# ---- fa_8_bit ----
==> fa_8_bit/wires.png <==
The bar under the picture is 10 microns long. Two of the layers only.
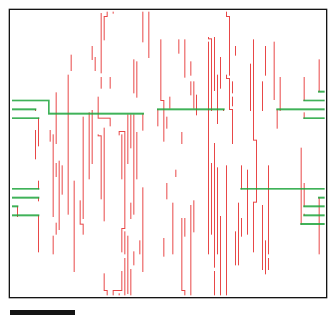

<file path="config.mk">
export PLATFORM = sky130hd
export DESIGN_NAME = fa_8_bit
export DESIGN_NICKNAME = d
export VERILOG_FILES = /design/src/rtl/fa_8_bit_pkg.sv /design/src/rtl/fa_8_bit_fa_1_bit.sv /design/src/rtl/fa_8_bit.sv
export SDC_FILE = /design/constraint.sdc
export NUM_CORES = 1
export LEC_CHECK = 0
export ABC_AREA = 0
export CAP_MARGIN = 20
export CORE_ASPECT_RATIO = 0.9
export CORE_MARGIN = 2
export CORE_UTILIZATION = 34
export DETAILED_ROUTE_END_ITERATION = 8
export GPL_TIMING_DRIVEN = 0
export PLACE_DENSITY_LB_ADDON = 0.05
export REMOVE_ABC_BUFFERS = 1
export SLEW_MARGIN = 20
export SYNTH_ARGS = -nofsm -noshare
export SYNTH_HDL_FRONTEND = slang
export SYNTH_SLANG_ARGS = --single-unit
</file>
<file path="constraint.sdc">
create_clock -name clk -period 0.95 [get_ports clk]
set_input_delay 0.1425 -clock clk [delete_from_list [all_inputs] [get_ports clk]]
set_output_delay 0.1425 -clock clk [all_outputs]
set_load 0.1 [all_outputs]
</file>
<file path="src/rtl/fa_8_bit_pkg.sv">
// Shared constants for the registered byte adder.
package fa_8_bit_pkg;
  localparam int DATA_W = 8;
  localparam int STAGES = 1;
  localparam logic [DATA_W-1:0] SUM_RST = 8'h00;
endpackage

</file>
<file path="src/rtl/fa_8_bit_fa_1_bit.sv">
// One-bit full adder cell; eight of these form the ripple chain.
module fa_1_bit (
  input  logic a,
  input  logic b,
  input  logic cin,
  output logic s,
  output logic co
);
  logic p;
  assign p  = a ^ b;
  assign s  = p ^ cin;
  assign co = (a & b) | (cin & p);
endmodule

</file>
<file path="src/rtl/fa_8_bit.sv">
// Registered 8-bit ripple-carry adder: {co_bit_8, sum} = a + b + cin, one cycle latency.
module fa_8_bit
  import fa_8_bit_pkg::*;
(
  input  logic              clk,
  input  logic              rst_n,
  input  logic              in_valid,
  input  logic [DATA_W-1:0] a,
  input  logic [DATA_W-1:0] b,
  input  logic              cin,
  output logic              out_valid,
  output logic [DATA_W-1:0] sum,
  output logic              co_bit_8,
  output logic              ovf
);
  logic [DATA_W:0]   c;
  logic [DATA_W-1:0] s;
  logic [STAGES:0]   vld_pipe;
  logic [STAGES:1]   vld_q;

  assign c[0] = cin;

  genvar gi;
  generate
    for (gi = 0; gi < DATA_W; gi++) begin : g_bit
      fa_1_bit u_fa (
        .a  (a[gi]),
        .b  (b[gi]),
        .cin(c[gi]),
        .s  (s[gi]),
        .co (c[gi+1])
      );
    end
  endgenerate

  // Result registers load only on accepted operands, otherwise they hold.
  always_ff @(posedge clk or negedge rst_n) begin
    if (!rst_n) begin
      sum      <= SUM_RST;
      co_bit_8 <= 1'b0;
      ovf      <= 1'b0;
    end else if (in_valid) begin
      sum      <= s;
      co_bit_8 <= c[DATA_W];
      ovf      <= c[DATA_W-1] ^ c[DATA_W];
    end
  end

  assign vld_pipe = {vld_q, in_valid};

  always_ff @(posedge clk or negedge rst_n) begin
    if (!rst_n) vld_q <= '0;
    else        vld_q <= vld_pipe[STAGES-1:0];
  end

  assign out_valid = vld_pipe[STAGES];
endmodule

</file>
# ---- laser_frame_tx ----
## config.mk

```make
export PLATFORM = sky130hd
export DESIGN_NAME = laser_frame_tx
export DESIGN_NICKNAME = d
export VERILOG_FILES = /design/src/rtl/laser_pkg.sv /design/src/rtl/laser_pair_fifo.sv /design/src/rtl/laser_frame_tx.sv
export SDC_FILE = /design/constraint.sdc
export NUM_CORES = 1
export LEC_CHECK = 0
export CAP_MARGIN = 20
export CORE_UTILIZATION = 45
export CTS_BUF_LIST = sky130_fd_sc_hd__clkbuf_16
export CTS_CLUSTER_DIAMETER = 40
export DETAILED_ROUTE_END_ITERATION = 8
export PLACE_DENSITY = 0.73
export SLEW_MARGIN = 20
export SYNTH_ARGS = -nofsm -noshare
export SYNTH_HDL_FRONTEND = slang
export SYNTH_SLANG_ARGS = --single-unit
```

## constraint.sdc

```tcl
create_clock -name clock -period 2.51 [get_ports clock]
set_input_delay 0.3765 -clock clock [delete_from_list [all_inputs] [get_ports clock]]
set_output_delay 0.3765 -clock clock [all_outputs]
set_load 0.05 [all_outputs]
```

## src/rtl/laser_pkg.sv

```systemverilog
// Shared definitions for the dual-lane laser frame transmitter:
// the FSM state set and the fixed frame framing constants.
package laser_pkg;

    typedef enum logic [2:0] {
        IDLE,
        START,
        DATA,
        STOP,
        GAP
    } laser_state_e;

    localparam logic START_BIT = 1'b1;
    localparam logic STOP_BIT  = 1'b0;
    localparam int   DATA_BITS = 8;

endpackage

```

## src/rtl/laser_pair_fifo.sv

```systemverilog
// Byte-pair buffer between the host push interface and the frame FSM.
// DEPTH must be a power of two so the pointers wrap by natural overflow.
module laser_pair_fifo #(
    parameter int DEPTH = 4,
    parameter int WIDTH = 16
) (
    input  logic             clk_i,
    input  logic             rst_ni,
    input  logic             push_i,
    input  logic             pop_i,
    input  logic [WIDTH-1:0] wdata_i,
    output logic [WIDTH-1:0] rdata_o,
    output logic             full_o,
    output logic             empty_o
);

    localparam int AW = (DEPTH > 1) ? $clog2(DEPTH) : 1;
    localparam logic [AW:0] FULL_CNT = (AW+1)'(DEPTH);

    logic [AW-1:0]    wr_ptr_q;
    logic [AW-1:0]    rd_ptr_q;
    logic [AW:0]      count_q;
    logic [WIDTH-1:0] mem_q [DEPTH];
    logic             do_push;
    logic             do_pop;

    assign full_o  = (count_q == FULL_CNT);
    assign empty_o = (count_q == '0);
    // Full is judged before any same-cycle pop, so a push offered while full is dropped.
    assign do_push = push_i && !full_o;
    assign do_pop  = pop_i && !empty_o;
    assign rdata_o = mem_q[rd_ptr_q];

    always_ff @(posedge clk_i or negedge rst_ni) begin
        if (!rst_ni) begin
            wr_ptr_q <= '0;
            rd_ptr_q <= '0;
            count_q  <= '0;
        end else begin
            if (do_push) wr_ptr_q <= wr_ptr_q + 1'b1;
            if (do_pop)  rd_ptr_q <= rd_ptr_q + 1'b1;
            case ({do_push, do_pop})
                2'b10:   count_q <= count_q + 1'b1;
                2'b01:   count_q <= count_q - 1'b1;
                default: count_q <= count_q;
            endcase
        end
    end

    always_ff @(posedge clk_i) begin
        if (do_push) mem_q[wr_ptr_q] <= wdata_i;
    end

endmodule

```

## src/rtl/laser_frame_tx.sv

```systemverilog
// Dual-lane laser frame transmitter: pops byte pairs from a small FIFO and
// sends them bit-aligned as start / 8 data (MSB first) / stop / gap frames.
module laser_frame_tx
    import laser_pkg::*;
#(
    parameter int BIT_TICKS  = 8,
    parameter int FIFO_DEPTH = 4,
    parameter int GAP_BITS   = 2
) (
    input  logic       clock,
    input  logic       reset,
    input  logic       en,
    input  logic [7:0] data_in1,
    input  logic [7:0] data_in2,
    input  logic       in_valid,
    output logic       in_ready,
    output logic [1:0] laser1_out,
    output logic [1:0] laser2_out,
    output logic       busy,
    output logic       done
);

    localparam int TW = (BIT_TICKS > 1) ? $clog2(BIT_TICKS) : 1;
    localparam logic [TW-1:0] TICK_LAST = TW'(BIT_TICKS - 1);
    localparam int CNT_MAX = (GAP_BITS > DATA_BITS) ? GAP_BITS : DATA_BITS;
    localparam int CW = $clog2(CNT_MAX + 1);
    localparam logic [CW-1:0] DATA_LAST = CW'(DATA_BITS - 1);
    localparam logic [CW-1:0] GAP_LAST  = CW'((GAP_BITS > 0) ? GAP_BITS - 1 : 0);

    laser_state_e  state_q, state_d;
    logic [TW-1:0] tick_q, tick_d;
    logic [CW-1:0] cnt_q, cnt_d;
    logic [7:0]    sh1_q, sh1_d;
    logic [7:0]    sh2_q, sh2_d;
    logic          bit1_q, bit1_d;
    logic          bit2_q, bit2_d;
    logic          busy_q;
    logic          done_q, done_d;
    logic          bit_end;
    logic          try_launch;
    logic          pop;
    logic          fifo_full;
    logic          fifo_empty;
    logic [15:0]   fifo_rdata;

    laser_pair_fifo #(
        .DEPTH (FIFO_DEPTH),
        .WIDTH (16)
    ) u_fifo (
        .clk_i   (clock),
        .rst_ni  (reset),
        .push_i  (in_valid),
        .pop_i   (pop),
        .wdata_i ({data_in1, data_in2}),
        .rdata_o (fifo_rdata),
        .full_o  (fifo_full),
        .empty_o (fifo_empty)
    );

    always_comb begin
        state_d    = state_q;
        tick_d     = tick_q;
        cnt_d      = cnt_q;
        sh1_d      = sh1_q;
        sh2_d      = sh2_q;
        bit1_d     = bit1_q;
        bit2_d     = bit2_q;
        pop        = 1'b0;
        try_launch = 1'b0;
        bit_end    = (tick_q == TICK_LAST);

        if (state_q != IDLE) tick_d = bit_end ? '0 : tick_q + 1'b1;

        case (state_q)
            IDLE: try_launch = 1'b1;
            START: if (bit_end) begin
                state_d = DATA;
                cnt_d   = '0;
                bit1_d  = sh1_q[7];
                bit2_d  = sh2_q[7];
            end
            DATA: if (bit_end) begin
                if (cnt_q == DATA_LAST) begin
                    state_d = STOP;
                    bit1_d  = STOP_BIT;
                    bit2_d  = STOP_BIT;
                end else begin
                    cnt_d  = cnt_q + 1'b1;
                    sh1_d  = {sh1_q[6:0], 1'b0};
                    sh2_d  = {sh2_q[6:0], 1'b0};
                    bit1_d = sh1_q[6];
                    bit2_d = sh2_q[6];
                end
            end
            STOP: if (bit_end) begin
                bit1_d = 1'b0;
                bit2_d = 1'b0;
                if (GAP_BITS == 0) begin
                    try_launch = 1'b1;
                end else begin
                    state_d = GAP;
                    cnt_d   = '0;
                end
            end
            GAP: if (bit_end) begin
                if (cnt_q == GAP_LAST) try_launch = 1'b1;
                else                   cnt_d = cnt_q + 1'b1;
            end
            default: state_d = IDLE;
        endcase

        // Frame boundary: either chain straight into the next queued pair or park in IDLE.
        if (try_launch) begin
            if (en && !fifo_empty) begin
                pop     = 1'b1;
                state_d = START;
                tick_d  = '0;
                sh1_d   = fifo_rdata[15:8];
                sh2_d   = fifo_rdata[7:0];
                bit1_d  = START_BIT;
                bit2_d  = START_BIT;
            end else begin
                state_d = IDLE;
                tick_d  = '0;
                bit1_d  = 1'b0;
                bit2_d  = 1'b0;
            end
        end

        done_d = (state_d == STOP) && (tick_d == TICK_LAST);
    end

    always_ff @(posedge clock or negedge reset) begin
        if (!reset) begin
            state_q <= IDLE;
            tick_q  <= '0;
            cnt_q   <= '0;
            sh1_q   <= '0;
            sh2_q   <= '0;
            bit1_q  <= 1'b0;
            bit2_q  <= 1'b0;
            busy_q  <= 1'b0;
            done_q  <= 1'b0;
        end else begin
            state_q <= state_d;
            tick_q  <= tick_d;
            cnt_q   <= cnt_d;
            sh1_q   <= sh1_d;
            sh2_q   <= sh2_d;
            bit1_q  <= bit1_d;
            bit2_q  <= bit2_d;
            busy_q  <= (state_d != IDLE);
            done_q  <= done_d;
        end
    end

    assign in_ready   = !fifo_full;
    assign busy       = busy_q;
    assign done       = done_q;
    assign laser1_out = {bit1_q, busy_q};
    assign laser2_out = {bit2_q, busy_q};

endmodule

```

# ---- seg7_capture ----
## src/rtl/seg7_pkg.sv

```systemverilog
// Shared seven-segment definitions: segment bit order, active-low hex glyphs
// and the capture FSM state encoding.
package seg7_pkg;

  localparam int SEG_A = 0;
  localparam int SEG_B = 1;
  localparam int SEG_C = 2;
  localparam int SEG_D = 3;
  localparam int SEG_E = 4;
  localparam int SEG_F = 5;
  localparam int SEG_G = 6;
  localparam int SEG_W = SEG_G + 1;

  // Active-low patterns, written g..a (MSB = segment g).
  localparam logic [SEG_W-1:0] GLYPH_0 = 7'b1000000;
  localparam logic [SEG_W-1:0] GLYPH_1 = 7'b1111001;
  localparam logic [SEG_W-1:0] GLYPH_2 = 7'b0100100;
  localparam logic [SEG_W-1:0] GLYPH_3 = 7'b0110000;
  localparam logic [SEG_W-1:0] GLYPH_4 = 7'b0011001;
  localparam logic [SEG_W-1:0] GLYPH_5 = 7'b0010010;
  localparam logic [SEG_W-1:0] GLYPH_6 = 7'b0000010;
  localparam logic [SEG_W-1:0] GLYPH_7 = 7'b1111000;
  localparam logic [SEG_W-1:0] GLYPH_8 = 7'b0000000;
  localparam logic [SEG_W-1:0] GLYPH_9 = 7'b0010000;
  localparam logic [SEG_W-1:0] GLYPH_A = 7'b0001000;
  localparam logic [SEG_W-1:0] GLYPH_B = 7'b0000011;
  localparam logic [SEG_W-1:0] GLYPH_C = 7'b1000110;
  localparam logic [SEG_W-1:0] GLYPH_D = 7'b0100001;
  localparam logic [SEG_W-1:0] GLYPH_E = 7'b0000110;
  localparam logic [SEG_W-1:0] GLYPH_F = 7'b0001110;

  localparam logic [SEG_W-1:0] GLYPH_TABLE [16] = '{
    GLYPH_0, GLYPH_1, GLYPH_2, GLYPH_3, GLYPH_4, GLYPH_5, GLYPH_6, GLYPH_7,
    GLYPH_8, GLYPH_9, GLYPH_A, GLYPH_B, GLYPH_C, GLYPH_D, GLYPH_E, GLYPH_F
  };

  typedef enum logic [1:0] {
    ST_IDLE   = 2'd0,
    ST_SETTLE = 2'd1,
    ST_HOLD   = 2'd2
  } cap_state_e;

endpackage

```

## src/rtl/seg7_glyph_decode.sv

```systemverilog
// Combinational inverse of the hex glyph table: active-low segment pattern to
// nibble; unknown patterns give nibble 0 with valid low.
module seg7_glyph_decode
  import seg7_pkg::*;
(
  input  logic [SEG_W-1:0] pattern,
  output logic [3:0]       nibble,
  output logic             valid
);

  // NOTE: every output gets a default before the search loop, so no path
  // leaves a value unassigned and no latch is inferred.
  always_comb begin
    nibble = '0;
    valid  = 1'b0;
    for (int i = 0; i < 16; i++) begin
      if (pattern == GLYPH_TABLE[i]) begin
        nibble = 4'(i);
        valid  = 1'b1;
      end
    end
  end

endmodule

```

## src/rtl/seg7_capture.sv

```systemverilog
// Frame capture of a multiplexed active-low seven-segment bus back into hex.
// Optional decimal-point observation: define SEG7_CAPTURE_DP_EN.
module seg7_capture
  import seg7_pkg::*;
#(
  parameter int NUM_DIGITS    = 4,
  parameter int STABLE_CYCLES = 4
) (
  input  logic                    clk,
  input  logic                    rst_n,
  input  logic [SEG_W-1:0]        seg_n,
`ifdef SEG7_CAPTURE_DP_EN
  input  logic                    dp_n,
  output logic [NUM_DIGITS-1:0]   dp_mask,
`endif
  input  logic [NUM_DIGITS-1:0]   digit_en_n,
  output logic [4*NUM_DIGITS-1:0] value,
  output logic [NUM_DIGITS-1:0]   invalid_mask,
  output logic                    frame_valid,
  output logic                    enable_error
);

  localparam int CW = $clog2(STABLE_CYCLES + 1);
  localparam int DW = (NUM_DIGITS > 1) ? $clog2(NUM_DIGITS) : 1;
  localparam logic [CW-1:0]         ONE_C = CW'(1);
  localparam logic [CW-1:0]         STABLE_C = CW'(STABLE_CYCLES);
  localparam logic [NUM_DIGITS-1:0] ONE_D = NUM_DIGITS'(1);

`ifdef SEG7_CAPTURE_DP_EN
  localparam int OBS_W = SEG_W + 1;
  logic [OBS_W-1:0] obs_raw;
  assign obs_raw = {dp_n, seg_n};
`else
  localparam int OBS_W = SEG_W;
  logic [OBS_W-1:0] obs_raw;
  assign obs_raw = seg_n;
`endif

  logic [OBS_W-1:0]      obs_meta, obs_sync, obs_prev;
  logic [NUM_DIGITS-1:0] en_meta, en_sync, en_prev;

  // Idle bus level is all ones (nothing lit, no digit enabled).
  // NOTE: state registers use non-blocking assignments so every flop samples
  // the pre-edge value of its neighbours, as the hardware does.
  always_ff @(posedge clk or negedge rst_n) begin
    if (!rst_n) begin
      obs_meta <= '1;
      obs_sync <= '1;
      obs_prev <= '1;
      en_meta  <= '1;
      en_sync  <= '1;
      en_prev  <= '1;
    end else begin
      obs_meta <= obs_raw;
      obs_sync <= obs_meta;
      obs_prev <= obs_sync;
      en_meta  <= digit_en_n;
      en_sync  <= en_meta;
      en_prev  <= en_sync;
    end
  end

  logic [NUM_DIGITS-1:0] en_low;
  logic                  one_hot, multi_low, same;
  logic [DW-1:0]         digit_idx;

  assign en_low    = ~en_sync;
  assign one_hot   = (en_low != '0) && ((en_low & (en_low - ONE_D)) == '0);
  assign multi_low = (en_low != '0) && !one_hot;
  assign same      = (obs_sync == obs_prev) && (en_sync == en_prev);

  always_comb begin
    digit_idx = '0;
    for (int i = 0; i < NUM_DIGITS; i++) begin
      if (en_low[i]) digit_idx = DW'(i);
    end
  end

  logic [3:0] dec_nibble;
  logic       dec_valid;

  seg7_glyph_decode u_decode (
    .pattern (obs_sync[SEG_W-1:0]),
    .nibble  (dec_nibble),
    .valid   (dec_valid)
  );

  cap_state_e state_q, state_d;
  logic [CW-1:0] cnt_q, cnt_d, run;
  logic          capture;

  // run is the length of the current identical-sample streak including this
  // cycle; a window held in HOLD never re-arms until the enable moves.
  always_comb begin
    state_d = state_q;
    cnt_d   = cnt_q;
    run     = '0;
    capture = 1'b0;
    if (!one_hot) begin
      state_d = ST_IDLE;
      cnt_d   = '0;
    end else if (state_q == ST_HOLD && en_sync == en_prev) begin
      state_d = ST_HOLD;
    end else begin
      run   = (state_q == ST_SETTLE && same) ? cnt_q + ONE_C : ONE_C;
      cnt_d = run;
      if (run == STABLE_C) begin
        capture = 1'b1;
        state_d = ST_HOLD;
      end else begin
        state_d = ST_SETTLE;
      end
    end
  end

  logic [4*NUM_DIGITS-1:0] stage_value;
  logic [NUM_DIGITS-1:0]   stage_inv, captured_mask, mask_d;
  logic                    mask_full;

  // A full mask only ever arises from a capture, so publishing the cycle after
  // it appears is exactly "one cycle after the completing capture".
  assign mask_full = &captured_mask;
  assign mask_d    = (mask_full ? '0 : captured_mask) | (capture ? en_low : '0);

`ifdef SEG7_CAPTURE_DP_EN
  logic [NUM_DIGITS-1:0] stage_dp;
`endif

  // NOTE: staging is reset along with the mask, so a reset mid-frame can never
  // leak pre-reset digits into a later frame.
  always_ff @(posedge clk or negedge rst_n) begin
    if (!rst_n) begin
      state_q       <= ST_IDLE;
      cnt_q         <= '0;
      captured_mask <= '0;
      stage_value   <= '0;
      stage_inv     <= '0;
      value         <= '0;
      invalid_mask  <= '0;
      frame_valid   <= 1'b0;
      enable_error  <= 1'b0;
`ifdef SEG7_CAPTURE_DP_EN
      stage_dp      <= '0;
      dp_mask       <= '0;
`endif
    end else begin
      state_q       <= state_d;
      cnt_q         <= cnt_d;
      captured_mask <= mask_d;
      frame_valid   <= mask_full;
      enable_error  <= multi_low;
      if (capture) begin
        stage_value[4*digit_idx +: 4] <= dec_nibble;
        stage_inv[digit_idx]          <= ~dec_valid;
`ifdef SEG7_CAPTURE_DP_EN
        stage_dp[digit_idx]           <= ~obs_sync[SEG_W];
`endif
      end
      if (mask_full) begin
        value        <= stage_value;
        invalid_mask <= stage_inv;
`ifdef SEG7_CAPTURE_DP_EN
        dp_mask      <= stage_dp;
`endif
      end
    end
  end

endmodule
```

## config.mk

```make
export PLATFORM = sky130hd
export DESIGN_NAME = seg7_capture
export DESIGN_NICKNAME = d
export VERILOG_FILES = /design/src/rtl/seg7_pkg.sv /design/src/rtl/seg7_glyph_decode.sv /design/src/rtl/seg7_capture.sv
export SDC_FILE = /design/constraint.sdc
export NUM_CORES = 1
export LEC_CHECK = 0
export ABC_AREA = 1
export CELL_PAD_IN_SITES_DETAIL_PLACEMENT = 1
export CELL_PAD_IN_SITES_GLOBAL_PLACEMENT = 2
export CORE_MARGIN = 1
export CORE_UTILIZATION = 39
export DETAILED_ROUTE_END_ITERATION = 8
export GPL_ROUTABILITY_DRIVEN = 1
export PLACE_DENSITY_LB_ADDON = 0.1
export SYNTH_ARGS = -nofsm -noshare
export SYNTH_HDL_FRONTEND = slang
export SYNTH_SLANG_ARGS = --single-unit
```

## constraint.sdc

```tcl
create_clock -name clk -period 5.06 [get_ports clk]
set_input_delay 1.012 -clock clk [delete_from_list [all_inputs] [get_ports clk]]
set_output_delay 1.012 -clock clk [all_outputs]
set_load 0.1 [all_outputs]
```


==> notes/layouts.md <==
Pictures saved along the way, in no particular order.

Clock wiring as the flow saved it.
panel A
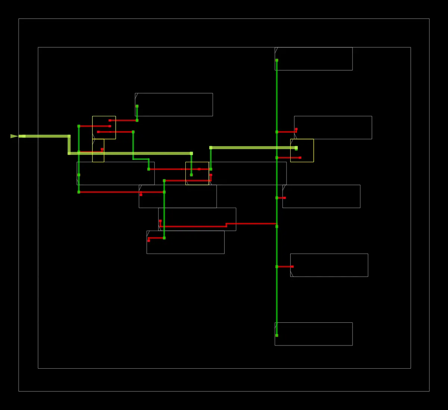
panel B
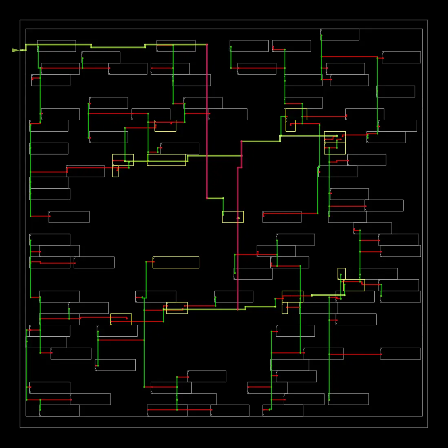
panel C
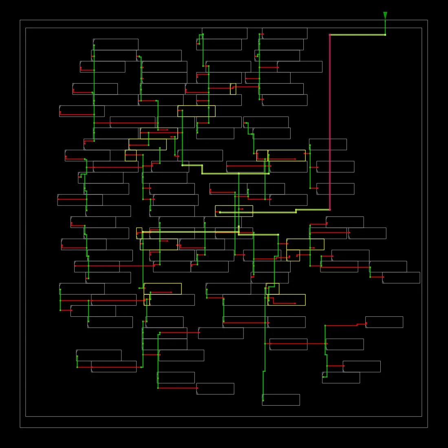
| from | picture |
|---|---|
| fa_8_bit | panel A |
| laser_frame_tx | panel C |
| seg7_capture | panel B |

==> fa_8_bit/placement_by_type.png <==
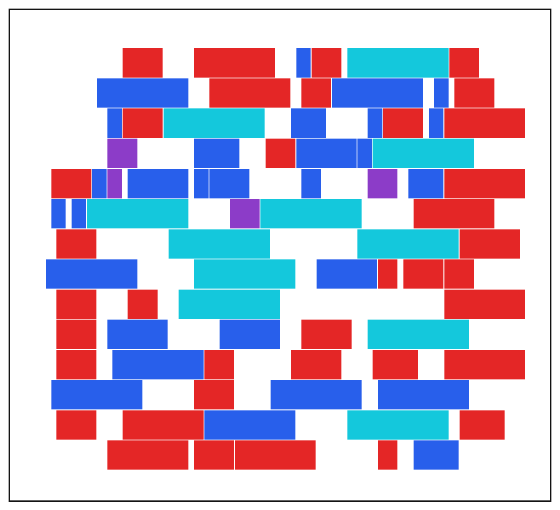
red -> other buffers and delay cells  # cells 37, share of their area 41%
cyan -> flops  # cells 11, share of their area 25%
blue -> combinational and other logic  # cells 29, share of their area 31%
purple -> clock drivers and dummy loads  # cells 4, share of their area 2.4%

## Picture notes: fa_8_bit/wires.png
green -> metal 3  # wire length 88.5 microns
red -> metal 2  # wire length 748 microns

==> results.ini, fa_8_bit <==
[die]
die_w_microns=48.7
core.rowCount=14
nWellTaps=24

[timing]
postLayoutSetupSlackWorst_ns=-2.11
post-route-min-period_ns=3.06
setup-violations-final=20

[status]
status=finished with violations
violated_checks=setup timing

[finish]
insertedDiodeCount=0
areaGrowthSynthToFinish_pct=85.9
largest_register=sum
layout_top_cells=sky130_fd_sc_hd__clkdlybuf4s50_1 (13), sky130_fd_sc_hd__dfrtp_1 (11), sky130_fd_sc_hd__buf_12 (10)
final_core_utilization_pct=67.5
post_layout_nonfiller_instances=105
final-clk-cell-share_pct=2.32

[global_route]
grt_max_degree=14
top_usage_layer_grt=met2
grt_first_pass_wirelength_microns=2260

[routing]
met3_length_microns=88
routedLengthMet1_microns=471
route.met2.wl_microns=748

[critical_path]
crit_chain=buf_6 > fa_2 > fa_2 > fa_2 > fa_2 > fa_2 > inv_2 > fa_2 > inv_2 > fa_2 > inv_2 > fa_2 > xnor2_1 > mux2_4
timing.critical_path.to=ovf$_DFFE_PN0P_
critical_path_endpoint_category=flop

[yosys]
synthesis.area_sq_um=611
synth-seq-cells=11
ys_cells=41
synth_adder_area_share_pct=26.2
mux_area_share_pct=17.6
ys_types=10

[clocking]
cts_tree=done
cts_hold_repair.buffers=0
clock_latency_ns=0.26

[power]
internal_power_uw=1380
comb_power_share_pct=61.2

[min_path]
hold_path_class=in -> async

[job]
warning_count=27
cap_viol_max_count=0

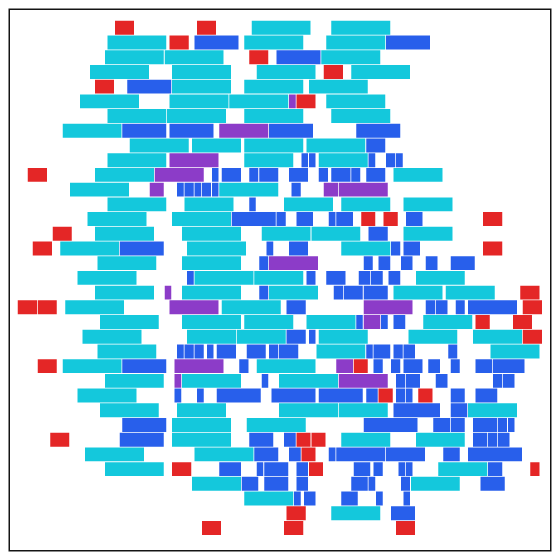
(laser_frame_tx/placement_by_type.png)
purple -> clock drivers and dummy loads  # cells 16, share of their area 5.6%
cyan -> flops  # cells 101, share of their area 59%
blue -> combinational and other logic  # cells 150, share of their area 28%
red -> other buffers and delay cells  # cells 36, share of their area 6.9%

==> results.ini, laser_frame_tx <==
[clocking]
clock_latency_ns=0.33
cts_hold_repair.buffers=0
cts-resized-gates=0

[die]
fp_util_pct=46.6
io_pins=27
die.size.y_microns=99.9
core-area_sq_mm=0.00924

[finish]
largest_register=u_fifo.mem_q
nets=328
regArea_sq_mm=0.00285
final-comb-area_sq_mm=0.00134

[routing]
drcViolationCount=0
met3_length_microns=176

[critical_path]
critical-path-top-delay-family=adder cells
critPathLaunch=tick_q[0]$_DFF_PN0_
critPathRequiredTime_ns=2.76
worst_r2r_path_depth=10
worst-r2r-setup-slack_ns=0.10

[status]
status=finished, final reports clean

[placement]
placed_cells_incl_taps=415

[yosys]
ys_types=48
ys_cells=268
ys_top_cells_by_count=sky130_fd_sc_hd__edfxtp_1 (64), sky130_fd_sc_hd__dfrtp_1 (37), sky130_fd_sc_hd__o21ai_0 (22)

[global_route]
grt_usage_pct=14.8

[power]
power_combinational_uw=1710

==> seg7_capture/clk_routes.png <==
The bar under the picture is 20 microns long.
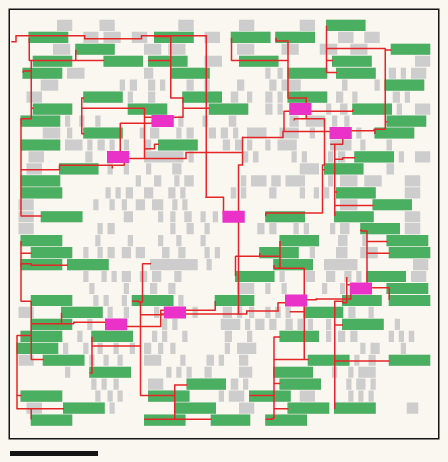
green -> flip-flops  # count 84
red -> clock wires  # length 1040 microns
magenta -> clock drivers  # count 9
flops lie = widely spread
routed clock nets = 10

==> results.ini, seg7_capture <==
[yosys]
synthMostInstantiatedCell=sky130_fd_sc_hd__nand2_1
gate_count_post_synth=354
yosysChipArea_sq_mm=0.00354
synth-seq-cells=84

[finish]
final_layout_size_suffix_gt1_share_pct=18.5
fillers=997

[routing]
wl_per_cell_microns=13.9
detail_route.iter0.violations=40

[job]
cap_viol_max_count=0

[global_route]
grt_max_degree=85

[power]
pg_clk_uw=501
pwr-share-seq_pct=55.2

[critical_path]
setup.worst_path.start_class=flop
crit_chain=clkdlybuf4s50_1

[status]
status=finished, final reports clean

[die]
die.size.y_microns=97.3


# ---- mem_stage ----
==> mem_stage/clk_routes.png <==
The bar under the picture is 20 microns long.
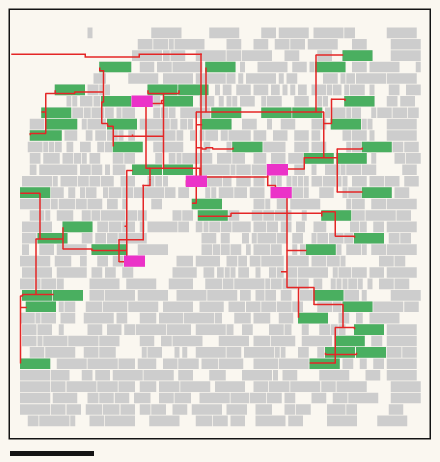

--- config.mk ---
export PLATFORM = sky130hd
export DESIGN_NAME = mem_stage
export DESIGN_NICKNAME = d
export VERILOG_FILES = /design/src/rtl/mem_stage.sv
export SDC_FILE = /design/constraint.sdc
export NUM_CORES = 1
export LEC_CHECK = 0
export CORE_AREA = 2 2 98 100
export CTS_BUF_LIST = sky130_fd_sc_hd__clkbuf_4 sky130_fd_sc_hd__clkbuf_8 sky130_fd_sc_hd__clkbuf_16
export DETAILED_ROUTE_END_ITERATION = 7
export DIE_AREA = 0 0 100 102
export MAX_ROUTING_LAYER = met4
export PLACE_DENSITY_LB_ADDON = 0.15
export SLEW_MARGIN = 5
export SYNTH_ARGS = -nofsm -noshare
export SYNTH_HDL_FRONTEND = slang
export SYNTH_SLANG_ARGS = --single-unit
--- constraint.sdc ---
create_clock -name clk -period 2.1 [get_ports clk]
set_clock_uncertainty 0.2 [all_clocks]
set_input_delay 0.42 -clock clk [delete_from_list [all_inputs] [get_ports clk]]
set_output_delay 0.42 -clock clk [all_outputs]
set_load 0.1 [all_outputs]
--- src/rtl/mem_stage.sv ---
`default_nettype none
// ============================================================================
//  Module   : mem_stage
//  Purpose  : RV32I MEM stage - loads/stores over a req/ready data bus,
//             produces the MEM/WB register set. Optional misalignment trap
//             enabled by defining MEM_MISALIGN_TRAP_EN.
//  Revision : 1.0
// ============================================================================
module mem_stage #(
    parameter int TIMEOUT_CYCLES = 255,
    parameter int TO_W           = 8
) (
    input  logic        clk,
    input  logic        reset,
    input  logic        stall,
    input  logic [31:0] ex_mem_alu_result,
    input  logic [31:0] ex_mem_reg2,
    input  logic [4:0]  ex_mem_rd,
    input  logic        ex_mem_reg_write,
    input  logic        ex_mem_mem_write,
    input  logic        ex_mem_mem_read,
    input  logic [2:0]  ex_mem_funct3,
    output logic        dmem_req,
    output logic        dmem_we,
    output logic [31:0] dmem_addr,
    output logic [31:0] dmem_wdata,
    output logic [3:0]  dmem_be,
    input  logic [31:0] dmem_rdata,
    input  logic        dmem_ready,
    output logic        mem_busy,
    output logic [31:0] mem_wb_result,
    output logic [4:0]  mem_wb_rd,
    output logic        mem_wb_reg_write,
`ifdef MEM_MISALIGN_TRAP_EN
    output logic        misaligned,
`endif
    output logic        bus_error
);

    typedef enum logic [0:0] {
        S_IDLE = 1'b0,
        S_WAIT = 1'b1
    } state_t;

    localparam logic [TO_W-1:0] TIMEOUT_LIM = TO_W'(TIMEOUT_CYCLES);

    state_t          state_q, state_d;
    logic [TO_W-1:0] cnt_q, cnt_d;
    logic [31:0]     result_q, result_d;
    logic [4:0]      rd_q, rd_d;
    logic            rw_q, rw_d;
    logic            berr_q, berr_d;
    logic            mis_q, mis_d;

    logic        w_memop;
    logic        w_misal;
    logic        w_issue;
    logic        w_wait;
    logic        w_req;
    logic        w_timeout_hit;
    logic [1:0]  w_a;
    logic [7:0]  w_byte;
    logic [15:0] w_half;
    logic [31:0] w_load;
    logic [31:0] w_wdata;
    logic [3:0]  w_be_store;

    assign w_memop = ex_mem_mem_read | ex_mem_mem_write;
    assign w_a     = ex_mem_alu_result[1:0];
    assign w_wait  = (state_q == S_WAIT);

`ifdef MEM_MISALIGN_TRAP_EN
    assign w_misal = w_memop &
                     (((ex_mem_funct3[1:0] == 2'b01) & w_a[0]) |
                      ((ex_mem_funct3[1:0] == 2'b10) & (w_a != 2'b00)));
    assign misaligned = mis_q;
`else
    assign w_misal = 1'b0;
`endif

    assign w_issue       = (state_q == S_IDLE) & w_memop & ~stall & ~w_misal;
    assign w_timeout_hit = w_wait & ~dmem_ready & (cnt_q == TIMEOUT_LIM);
    assign w_req         = reset & (w_issue | w_wait);

    assign mem_busy   = (w_issue & ~dmem_ready) | (w_wait & ~dmem_ready & ~w_timeout_hit);
    assign dmem_req   = w_req;
    assign dmem_we    = w_req & ex_mem_mem_write & ~ex_mem_mem_read;
    assign dmem_addr  = {ex_mem_alu_result[31:2], 2'b00};
    assign dmem_wdata = w_wdata;
    assign dmem_be    = w_req ? (ex_mem_mem_read ? 4'b1111 : w_be_store) : 4'b0000;

    // Store lane placement; funct3[2] is irrelevant for stores.
    always_comb begin
        w_wdata    = ex_mem_reg2;
        w_be_store = 4'b1111;
        case (ex_mem_funct3[1:0])
            2'b00: begin
                w_wdata    = {4{ex_mem_reg2[7:0]}};
                w_be_store = 4'b0001 << w_a;
            end
            2'b01: begin
                w_wdata    = {2{ex_mem_reg2[15:0]}};
                w_be_store = 4'b0011 << {w_a[1], 1'b0};
            end
            default: ;
        endcase
    end

    always_comb begin
        case (w_a)
            2'b00:   w_byte = dmem_rdata[7:0];
            2'b01:   w_byte = dmem_rdata[15:8];
            2'b10:   w_byte = dmem_rdata[23:16];
            default: w_byte = dmem_rdata[31:24];
        endcase
        w_half = w_a[1] ? dmem_rdata[31:16] : dmem_rdata[15:0];
        case (ex_mem_funct3)
            3'b000:  w_load = {{24{w_byte[7]}}, w_byte};
            3'b100:  w_load = {24'd0, w_byte};
            3'b001:  w_load = {{16{w_half[15]}}, w_half};
            3'b101:  w_load = {16'd0, w_half};
            default: w_load = dmem_rdata;
        endcase
    end

    always_comb begin
        state_d  = state_q;
        cnt_d    = cnt_q;
        result_d = result_q;
        rd_d     = rd_q;
        rw_d     = rw_q;
        berr_d   = 1'b0;
        mis_d    = 1'b0;
        if ((w_issue & dmem_ready) | (w_wait & dmem_ready)) begin
            result_d = ex_mem_mem_read ? w_load : ex_mem_alu_result;
            rd_d     = ex_mem_rd;
            rw_d     = ex_mem_reg_write;
            state_d  = S_IDLE;
        end else if (w_issue) begin
            state_d = S_WAIT;
            cnt_d   = '0;
            rw_d    = 1'b0;
        end else if (w_timeout_hit) begin
            berr_d  = 1'b1;
            rw_d    = 1'b0;
            state_d = S_IDLE;
        end else if (w_wait) begin
            cnt_d = cnt_q + 1'b1;
            rw_d  = 1'b0;
        end else if (w_misal & ~stall) begin
            mis_d = 1'b1;
            rw_d  = 1'b0;
        end else if (~w_memop & ~stall) begin
            result_d = ex_mem_alu_result;
            rd_d     = ex_mem_rd;
            rw_d     = ex_mem_reg_write;
        end
    end

    always_ff @(posedge clk) begin
        if (!reset) begin
            state_q  <= S_IDLE;
            cnt_q    <= '0;
            result_q <= 32'd0;
            rd_q     <= 5'd0;
            rw_q     <= 1'b0;
            berr_q   <= 1'b0;
            mis_q    <= 1'b0;
        end else begin
            state_q  <= state_d;
            cnt_q    <= cnt_d;
            result_q <= result_d;
            rd_q     <= rd_d;
            rw_q     <= rw_d;
            berr_q   <= berr_d;
            mis_q    <= mis_d;
        end
    end

    assign mem_wb_result    = result_q;
    assign mem_wb_rd        = rd_q;
    assign mem_wb_reg_write = rw_q;
    assign bus_error        = berr_q;

`ifndef MEM_MISALIGN_TRAP_EN
    logic w_unused;
    assign w_unused = mis_q;
`endif

endmodule
`default_nettype wire

# ---- pipelined_cla_addsub ----
[src/rtl/alu_pkg.sv]
// Shared ALU definitions: add/sub operation encodings and flag bit positions.
package alu_pkg;

  localparam logic [1:0] ADDSUB_ADD = 2'b00;
  localparam logic [1:0] ADDSUB_SUB = 2'b01;
  localparam logic [1:0] ADDSUB_ADC = 2'b10;
  localparam logic [1:0] ADDSUB_SBC = 2'b11;

  localparam int FLAG_V = 0;
  localparam int FLAG_C = 1;
  localparam int FLAG_Z = 2;
  localparam int FLAG_N = 3;
  localparam int NFLAGS = 4;

endpackage

[src/rtl/pipelined_cla_addsub_cla_slice.sv]
// Combinational BLOCK-bit carry-lookahead slice: group generate/propagate prefixes give every
// internal carry directly from the slice carry-in.
module cla_slice
  import alu_pkg::*;
#(
  parameter int BLOCK = 8
) (
  input  logic [BLOCK-1:0] a,
  input  logic [BLOCK-1:0] b,
  input  logic             cin,
  output logic [BLOCK-1:0] s,
  output logic             cout,
  output logic             c_msb_in
);

  logic [BLOCK-1:0] g;
  logic [BLOCK-1:0] p;
  logic [BLOCK-1:0] gg;
  logic [BLOCK-1:0] pp;
  logic [BLOCK:0]   c;

  always_comb begin
    g     = a & b;
    p     = a | b;
    gg    = '0;
    pp    = '0;
    c     = '0;
    gg[0] = g[0];
    pp[0] = p[0];
    for (int i = 1; i < BLOCK; i++) begin
      gg[i] = g[i] | (p[i] & gg[i-1]);
      pp[i] = p[i] & pp[i-1];
    end
    // gg/pp[i] span bits i..0, so each carry is one AND-OR away from cin
    c[0] = cin;
    for (int i = 0; i < BLOCK; i++) begin
      c[i+1] = gg[i] | (pp[i] & cin);
    end
    s = a ^ b ^ c[BLOCK-1:0];
  end

  assign cout     = c[BLOCK];
  assign c_msb_in = c[BLOCK-1];

endmodule

[src/rtl/pipelined_cla_addsub.sv]
// Pipelined add/sub: one lookahead slice per stage, carry registered between stages,
// valid/ready handshake with a per-stage advance chain and NZCV-style flags.
module pipelined_cla_addsub
  import alu_pkg::*;
#(
  parameter int WIDTH = 32,
  parameter int BLOCK = 8
) (
  input  logic             clk,
  input  logic             rst_n,
  input  logic             in_valid,
  output logic             in_ready,
  input  logic [1:0]       op,
  input  logic [WIDTH-1:0] a,
  input  logic [WIDTH-1:0] b,
  input  logic             cin,
  output logic             out_valid,
  input  logic             out_ready,
  output logic [WIDTH-1:0] sum,
  output logic             cout,
  output logic             ovf,
  output logic             zero,
  output logic             neg
);

  localparam int NSTAGES = WIDTH / BLOCK;

  if (BLOCK < 1 || (WIDTH % BLOCK) != 0) begin : g_param_check
    $error("pipelined_cla_addsub: WIDTH must be a positive multiple of BLOCK");
  end

  logic [NSTAGES-1:0] v;
  logic [NSTAGES-1:0] adv;
  logic [NSTAGES-1:0] ld;
  logic [NSTAGES-1:0] vin;

  // w carries finished sum bits below the current slice and raw a bits from it upward
  logic [WIDTH-1:0] w_in [NSTAGES];
  logic [WIDTH-1:0] b_in [NSTAGES];
  logic [WIDTH-1:0] w_q  [NSTAGES];
  logic [WIDTH-1:0] b_q  [NSTAGES];
  logic             c_in [NSTAGES];
  logic             z_in [NSTAGES];
  logic             c_q  [NSTAGES];
  logic             z_q  [NSTAGES];
  logic             cmsb [NSTAGES];

  logic [WIDTH-1:0]  sum_q;
  logic [NFLAGS-1:0] flags_q;
  logic [WIDTH-1:0]  b_eff;
  logic              c0;

  assign b_eff = (op == ADDSUB_SUB || op == ADDSUB_SBC) ? ~b : b;
  assign c0    = (op == ADDSUB_ADC || op == ADDSUB_SBC) ? cin : (op == ADDSUB_SUB);

  always_comb begin
    adv            = '0;
    adv[NSTAGES-1] = out_ready | ~v[NSTAGES-1];
    for (int k = NSTAGES - 2; k >= 0; k--) begin
      adv[k] = adv[k+1] | ~v[k+1];
    end
  end

  assign ld       = adv | ~v;
  assign in_ready = rst_n & ld[0];

  for (genvar k = 0; k < NSTAGES; k++) begin : g_stage
    logic [BLOCK-1:0] s;
    logic             s_cout;
    logic [WIDTH-1:0] w_nxt;
    logic             z_nxt;
    logic             v_r;

    if (k == 0) begin : g_first
      assign w_in[k] = a;
      assign b_in[k] = b_eff;
      assign c_in[k] = c0;
      assign z_in[k] = 1'b1;
      assign vin[k]  = in_valid & in_ready;
    end else begin : g_next
      assign w_in[k] = w_q[k-1];
      assign b_in[k] = b_q[k-1];
      assign c_in[k] = c_q[k-1];
      assign z_in[k] = z_q[k-1];
      assign vin[k]  = v[k-1];
    end

    cla_slice #(.BLOCK(BLOCK)) u_slice (
      .a        (w_in[k][k*BLOCK +: BLOCK]),
      .b        (b_in[k][k*BLOCK +: BLOCK]),
      .cin      (c_in[k]),
      .s        (s),
      .cout     (s_cout),
      .c_msb_in (cmsb[k])
    );

    always_comb begin
      w_nxt                      = w_in[k];
      w_nxt[k*BLOCK +: BLOCK]    = s;
    end

    assign z_nxt = z_in[k] & (s == '0);

    // ---- stage k register boundary ----
    always_ff @(posedge clk) begin
      if (!rst_n) begin
        v_r <= 1'b0;
      end else if (ld[k]) begin
        v_r <= vin[k];
      end
    end

    assign v[k] = v_r;

    if (k < NSTAGES - 1) begin : g_mid
      logic [WIDTH-1:0] w_r;
      logic [WIDTH-1:0] b_r;
      logic             c_r;
      logic             z_r;

      always_ff @(posedge clk) begin
        if (ld[k] && vin[k]) begin
          w_r <= w_nxt;
          b_r <= b_in[k];
          c_r <= s_cout;
          z_r <= z_nxt;
        end
      end

      assign w_q[k] = w_r;
      assign b_q[k] = b_r;
      assign c_q[k] = c_r;
      assign z_q[k] = z_r;
    end else begin : g_last
      always_ff @(posedge clk) begin
        if (!rst_n) begin
          sum_q   <= '0;
          flags_q <= '0;
        end else if (ld[k] && vin[k]) begin
          sum_q           <= w_nxt;
          flags_q[FLAG_C] <= s_cout;
          flags_q[FLAG_V] <= s_cout ^ cmsb[k];
          flags_q[FLAG_Z] <= z_nxt;
          flags_q[FLAG_N] <= w_nxt[WIDTH-1];
        end
      end
    end
  end

  assign out_valid = v[NSTAGES-1];
  assign sum       = sum_q;
  assign cout      = flags_q[FLAG_C];
  assign ovf       = flags_q[FLAG_V];
  assign zero      = flags_q[FLAG_Z];
  assign neg       = flags_q[FLAG_N];

endmodule

[config.mk]
export PLATFORM = sky130hd
export DESIGN_NAME = pipelined_cla_addsub
export DESIGN_NICKNAME = d
export VERILOG_FILES = /design/src/rtl/alu_pkg.sv /design/src/rtl/pipelined_cla_addsub_cla_slice.sv /design/src/rtl/pipelined_cla_addsub.sv
export SDC_FILE = /design/constraint.sdc
export NUM_CORES = 1
export LEC_CHECK = 0
export ABC_AREA = 0
export CAP_MARGIN = 25
export CORE_MARGIN = 10
export CORE_UTILIZATION = 40
export DETAILED_ROUTE_END_ITERATION = 7
export PLACE_DENSITY = 0.64
export SLEW_MARGIN = 10
export SYNTH_ARGS = -nofsm -noshare
export SYNTH_HDL_FRONTEND = slang
export SYNTH_SLANG_ARGS = --single-unit
[constraint.sdc]
create_clock -name clk -period 11.3 [get_ports clk]
set_input_delay 1.13 -clock clk [delete_from_list [all_inputs] [get_ports clk]]
set_output_delay 1.13 -clock clk [all_outputs]
set_load 0.1 [all_outputs]
# ---- rr_mux_8 ----
## src/rtl/rr_mux_8_pkg.sv

```systemverilog
// Shared constants, state encoding and pointer helper for the 8-source round-robin collector.
package rr_mux_8_pkg;

   localparam int NUM_SRC = 8;
   localparam int SEL_W   = 3;

   typedef enum logic {
      ST_EMPTY = 1'b0,
      ST_FULL  = 1'b1
   } state_t;

   function automatic logic [SEL_W-1:0] rr_next(input logic [SEL_W-1:0] p);
      return p + 1'b1;
   endfunction

endpackage

```

## src/rtl/rr_mux_8_arb.sv

```systemverilog
// Combinational round-robin picker: first requester at or after ptr, wrapping modulo 8.
module rr_arb_8
   import rr_mux_8_pkg::*;
(
   input  logic [NUM_SRC-1:0] req,
   input  logic [SEL_W-1:0]   ptr,
   output logic [NUM_SRC-1:0] gnt,
   output logic [SEL_W-1:0]   gnt_idx,
   output logic               any
);

   always_comb begin
      logic [SEL_W-1:0] idx;
      gnt     = '0;
      gnt_idx = '0;
      any     = 1'b0;
      idx     = '0;
      for (int k = 0; k < NUM_SRC; k++) begin
         idx = ptr + k[SEL_W-1:0];
         if (!any && req[idx]) begin
            any          = 1'b1;
            gnt[idx]     = 1'b1;
            gnt_idx      = idx;
         end
      end
   end

endmodule

```

## src/rtl/rr_mux_8.sv

```systemverilog
// 8-to-1 round-robin collector with a one-word registered output stage.
// Optional packet locking (in_last/out_last) is enabled by defining RR_MUX_LOCK_EN.
module rr_mux_8
   import rr_mux_8_pkg::*;
#(
   parameter int WIDTH = 8
) (
   input  logic                       clk,
   input  logic                       rst_n,
   input  logic [NUM_SRC-1:0]         in_valid,
   input  logic [NUM_SRC*WIDTH-1:0]   in_data,
   output logic [NUM_SRC-1:0]         in_ready,
`ifdef RR_MUX_LOCK_EN
   input  logic [NUM_SRC-1:0]         in_last,
   output logic                       out_last,
`endif
   output logic                       out_valid,
   output logic [WIDTH-1:0]           out_data,
   output logic [SEL_W-1:0]           out_sel,
   input  logic                       out_ready
);

   state_t               state, state_nx;
   logic [SEL_W-1:0]     ptr, ptr_nx;
   logic [NUM_SRC-1:0]   req, gnt;
   logic [SEL_W-1:0]     gnt_idx;
   logic                 any;
   logic                 can_load, load;
   logic [WIDTH-1:0]     win_data;

`ifdef RR_MUX_LOCK_EN
   logic                 locked;
   logic [SEL_W-1:0]     lock_idx;

   // While a packet is open only its owner is visible to the arbiter.
   assign req    = locked ? (in_valid & (NUM_SRC'(1) << lock_idx)) : in_valid;
   assign ptr_nx = in_last[gnt_idx] ? rr_next(gnt_idx) : ptr;
`else
   assign req    = in_valid;
   assign ptr_nx = rr_next(gnt_idx);
`endif

   rr_arb_8 u_arb (
      .req     (req),
      .ptr     (ptr),
      .gnt     (gnt),
      .gnt_idx (gnt_idx),
      .any     (any)
   );

   // Reset gating keeps every in_ready low for the whole reset cycle.
   assign can_load  = (state == ST_EMPTY) | out_ready;
   assign load      = rst_n & can_load & any;
   assign in_ready  = gnt & {NUM_SRC{load}};
   assign out_valid = (state == ST_FULL);

   always_comb begin
      win_data = '0;
      for (int i = 0; i < NUM_SRC; i++) begin
         if (gnt[i]) win_data = in_data[i*WIDTH +: WIDTH];
      end
   end

   always_comb begin
      state_nx = state;
      case (state)
         ST_EMPTY: if (load) state_nx = ST_FULL;
         ST_FULL:  if (out_ready && !load) state_nx = ST_EMPTY;
         default:  state_nx = ST_EMPTY;
      endcase
   end

   always_ff @(posedge clk) begin
      if (!rst_n) begin
         state    <= ST_EMPTY;
         ptr      <= '0;
         out_data <= '0;
         out_sel  <= '0;
      end else begin
         state <= state_nx;
         if (load) begin
            out_data <= win_data;
            out_sel  <= gnt_idx;
            ptr      <= ptr_nx;
         end
      end
   end

`ifdef RR_MUX_LOCK_EN
   always_ff @(posedge clk) begin
      if (!rst_n) begin
         locked   <= 1'b0;
         lock_idx <= '0;
         out_last <= 1'b0;
      end else if (load) begin
         locked   <= ~in_last[gnt_idx];
         lock_idx <= gnt_idx;
         out_last <= in_last[gnt_idx];
      end
   end
`endif

endmodule

```

## config.mk

```make
export PLATFORM = sky130hd
export DESIGN_NAME = rr_mux_8
export DESIGN_NICKNAME = d
export VERILOG_FILES = /design/src/rtl/rr_mux_8_pkg.sv /design/src/rtl/rr_mux_8_arb.sv /design/src/rtl/rr_mux_8.sv
export SDC_FILE = /design/constraint.sdc
export NUM_CORES = 1
export LEC_CHECK = 0
export ABC_AREA = 1
export CAP_MARGIN = 20
export CORE_UTILIZATION = 42
export DETAILED_ROUTE_END_ITERATION = 8
export PLACE_DENSITY = 0.77
export SETUP_SLACK_MARGIN = 0.3
export SYNTH_ARGS = -nofsm -noshare
export SYNTH_HDL_FRONTEND = slang
export SYNTH_SLANG_ARGS = --single-unit
```

## constraint.sdc

```tcl
create_clock -name clk -period 3.3 [get_ports clk]
set_clock_uncertainty 0.1 [all_clocks]
set_input_delay 0.33 -clock clk [delete_from_list [all_inputs] [get_ports clk]]
set_output_delay 0.33 -clock clk [all_outputs]
set_load 0.005 [all_outputs]
```

# ---- axis_noc_injection_mux_flat ----
<file path="src/rtl/axis_noc_injection_mux_if.sv">
// Bundle of AXIS source channels plus the flit/credit link into router port 0.
// master = sources and router side, slave = the injection mux.
interface axis_noc_injection_mux_if #(
   parameter int NUM_CHANNELS      = 4,
   parameter int TDATA_WIDTH       = 32,
   parameter int TID_WIDTH         = 2,
   parameter int TDEST_WIDTH       = 4,
   parameter int FLIT_BUFFER_DEPTH = 8
);
   localparam int DEST_WIDTH   = TDEST_WIDTH + TID_WIDTH;
   localparam int CREDIT_WIDTH = $clog2(FLIT_BUFFER_DEPTH + 1);

   logic [NUM_CHANNELS-1:0]                   axis_in_tvalid;
   logic [NUM_CHANNELS-1:0]                   axis_in_tready;
   logic [NUM_CHANNELS-1:0][TDATA_WIDTH-1:0]  axis_in_tdata;
   logic [NUM_CHANNELS-1:0]                   axis_in_tlast;
   logic [NUM_CHANNELS-1:0][TID_WIDTH-1:0]    axis_in_tid;
   logic [NUM_CHANNELS-1:0][TDEST_WIDTH-1:0]  axis_in_tdest;
   logic [TDATA_WIDTH-1:0]                    data_out;
   logic [DEST_WIDTH-1:0]                     dest_out;
   logic                                      is_tail_out;
   logic                                      send_out;
   logic                                      credit_in;
   logic [CREDIT_WIDTH-1:0]                   credit_count;
   logic [NUM_CHANNELS-1:0]                   grant_onehot;
   logic                                      credit_overflow;

   modport master (
      output axis_in_tvalid, axis_in_tdata, axis_in_tlast, axis_in_tid, axis_in_tdest, credit_in,
      input  axis_in_tready, data_out, dest_out, is_tail_out, send_out,
             credit_count, grant_onehot, credit_overflow
   );

   modport slave (
      input  axis_in_tvalid, axis_in_tdata, axis_in_tlast, axis_in_tid, axis_in_tdest, credit_in,
      output axis_in_tready, data_out, dest_out, is_tail_out, send_out,
             credit_count, grant_onehot, credit_overflow
   );
endinterface

</file>
<file path="src/rtl/axis_noc_injection_mux.sv">
// Packet-atomic round-robin merge of AXIS channels into one credit-controlled router port.
// Handshake: a beat transfers on a channel when tvalid & tready are both high at a clk_noc edge.
module axis_noc_injection_mux #(
   parameter int NUM_CHANNELS      = 4,
   parameter int TDATA_WIDTH       = 32,
   parameter int TID_WIDTH         = 2,
   parameter int TDEST_WIDTH       = 4,
   parameter int FLIT_BUFFER_DEPTH = 8
) (
   input  logic                    clk_noc,
   input  logic                    rst_n,
   axis_noc_injection_mux_if.slave bus,
   output logic                    state_dbg
);
   localparam int CH_W         = $clog2(NUM_CHANNELS);
   localparam int DEST_WIDTH   = TDEST_WIDTH + TID_WIDTH;
   localparam int CREDIT_WIDTH = $clog2(FLIT_BUFFER_DEPTH + 1);
   localparam logic [CREDIT_WIDTH-1:0] CREDIT_MAX = CREDIT_WIDTH'(FLIT_BUFFER_DEPTH);

   typedef enum logic {S_IDLE = 1'b0, S_LOCKED = 1'b1} state_e;

   state_e                  state_q, state_d;
   logic [CH_W-1:0]         owner_q, owner_d;
   logic [CH_W-1:0]         rr_ptr_q, rr_ptr_d;
   logic [CREDIT_WIDTH-1:0] credit_q, credit_d;
   logic                    overflow_q, overflow_d;
   logic                    send_q, send_d;
   logic                    tail_q, tail_d;
   logic [TDATA_WIDTH-1:0]  data_q, data_d;
   logic [DEST_WIDTH-1:0]   dest_q, dest_d;

   logic [CH_W-1:0]         cand, winner, sel;
   logic                    found, has_credit, fire_any;
   logic [NUM_CHANNELS-1:0] tready, fire;

   function automatic logic [CH_W-1:0] wrap_inc(input logic [CH_W-1:0] c);
      if (c == CH_W'(NUM_CHANNELS - 1)) return '0;
      return c + CH_W'(1);
   endfunction

   // Scan from the far end backwards so the candidate closest to rr_ptr is written last and wins.
   always_comb begin
      winner = rr_ptr_q;
      found  = 1'b0;
      cand   = '0;
      for (int i = NUM_CHANNELS - 1; i >= 0; i--) begin
         cand = CH_W'((int'(rr_ptr_q) + i) % NUM_CHANNELS);
         if (bus.axis_in_tvalid[cand]) begin
            winner = cand;
            found  = 1'b1;
         end
      end
   end

   always_comb begin
      state_d    = state_q;
      owner_d    = owner_q;
      rr_ptr_d   = rr_ptr_q;
      credit_d   = credit_q;
      overflow_d = overflow_q;
      send_d     = 1'b0;
      tail_d     = tail_q;
      data_d     = data_q;
      dest_d     = dest_q;
      tready     = '0;
      has_credit = (credit_q != '0);
      sel        = (state_q == S_LOCKED) ? owner_q : winner;

      case (state_q)
         S_IDLE:   if (found && has_credit) tready[winner] = 1'b1;
         S_LOCKED: tready[owner_q] = has_credit;
         default:  tready = '0;
      endcase

      fire     = bus.axis_in_tvalid & tready;
      fire_any = |fire;

      if (fire_any) begin
         send_d = 1'b1;
         data_d = bus.axis_in_tdata[sel];
         dest_d = {bus.axis_in_tid[sel], bus.axis_in_tdest[sel]};
         tail_d = bus.axis_in_tlast[sel];
         if (bus.axis_in_tlast[sel]) begin
            state_d  = S_IDLE;
            rr_ptr_d = wrap_inc(sel);
         end else begin
            state_d = S_LOCKED;
            owner_d = sel;
         end
      end

      // A returned credit that cannot be absorbed indicates a router/mux credit mismatch.
      case ({fire_any, bus.credit_in})
         2'b10: credit_d = credit_q - CREDIT_WIDTH'(1);
         2'b01: begin
            if (credit_q == CREDIT_MAX) overflow_d = 1'b1;
            else                        credit_d   = credit_q + CREDIT_WIDTH'(1);
         end
         default: credit_d = credit_q;
      endcase
   end

   always_ff @(posedge clk_noc) begin
      if (!rst_n) begin
         state_q    <= S_IDLE;
         owner_q    <= '0;
         rr_ptr_q   <= '0;
         credit_q   <= CREDIT_MAX;
         overflow_q <= 1'b0;
         send_q     <= 1'b0;
         tail_q     <= 1'b0;
         data_q     <= '0;
         dest_q     <= '0;
      end else begin
         state_q    <= state_d;
         owner_q    <= owner_d;
         rr_ptr_q   <= rr_ptr_d;
         credit_q   <= credit_d;
         overflow_q <= overflow_d;
         send_q     <= send_d;
         tail_q     <= tail_d;
         data_q     <= data_d;
         dest_q     <= dest_d;
      end
   end

   assign bus.axis_in_tready  = tready;
   assign bus.data_out        = data_q;
   assign bus.dest_out        = dest_q;
   assign bus.is_tail_out     = tail_q;
   assign bus.send_out        = send_q;
   assign bus.credit_count    = credit_q;
   assign bus.credit_overflow = overflow_q;
   assign bus.grant_onehot    = (state_q == S_LOCKED) ? (NUM_CHANNELS'(1) << owner_q) : '0;
   assign state_dbg           = state_q;
endmodule
</file>
<file path="src/flat_wrapper.sv">
// flat-port wrapper written by rule: the top's interface ports become plain ports
module axis_noc_injection_mux_flat 
#(
   parameter int NUM_CHANNELS      = 4,
   parameter int TDATA_WIDTH       = 32,
   parameter int TID_WIDTH         = 2,
   parameter int TDEST_WIDTH       = 4,
   parameter int FLIT_BUFFER_DEPTH = 8
)
  (clk_noc, rst_n, state_dbg, bus_axis_in_tvalid, bus_axis_in_tdata, bus_axis_in_tlast, bus_axis_in_tid, bus_axis_in_tdest, bus_credit_in, bus_axis_in_tready, bus_data_out, bus_dest_out, bus_is_tail_out, bus_send_out, bus_credit_count, bus_grant_onehot, bus_credit_overflow);
  axis_noc_injection_mux_if #(.NUM_CHANNELS(NUM_CHANNELS), .TDATA_WIDTH(TDATA_WIDTH), .TID_WIDTH(TID_WIDTH), .TDEST_WIDTH(TDEST_WIDTH), .FLIT_BUFFER_DEPTH(FLIT_BUFFER_DEPTH)) bus_i ();
  input  logic clk_noc;
  input  logic rst_n;
  output logic state_dbg;
  input wire logic [$bits(bus_i.axis_in_tvalid)-1:0] bus_axis_in_tvalid;
  input wire logic [$bits(bus_i.axis_in_tdata)-1:0] bus_axis_in_tdata;
  input wire logic [$bits(bus_i.axis_in_tlast)-1:0] bus_axis_in_tlast;
  input wire logic [$bits(bus_i.axis_in_tid)-1:0] bus_axis_in_tid;
  input wire logic [$bits(bus_i.axis_in_tdest)-1:0] bus_axis_in_tdest;
  input wire logic [$bits(bus_i.credit_in)-1:0] bus_credit_in;
  output wire logic [$bits(bus_i.axis_in_tready)-1:0] bus_axis_in_tready;
  output wire logic [$bits(bus_i.data_out)-1:0] bus_data_out;
  output wire logic [$bits(bus_i.dest_out)-1:0] bus_dest_out;
  output wire logic [$bits(bus_i.is_tail_out)-1:0] bus_is_tail_out;
  output wire logic [$bits(bus_i.send_out)-1:0] bus_send_out;
  output wire logic [$bits(bus_i.credit_count)-1:0] bus_credit_count;
  output wire logic [$bits(bus_i.grant_onehot)-1:0] bus_grant_onehot;
  output wire logic [$bits(bus_i.credit_overflow)-1:0] bus_credit_overflow;
  assign bus_i.axis_in_tvalid = bus_axis_in_tvalid;
  assign bus_i.axis_in_tdata = bus_axis_in_tdata;
  assign bus_i.axis_in_tlast = bus_axis_in_tlast;
  assign bus_i.axis_in_tid = bus_axis_in_tid;
  assign bus_i.axis_in_tdest = bus_axis_in_tdest;
  assign bus_i.credit_in = bus_credit_in;
  assign bus_axis_in_tready = bus_i.axis_in_tready;
  assign bus_data_out = bus_i.data_out;
  assign bus_dest_out = bus_i.dest_out;
  assign bus_is_tail_out = bus_i.is_tail_out;
  assign bus_send_out = bus_i.send_out;
  assign bus_credit_count = bus_i.credit_count;
  assign bus_grant_onehot = bus_i.grant_onehot;
  assign bus_credit_overflow = bus_i.credit_overflow;
  axis_noc_injection_mux #(.NUM_CHANNELS(NUM_CHANNELS), .TDATA_WIDTH(TDATA_WIDTH), .TID_WIDTH(TID_WIDTH), .TDEST_WIDTH(TDEST_WIDTH), .FLIT_BUFFER_DEPTH(FLIT_BUFFER_DEPTH)) u_core (.clk_noc(clk_noc), .rst_n(rst_n), .bus(bus_i), .state_dbg(state_dbg));
endmodule
</file>
<file path="config.mk">
export PLATFORM = sky130hd
export DESIGN_NAME = axis_noc_injection_mux_flat
export DESIGN_NICKNAME = d
export VERILOG_FILES = /design/src/rtl/axis_noc_injection_mux_if.sv /design/src/rtl/axis_noc_injection_mux.sv /design/src/flat_wrapper.sv
export SDC_FILE = /design/constraint.sdc
export NUM_CORES = 1
export LEC_CHECK = 0
export ABC_AREA = 1
export CAP_MARGIN = 20
export CORE_MARGIN = 1
export CORE_UTILIZATION = 40
export CTS_CLUSTER_DIAMETER = 30
export DETAILED_ROUTE_END_ITERATION = 8
export PLACE_DENSITY = 0.89
export SLEW_MARGIN = 0
export SYNTH_ARGS = -nofsm -noshare
export SYNTH_HDL_FRONTEND = slang
export SYNTH_SLANG_ARGS = --single-unit
</file>
<file path="constraint.sdc">
create_clock -name clk_noc -period 7.15 [get_ports clk_noc]
set_clock_uncertainty 0.2 [all_clocks]
set_input_delay 1.0725 -clock clk_noc [delete_from_list [all_inputs] [get_ports clk_noc]]
set_output_delay 1.0725 -clock clk_noc [all_outputs]
set_load 0.05 [all_outputs]
</file>
==> mem_stage/clocks.png <==
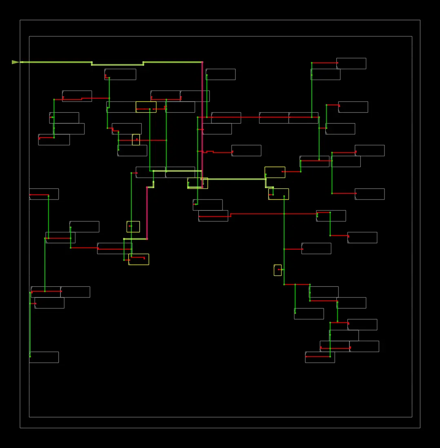
clock network power consumption: 566 uW
clock latency at the later pin of the worst-skew pair: 0.30 ns
Num Clock Sinks: 48
number of CTS-inserted buffers: 5

## Picture notes: mem_stage/clk_routes.png
green -> flip-flops  # count 48
magenta -> clock drivers  # count 5
red -> clock wires  # length 661 microns
routed clock nets = 6

==> results.ini, mem_stage <==
[status]
status=finished, final reports clean

[power]
pwr-share-seq_pct=25.8
power.leakage_uw=0.00286
largestPowerGroup=combinational cells
p_per_area_mw_per_mm2=564

[yosys]
mux_area_share_pct=13.3
gate_count_post_synth=405
yosys_warnings=0
netlist_logic_family_top=AND-OR/OR-AND gates
largest_area_cell=sky130_fd_sc_hd__dfxtp_1
post_synth_ao_oa_area_fraction_pct=23.8

[timing]
slew-limit-headroom_pct=65.1
postLayoutSetupSlackWorst_ns=0.0272
tightestPinTransition_ns=0.522
post-route-min-period_ns=2.07
setup-violations-final=0

[critical_path]
critPathLaunch=ex_mem_reg2[0]
critical_path_endpoint_category=output port
worst-path-stages=4
crit_chain=clkdlybuf4s50_1 > mux2i_2 > o21ai_4 > buf_12

[min_path]
worst_hold_startpoint=dmem_ready
hold_path_class=in -> reg

[clocking]
number_of_buffers_added_for_setup_after_cts=6

[routing]
routed_wirelength_microns=13200
drcViolationCount=0
detail_route.iter0.violations=161
route.met2.wl_microns=6920
routedLengthMet1_microns=4950

[global_route]
grt_usage_pct=25.7
top_usage_layer_grt=met2

[finish]
final_layout_size_suffix_gt1_share_pct=41.0
areaGrowthSynthToFinish_pct=116

[die]
die_w_microns=100
core-area_sq_mm=0.00911

[placement]
place.gp.congestion=0.910
placement.cell_area_sq_mm=0.00676

[job]
cap_viol_max_count=0

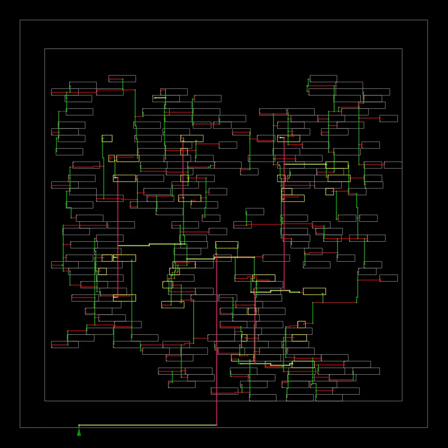
(pipelined_cla_addsub/clocks.png)
number of CTS-inserted buffers: 17
clock network power consumption: 577 uW

==> pipelined_cla_addsub/wires.png <==
The bar under the picture is 50 microns long. Two of the layers only.
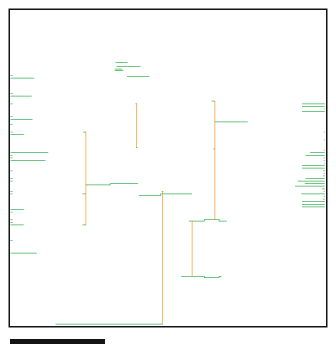
green -> metal 3  # wire length 514 microns
orange -> metal 4  # wire length 234 microns

==> results.ini, pipelined_cla_addsub <==
[status]
status=finished, final reports clean

[critical_path]
worst_r2r_path_depth=8
worst-r2r-setup-slack_ns=8.86
critPathLaunch=out_ready
critical-path-top-delay-family=buffers and inverters
timing.critical_path.slowest_stage_cell=sky130_fd_sc_hd__clkdlybuf4s50_1
worst_path_max_stage_delay_ns=0.96

[die]
core-area_sq_mm=0.0211
fp_util_pct=40.9
core.rowCount=53
nWellTaps=275

[yosys]
post_synth_main_area_contributors=sky130_fd_sc_hd__edfxtp_1 (52%), sky130_fd_sc_hd__ha_1 (9.3%), sky130_fd_sc_hd__dfxtp_1 (9.1%)
synthesis.nets=819
yosys.area.top_type_share_pct=52.2
ys_cells=680
simple_gate_area_share_pct=9.24

[power]
internal_power_uw=1150
comb_power_share_pct=10.5

[placement]
placement.cell_area_sq_mm=0.0100
dpl.hpwl_microns=10900

[global_route]
groute.layer.met1.usage_pct=13.7

[timing]
final.period_utilization_pct=40.0

[finish]
final_layout_size_suffix_gt1_share_pct=6.30
nFlopsAndLatches=189
areaGrowthSynthToFinish_pct=23.1

[min_path]
hold_path_class=reg -> reg

[routing]
detail_route.iter0.violations=151

[job]
warning_count=62

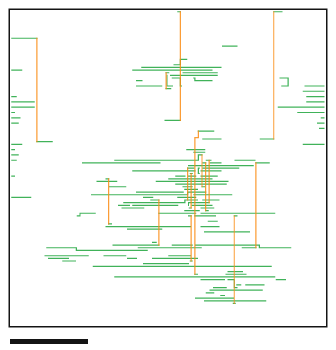
(rr_mux_8/wires.png)
The bar under the picture is 20 microns long. Two of the layers only.
orange -> metal 4  # wire length 256 microns
green -> metal 3  # wire length 901 microns

==> rr_mux_8/power_grid.png <==
The bar under the picture is 20 microns long. Pins as bars on the die edge. Tap cells in gray.
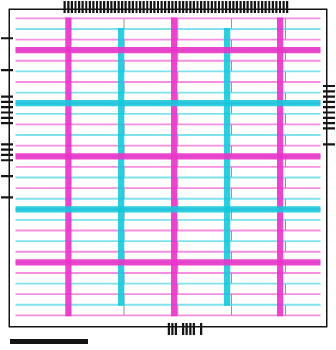
cyan -> VDD
magenta -> VSS
met4 straps = 5
rows = 28
met1 rails = 29
met5 straps = 5

==> results.ini, rr_mux_8 <==
[power]
switchingPower_uw=2720
seq_power_uw=272

[finish]
nets=717
final_layout_size_suffix_gt1_share_pct=30.3
fillers=474
nFlopsAndLatches=15

[timing]
slew-limit-headroom_pct=49.6
finalSetupTns_ns=0

[clocking]
root_buffer=sky130_fd_sc_hd__clkbuf_8

[job]
cap_viol_max_count=0

[die]
io_pins=95

[critical_path]
worst_r2r_path_depth=23
worst-r2r-setup-slack_ns=0.29

[yosys]
post_synth_xor_area_fraction_pct=1.38
simple_gate_area_share_pct=53.2

[status]
status=finished, final reports clean

==> axis_noc_injection_mux_flat/wires.png <==
The bar under the picture is 20 microns long. Two of the layers only.
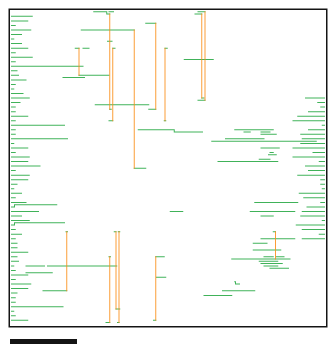
green -> metal 3  # wire length 812 microns
orange -> metal 4  # wire length 314 microns

==> axis_noc_injection_mux_flat/clk_routes.png <==
The bar under the picture is 20 microns long.
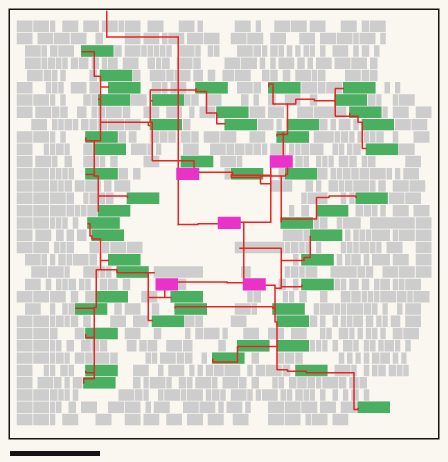
red -> clock wires  # length 595 microns
green -> flip-flops  # count 50
magenta -> clock drivers  # count 5
routed clock nets = 6

==> results.ini, axis_noc_injection_mux_flat <==
[status]
status=finished, final reports clean

[routing]
drcViolationCount=0
detail_route.iter0.violations=175
detailroute.via_count=4454
route.antenna.remaining_nets=0
drtPass1Iterations=5

[timing]
finalSetupTns_ns=0
timing_max_transition_violations_final=0
max_freq_mhz=216
slew-limit-headroom_pct=48.1
final.period_utilization_pct=64.9

[global_route]
grt_first_pass_wirelength_microns=18300
groute.layer.met1.usage_pct=30.8
grt_max_degree=83
vias_in_the_first_global_route=4065

[clocking]
clk_pin_slew_ns=0.09
root_buffer=sky130_fd_sc_hd__clkbuf_8
number_of_buffers_added_for_setup_after_cts=0
cts_tree=done
tritoncts.num_buffers=5

[finish]
post_layout_nonfiller_instances=850
final_common_cell=sky130_fd_sc_hd__clkdlybuf4s50_1
final_core_utilization_pct=68.8
logic_gate_count=440

[yosys]
synthesis.nets=724
ys_seq_share_pct=29.1
simple_gate_area_share_pct=33.3
ys_top_cells_by_count=sky130_fd_sc_hd__nor2_1 (171), sky130_fd_sc_hd__o21ai_0 (78), sky130_fd_sc_hd__nand2_1 (58)
post_synth_xor_area_fraction_pct=0.255
synth_area_per_cell_sq_um=6.18

[die]
die.size.y_microns=94.7

[power]
switching_share_pct=58.4

[critical_path]
crit_chain=clkdlybuf4s50_1 > inv_1 > nand2_1 > nand3_1 > nand2_1 > inv_2 > nand2_1 > nor2_1 > nor2_2 > nand4_1 > nand2_1 > clkdlybuf4s50_1

[min_path]
hold_path_class=reg -> reg



==> layout pictures side by side <==
Clock network drawn from the DEF.
shot_01.png
The bar under the picture is 20 microns long.
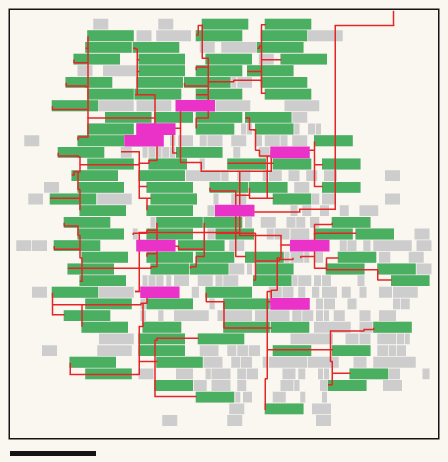
shot_02.png
The bar under the picture is 10 microns long.
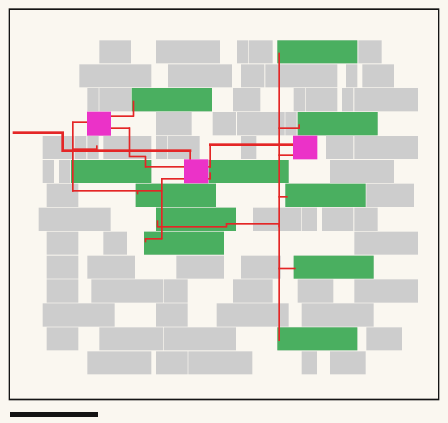
shot_03.png
The bar under the picture is 50 microns long.
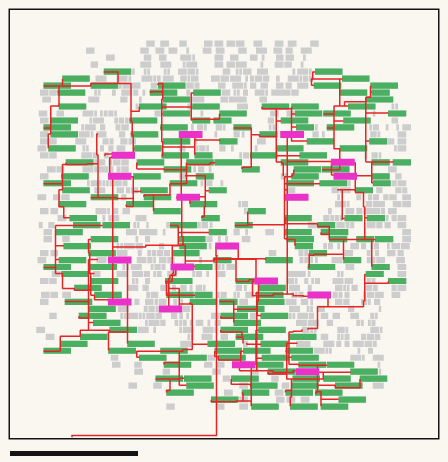
shot_04.png
The bar under the picture is 20 microns long.
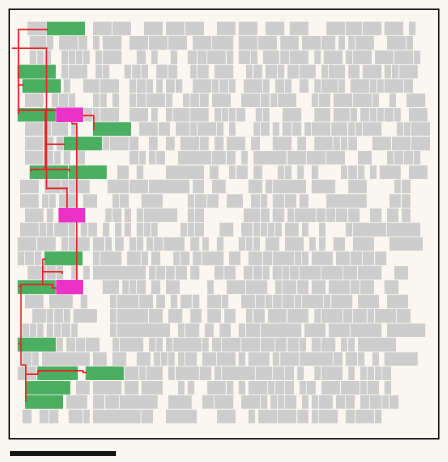
shot_03.png -> pipelined_cla_addsub
shot_04.png -> rr_mux_8
shot_02.png -> fa_8_bit
shot_01.png -> laser_frame_tx
- smallest die: shot_02.png

Key to shot_02.png:
magenta -> clock drivers  # count 3
red -> clock wires  # length 156 microns
green -> flip-flops  # count 11
routed clock nets = 4


==> gallery <==
Placed cells, one color a class.
picture 1
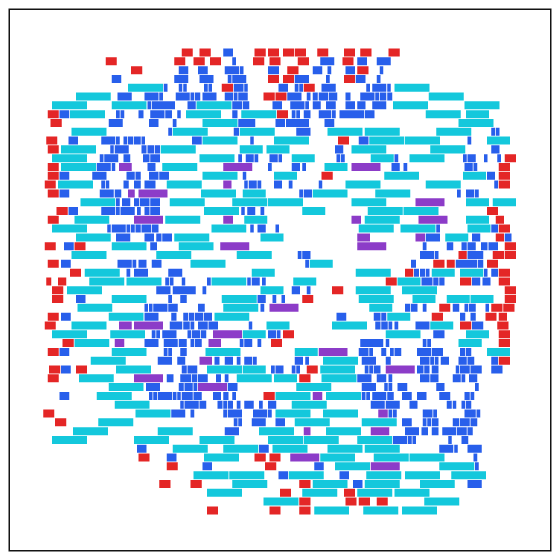
picture 2
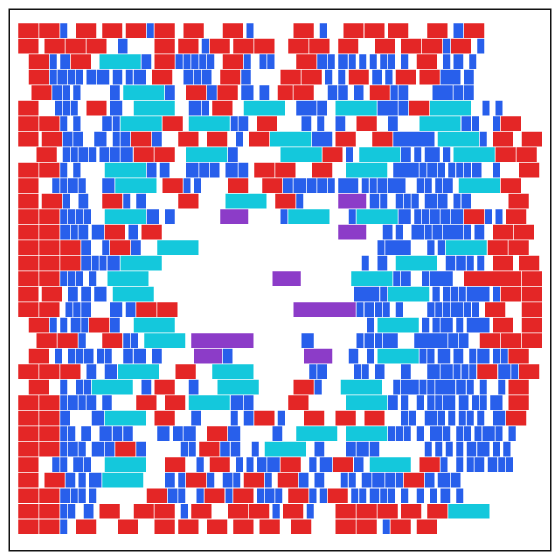
picture 3
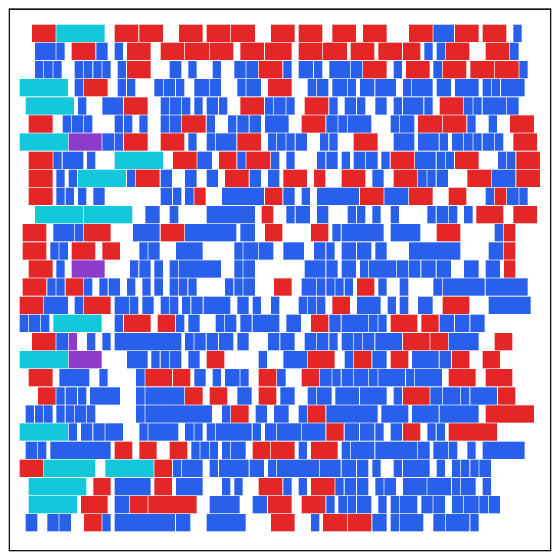
picture 4
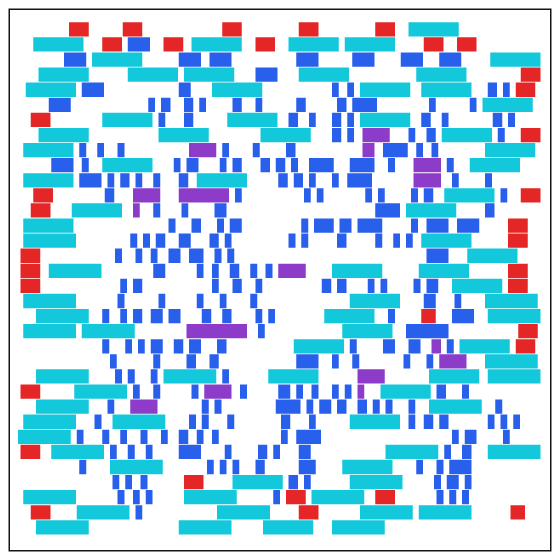
picture 5
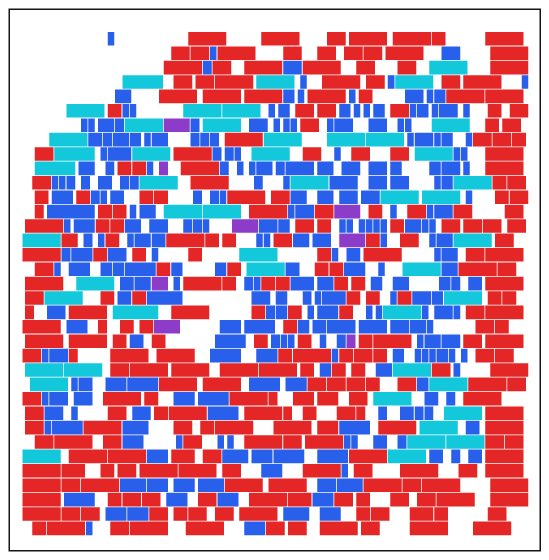
- pipelined_cla_addsub = picture 1
- mem_stage = picture 5
- seg7_capture = picture 4
- axis_noc_injection_mux_flat = picture 2
- rr_mux_8 = picture 3

Key to picture 5:
red -> other buffers and delay cells  # cells 287, share of their area 54%
purple -> clock drivers and dummy loads  # cells 8, share of their area 1.3%
cyan -> flops  # cells 48, share of their area 14%
blue -> combinational and other logic  # cells 291, share of their area 31%

Power and IR drop assume default switching activity.
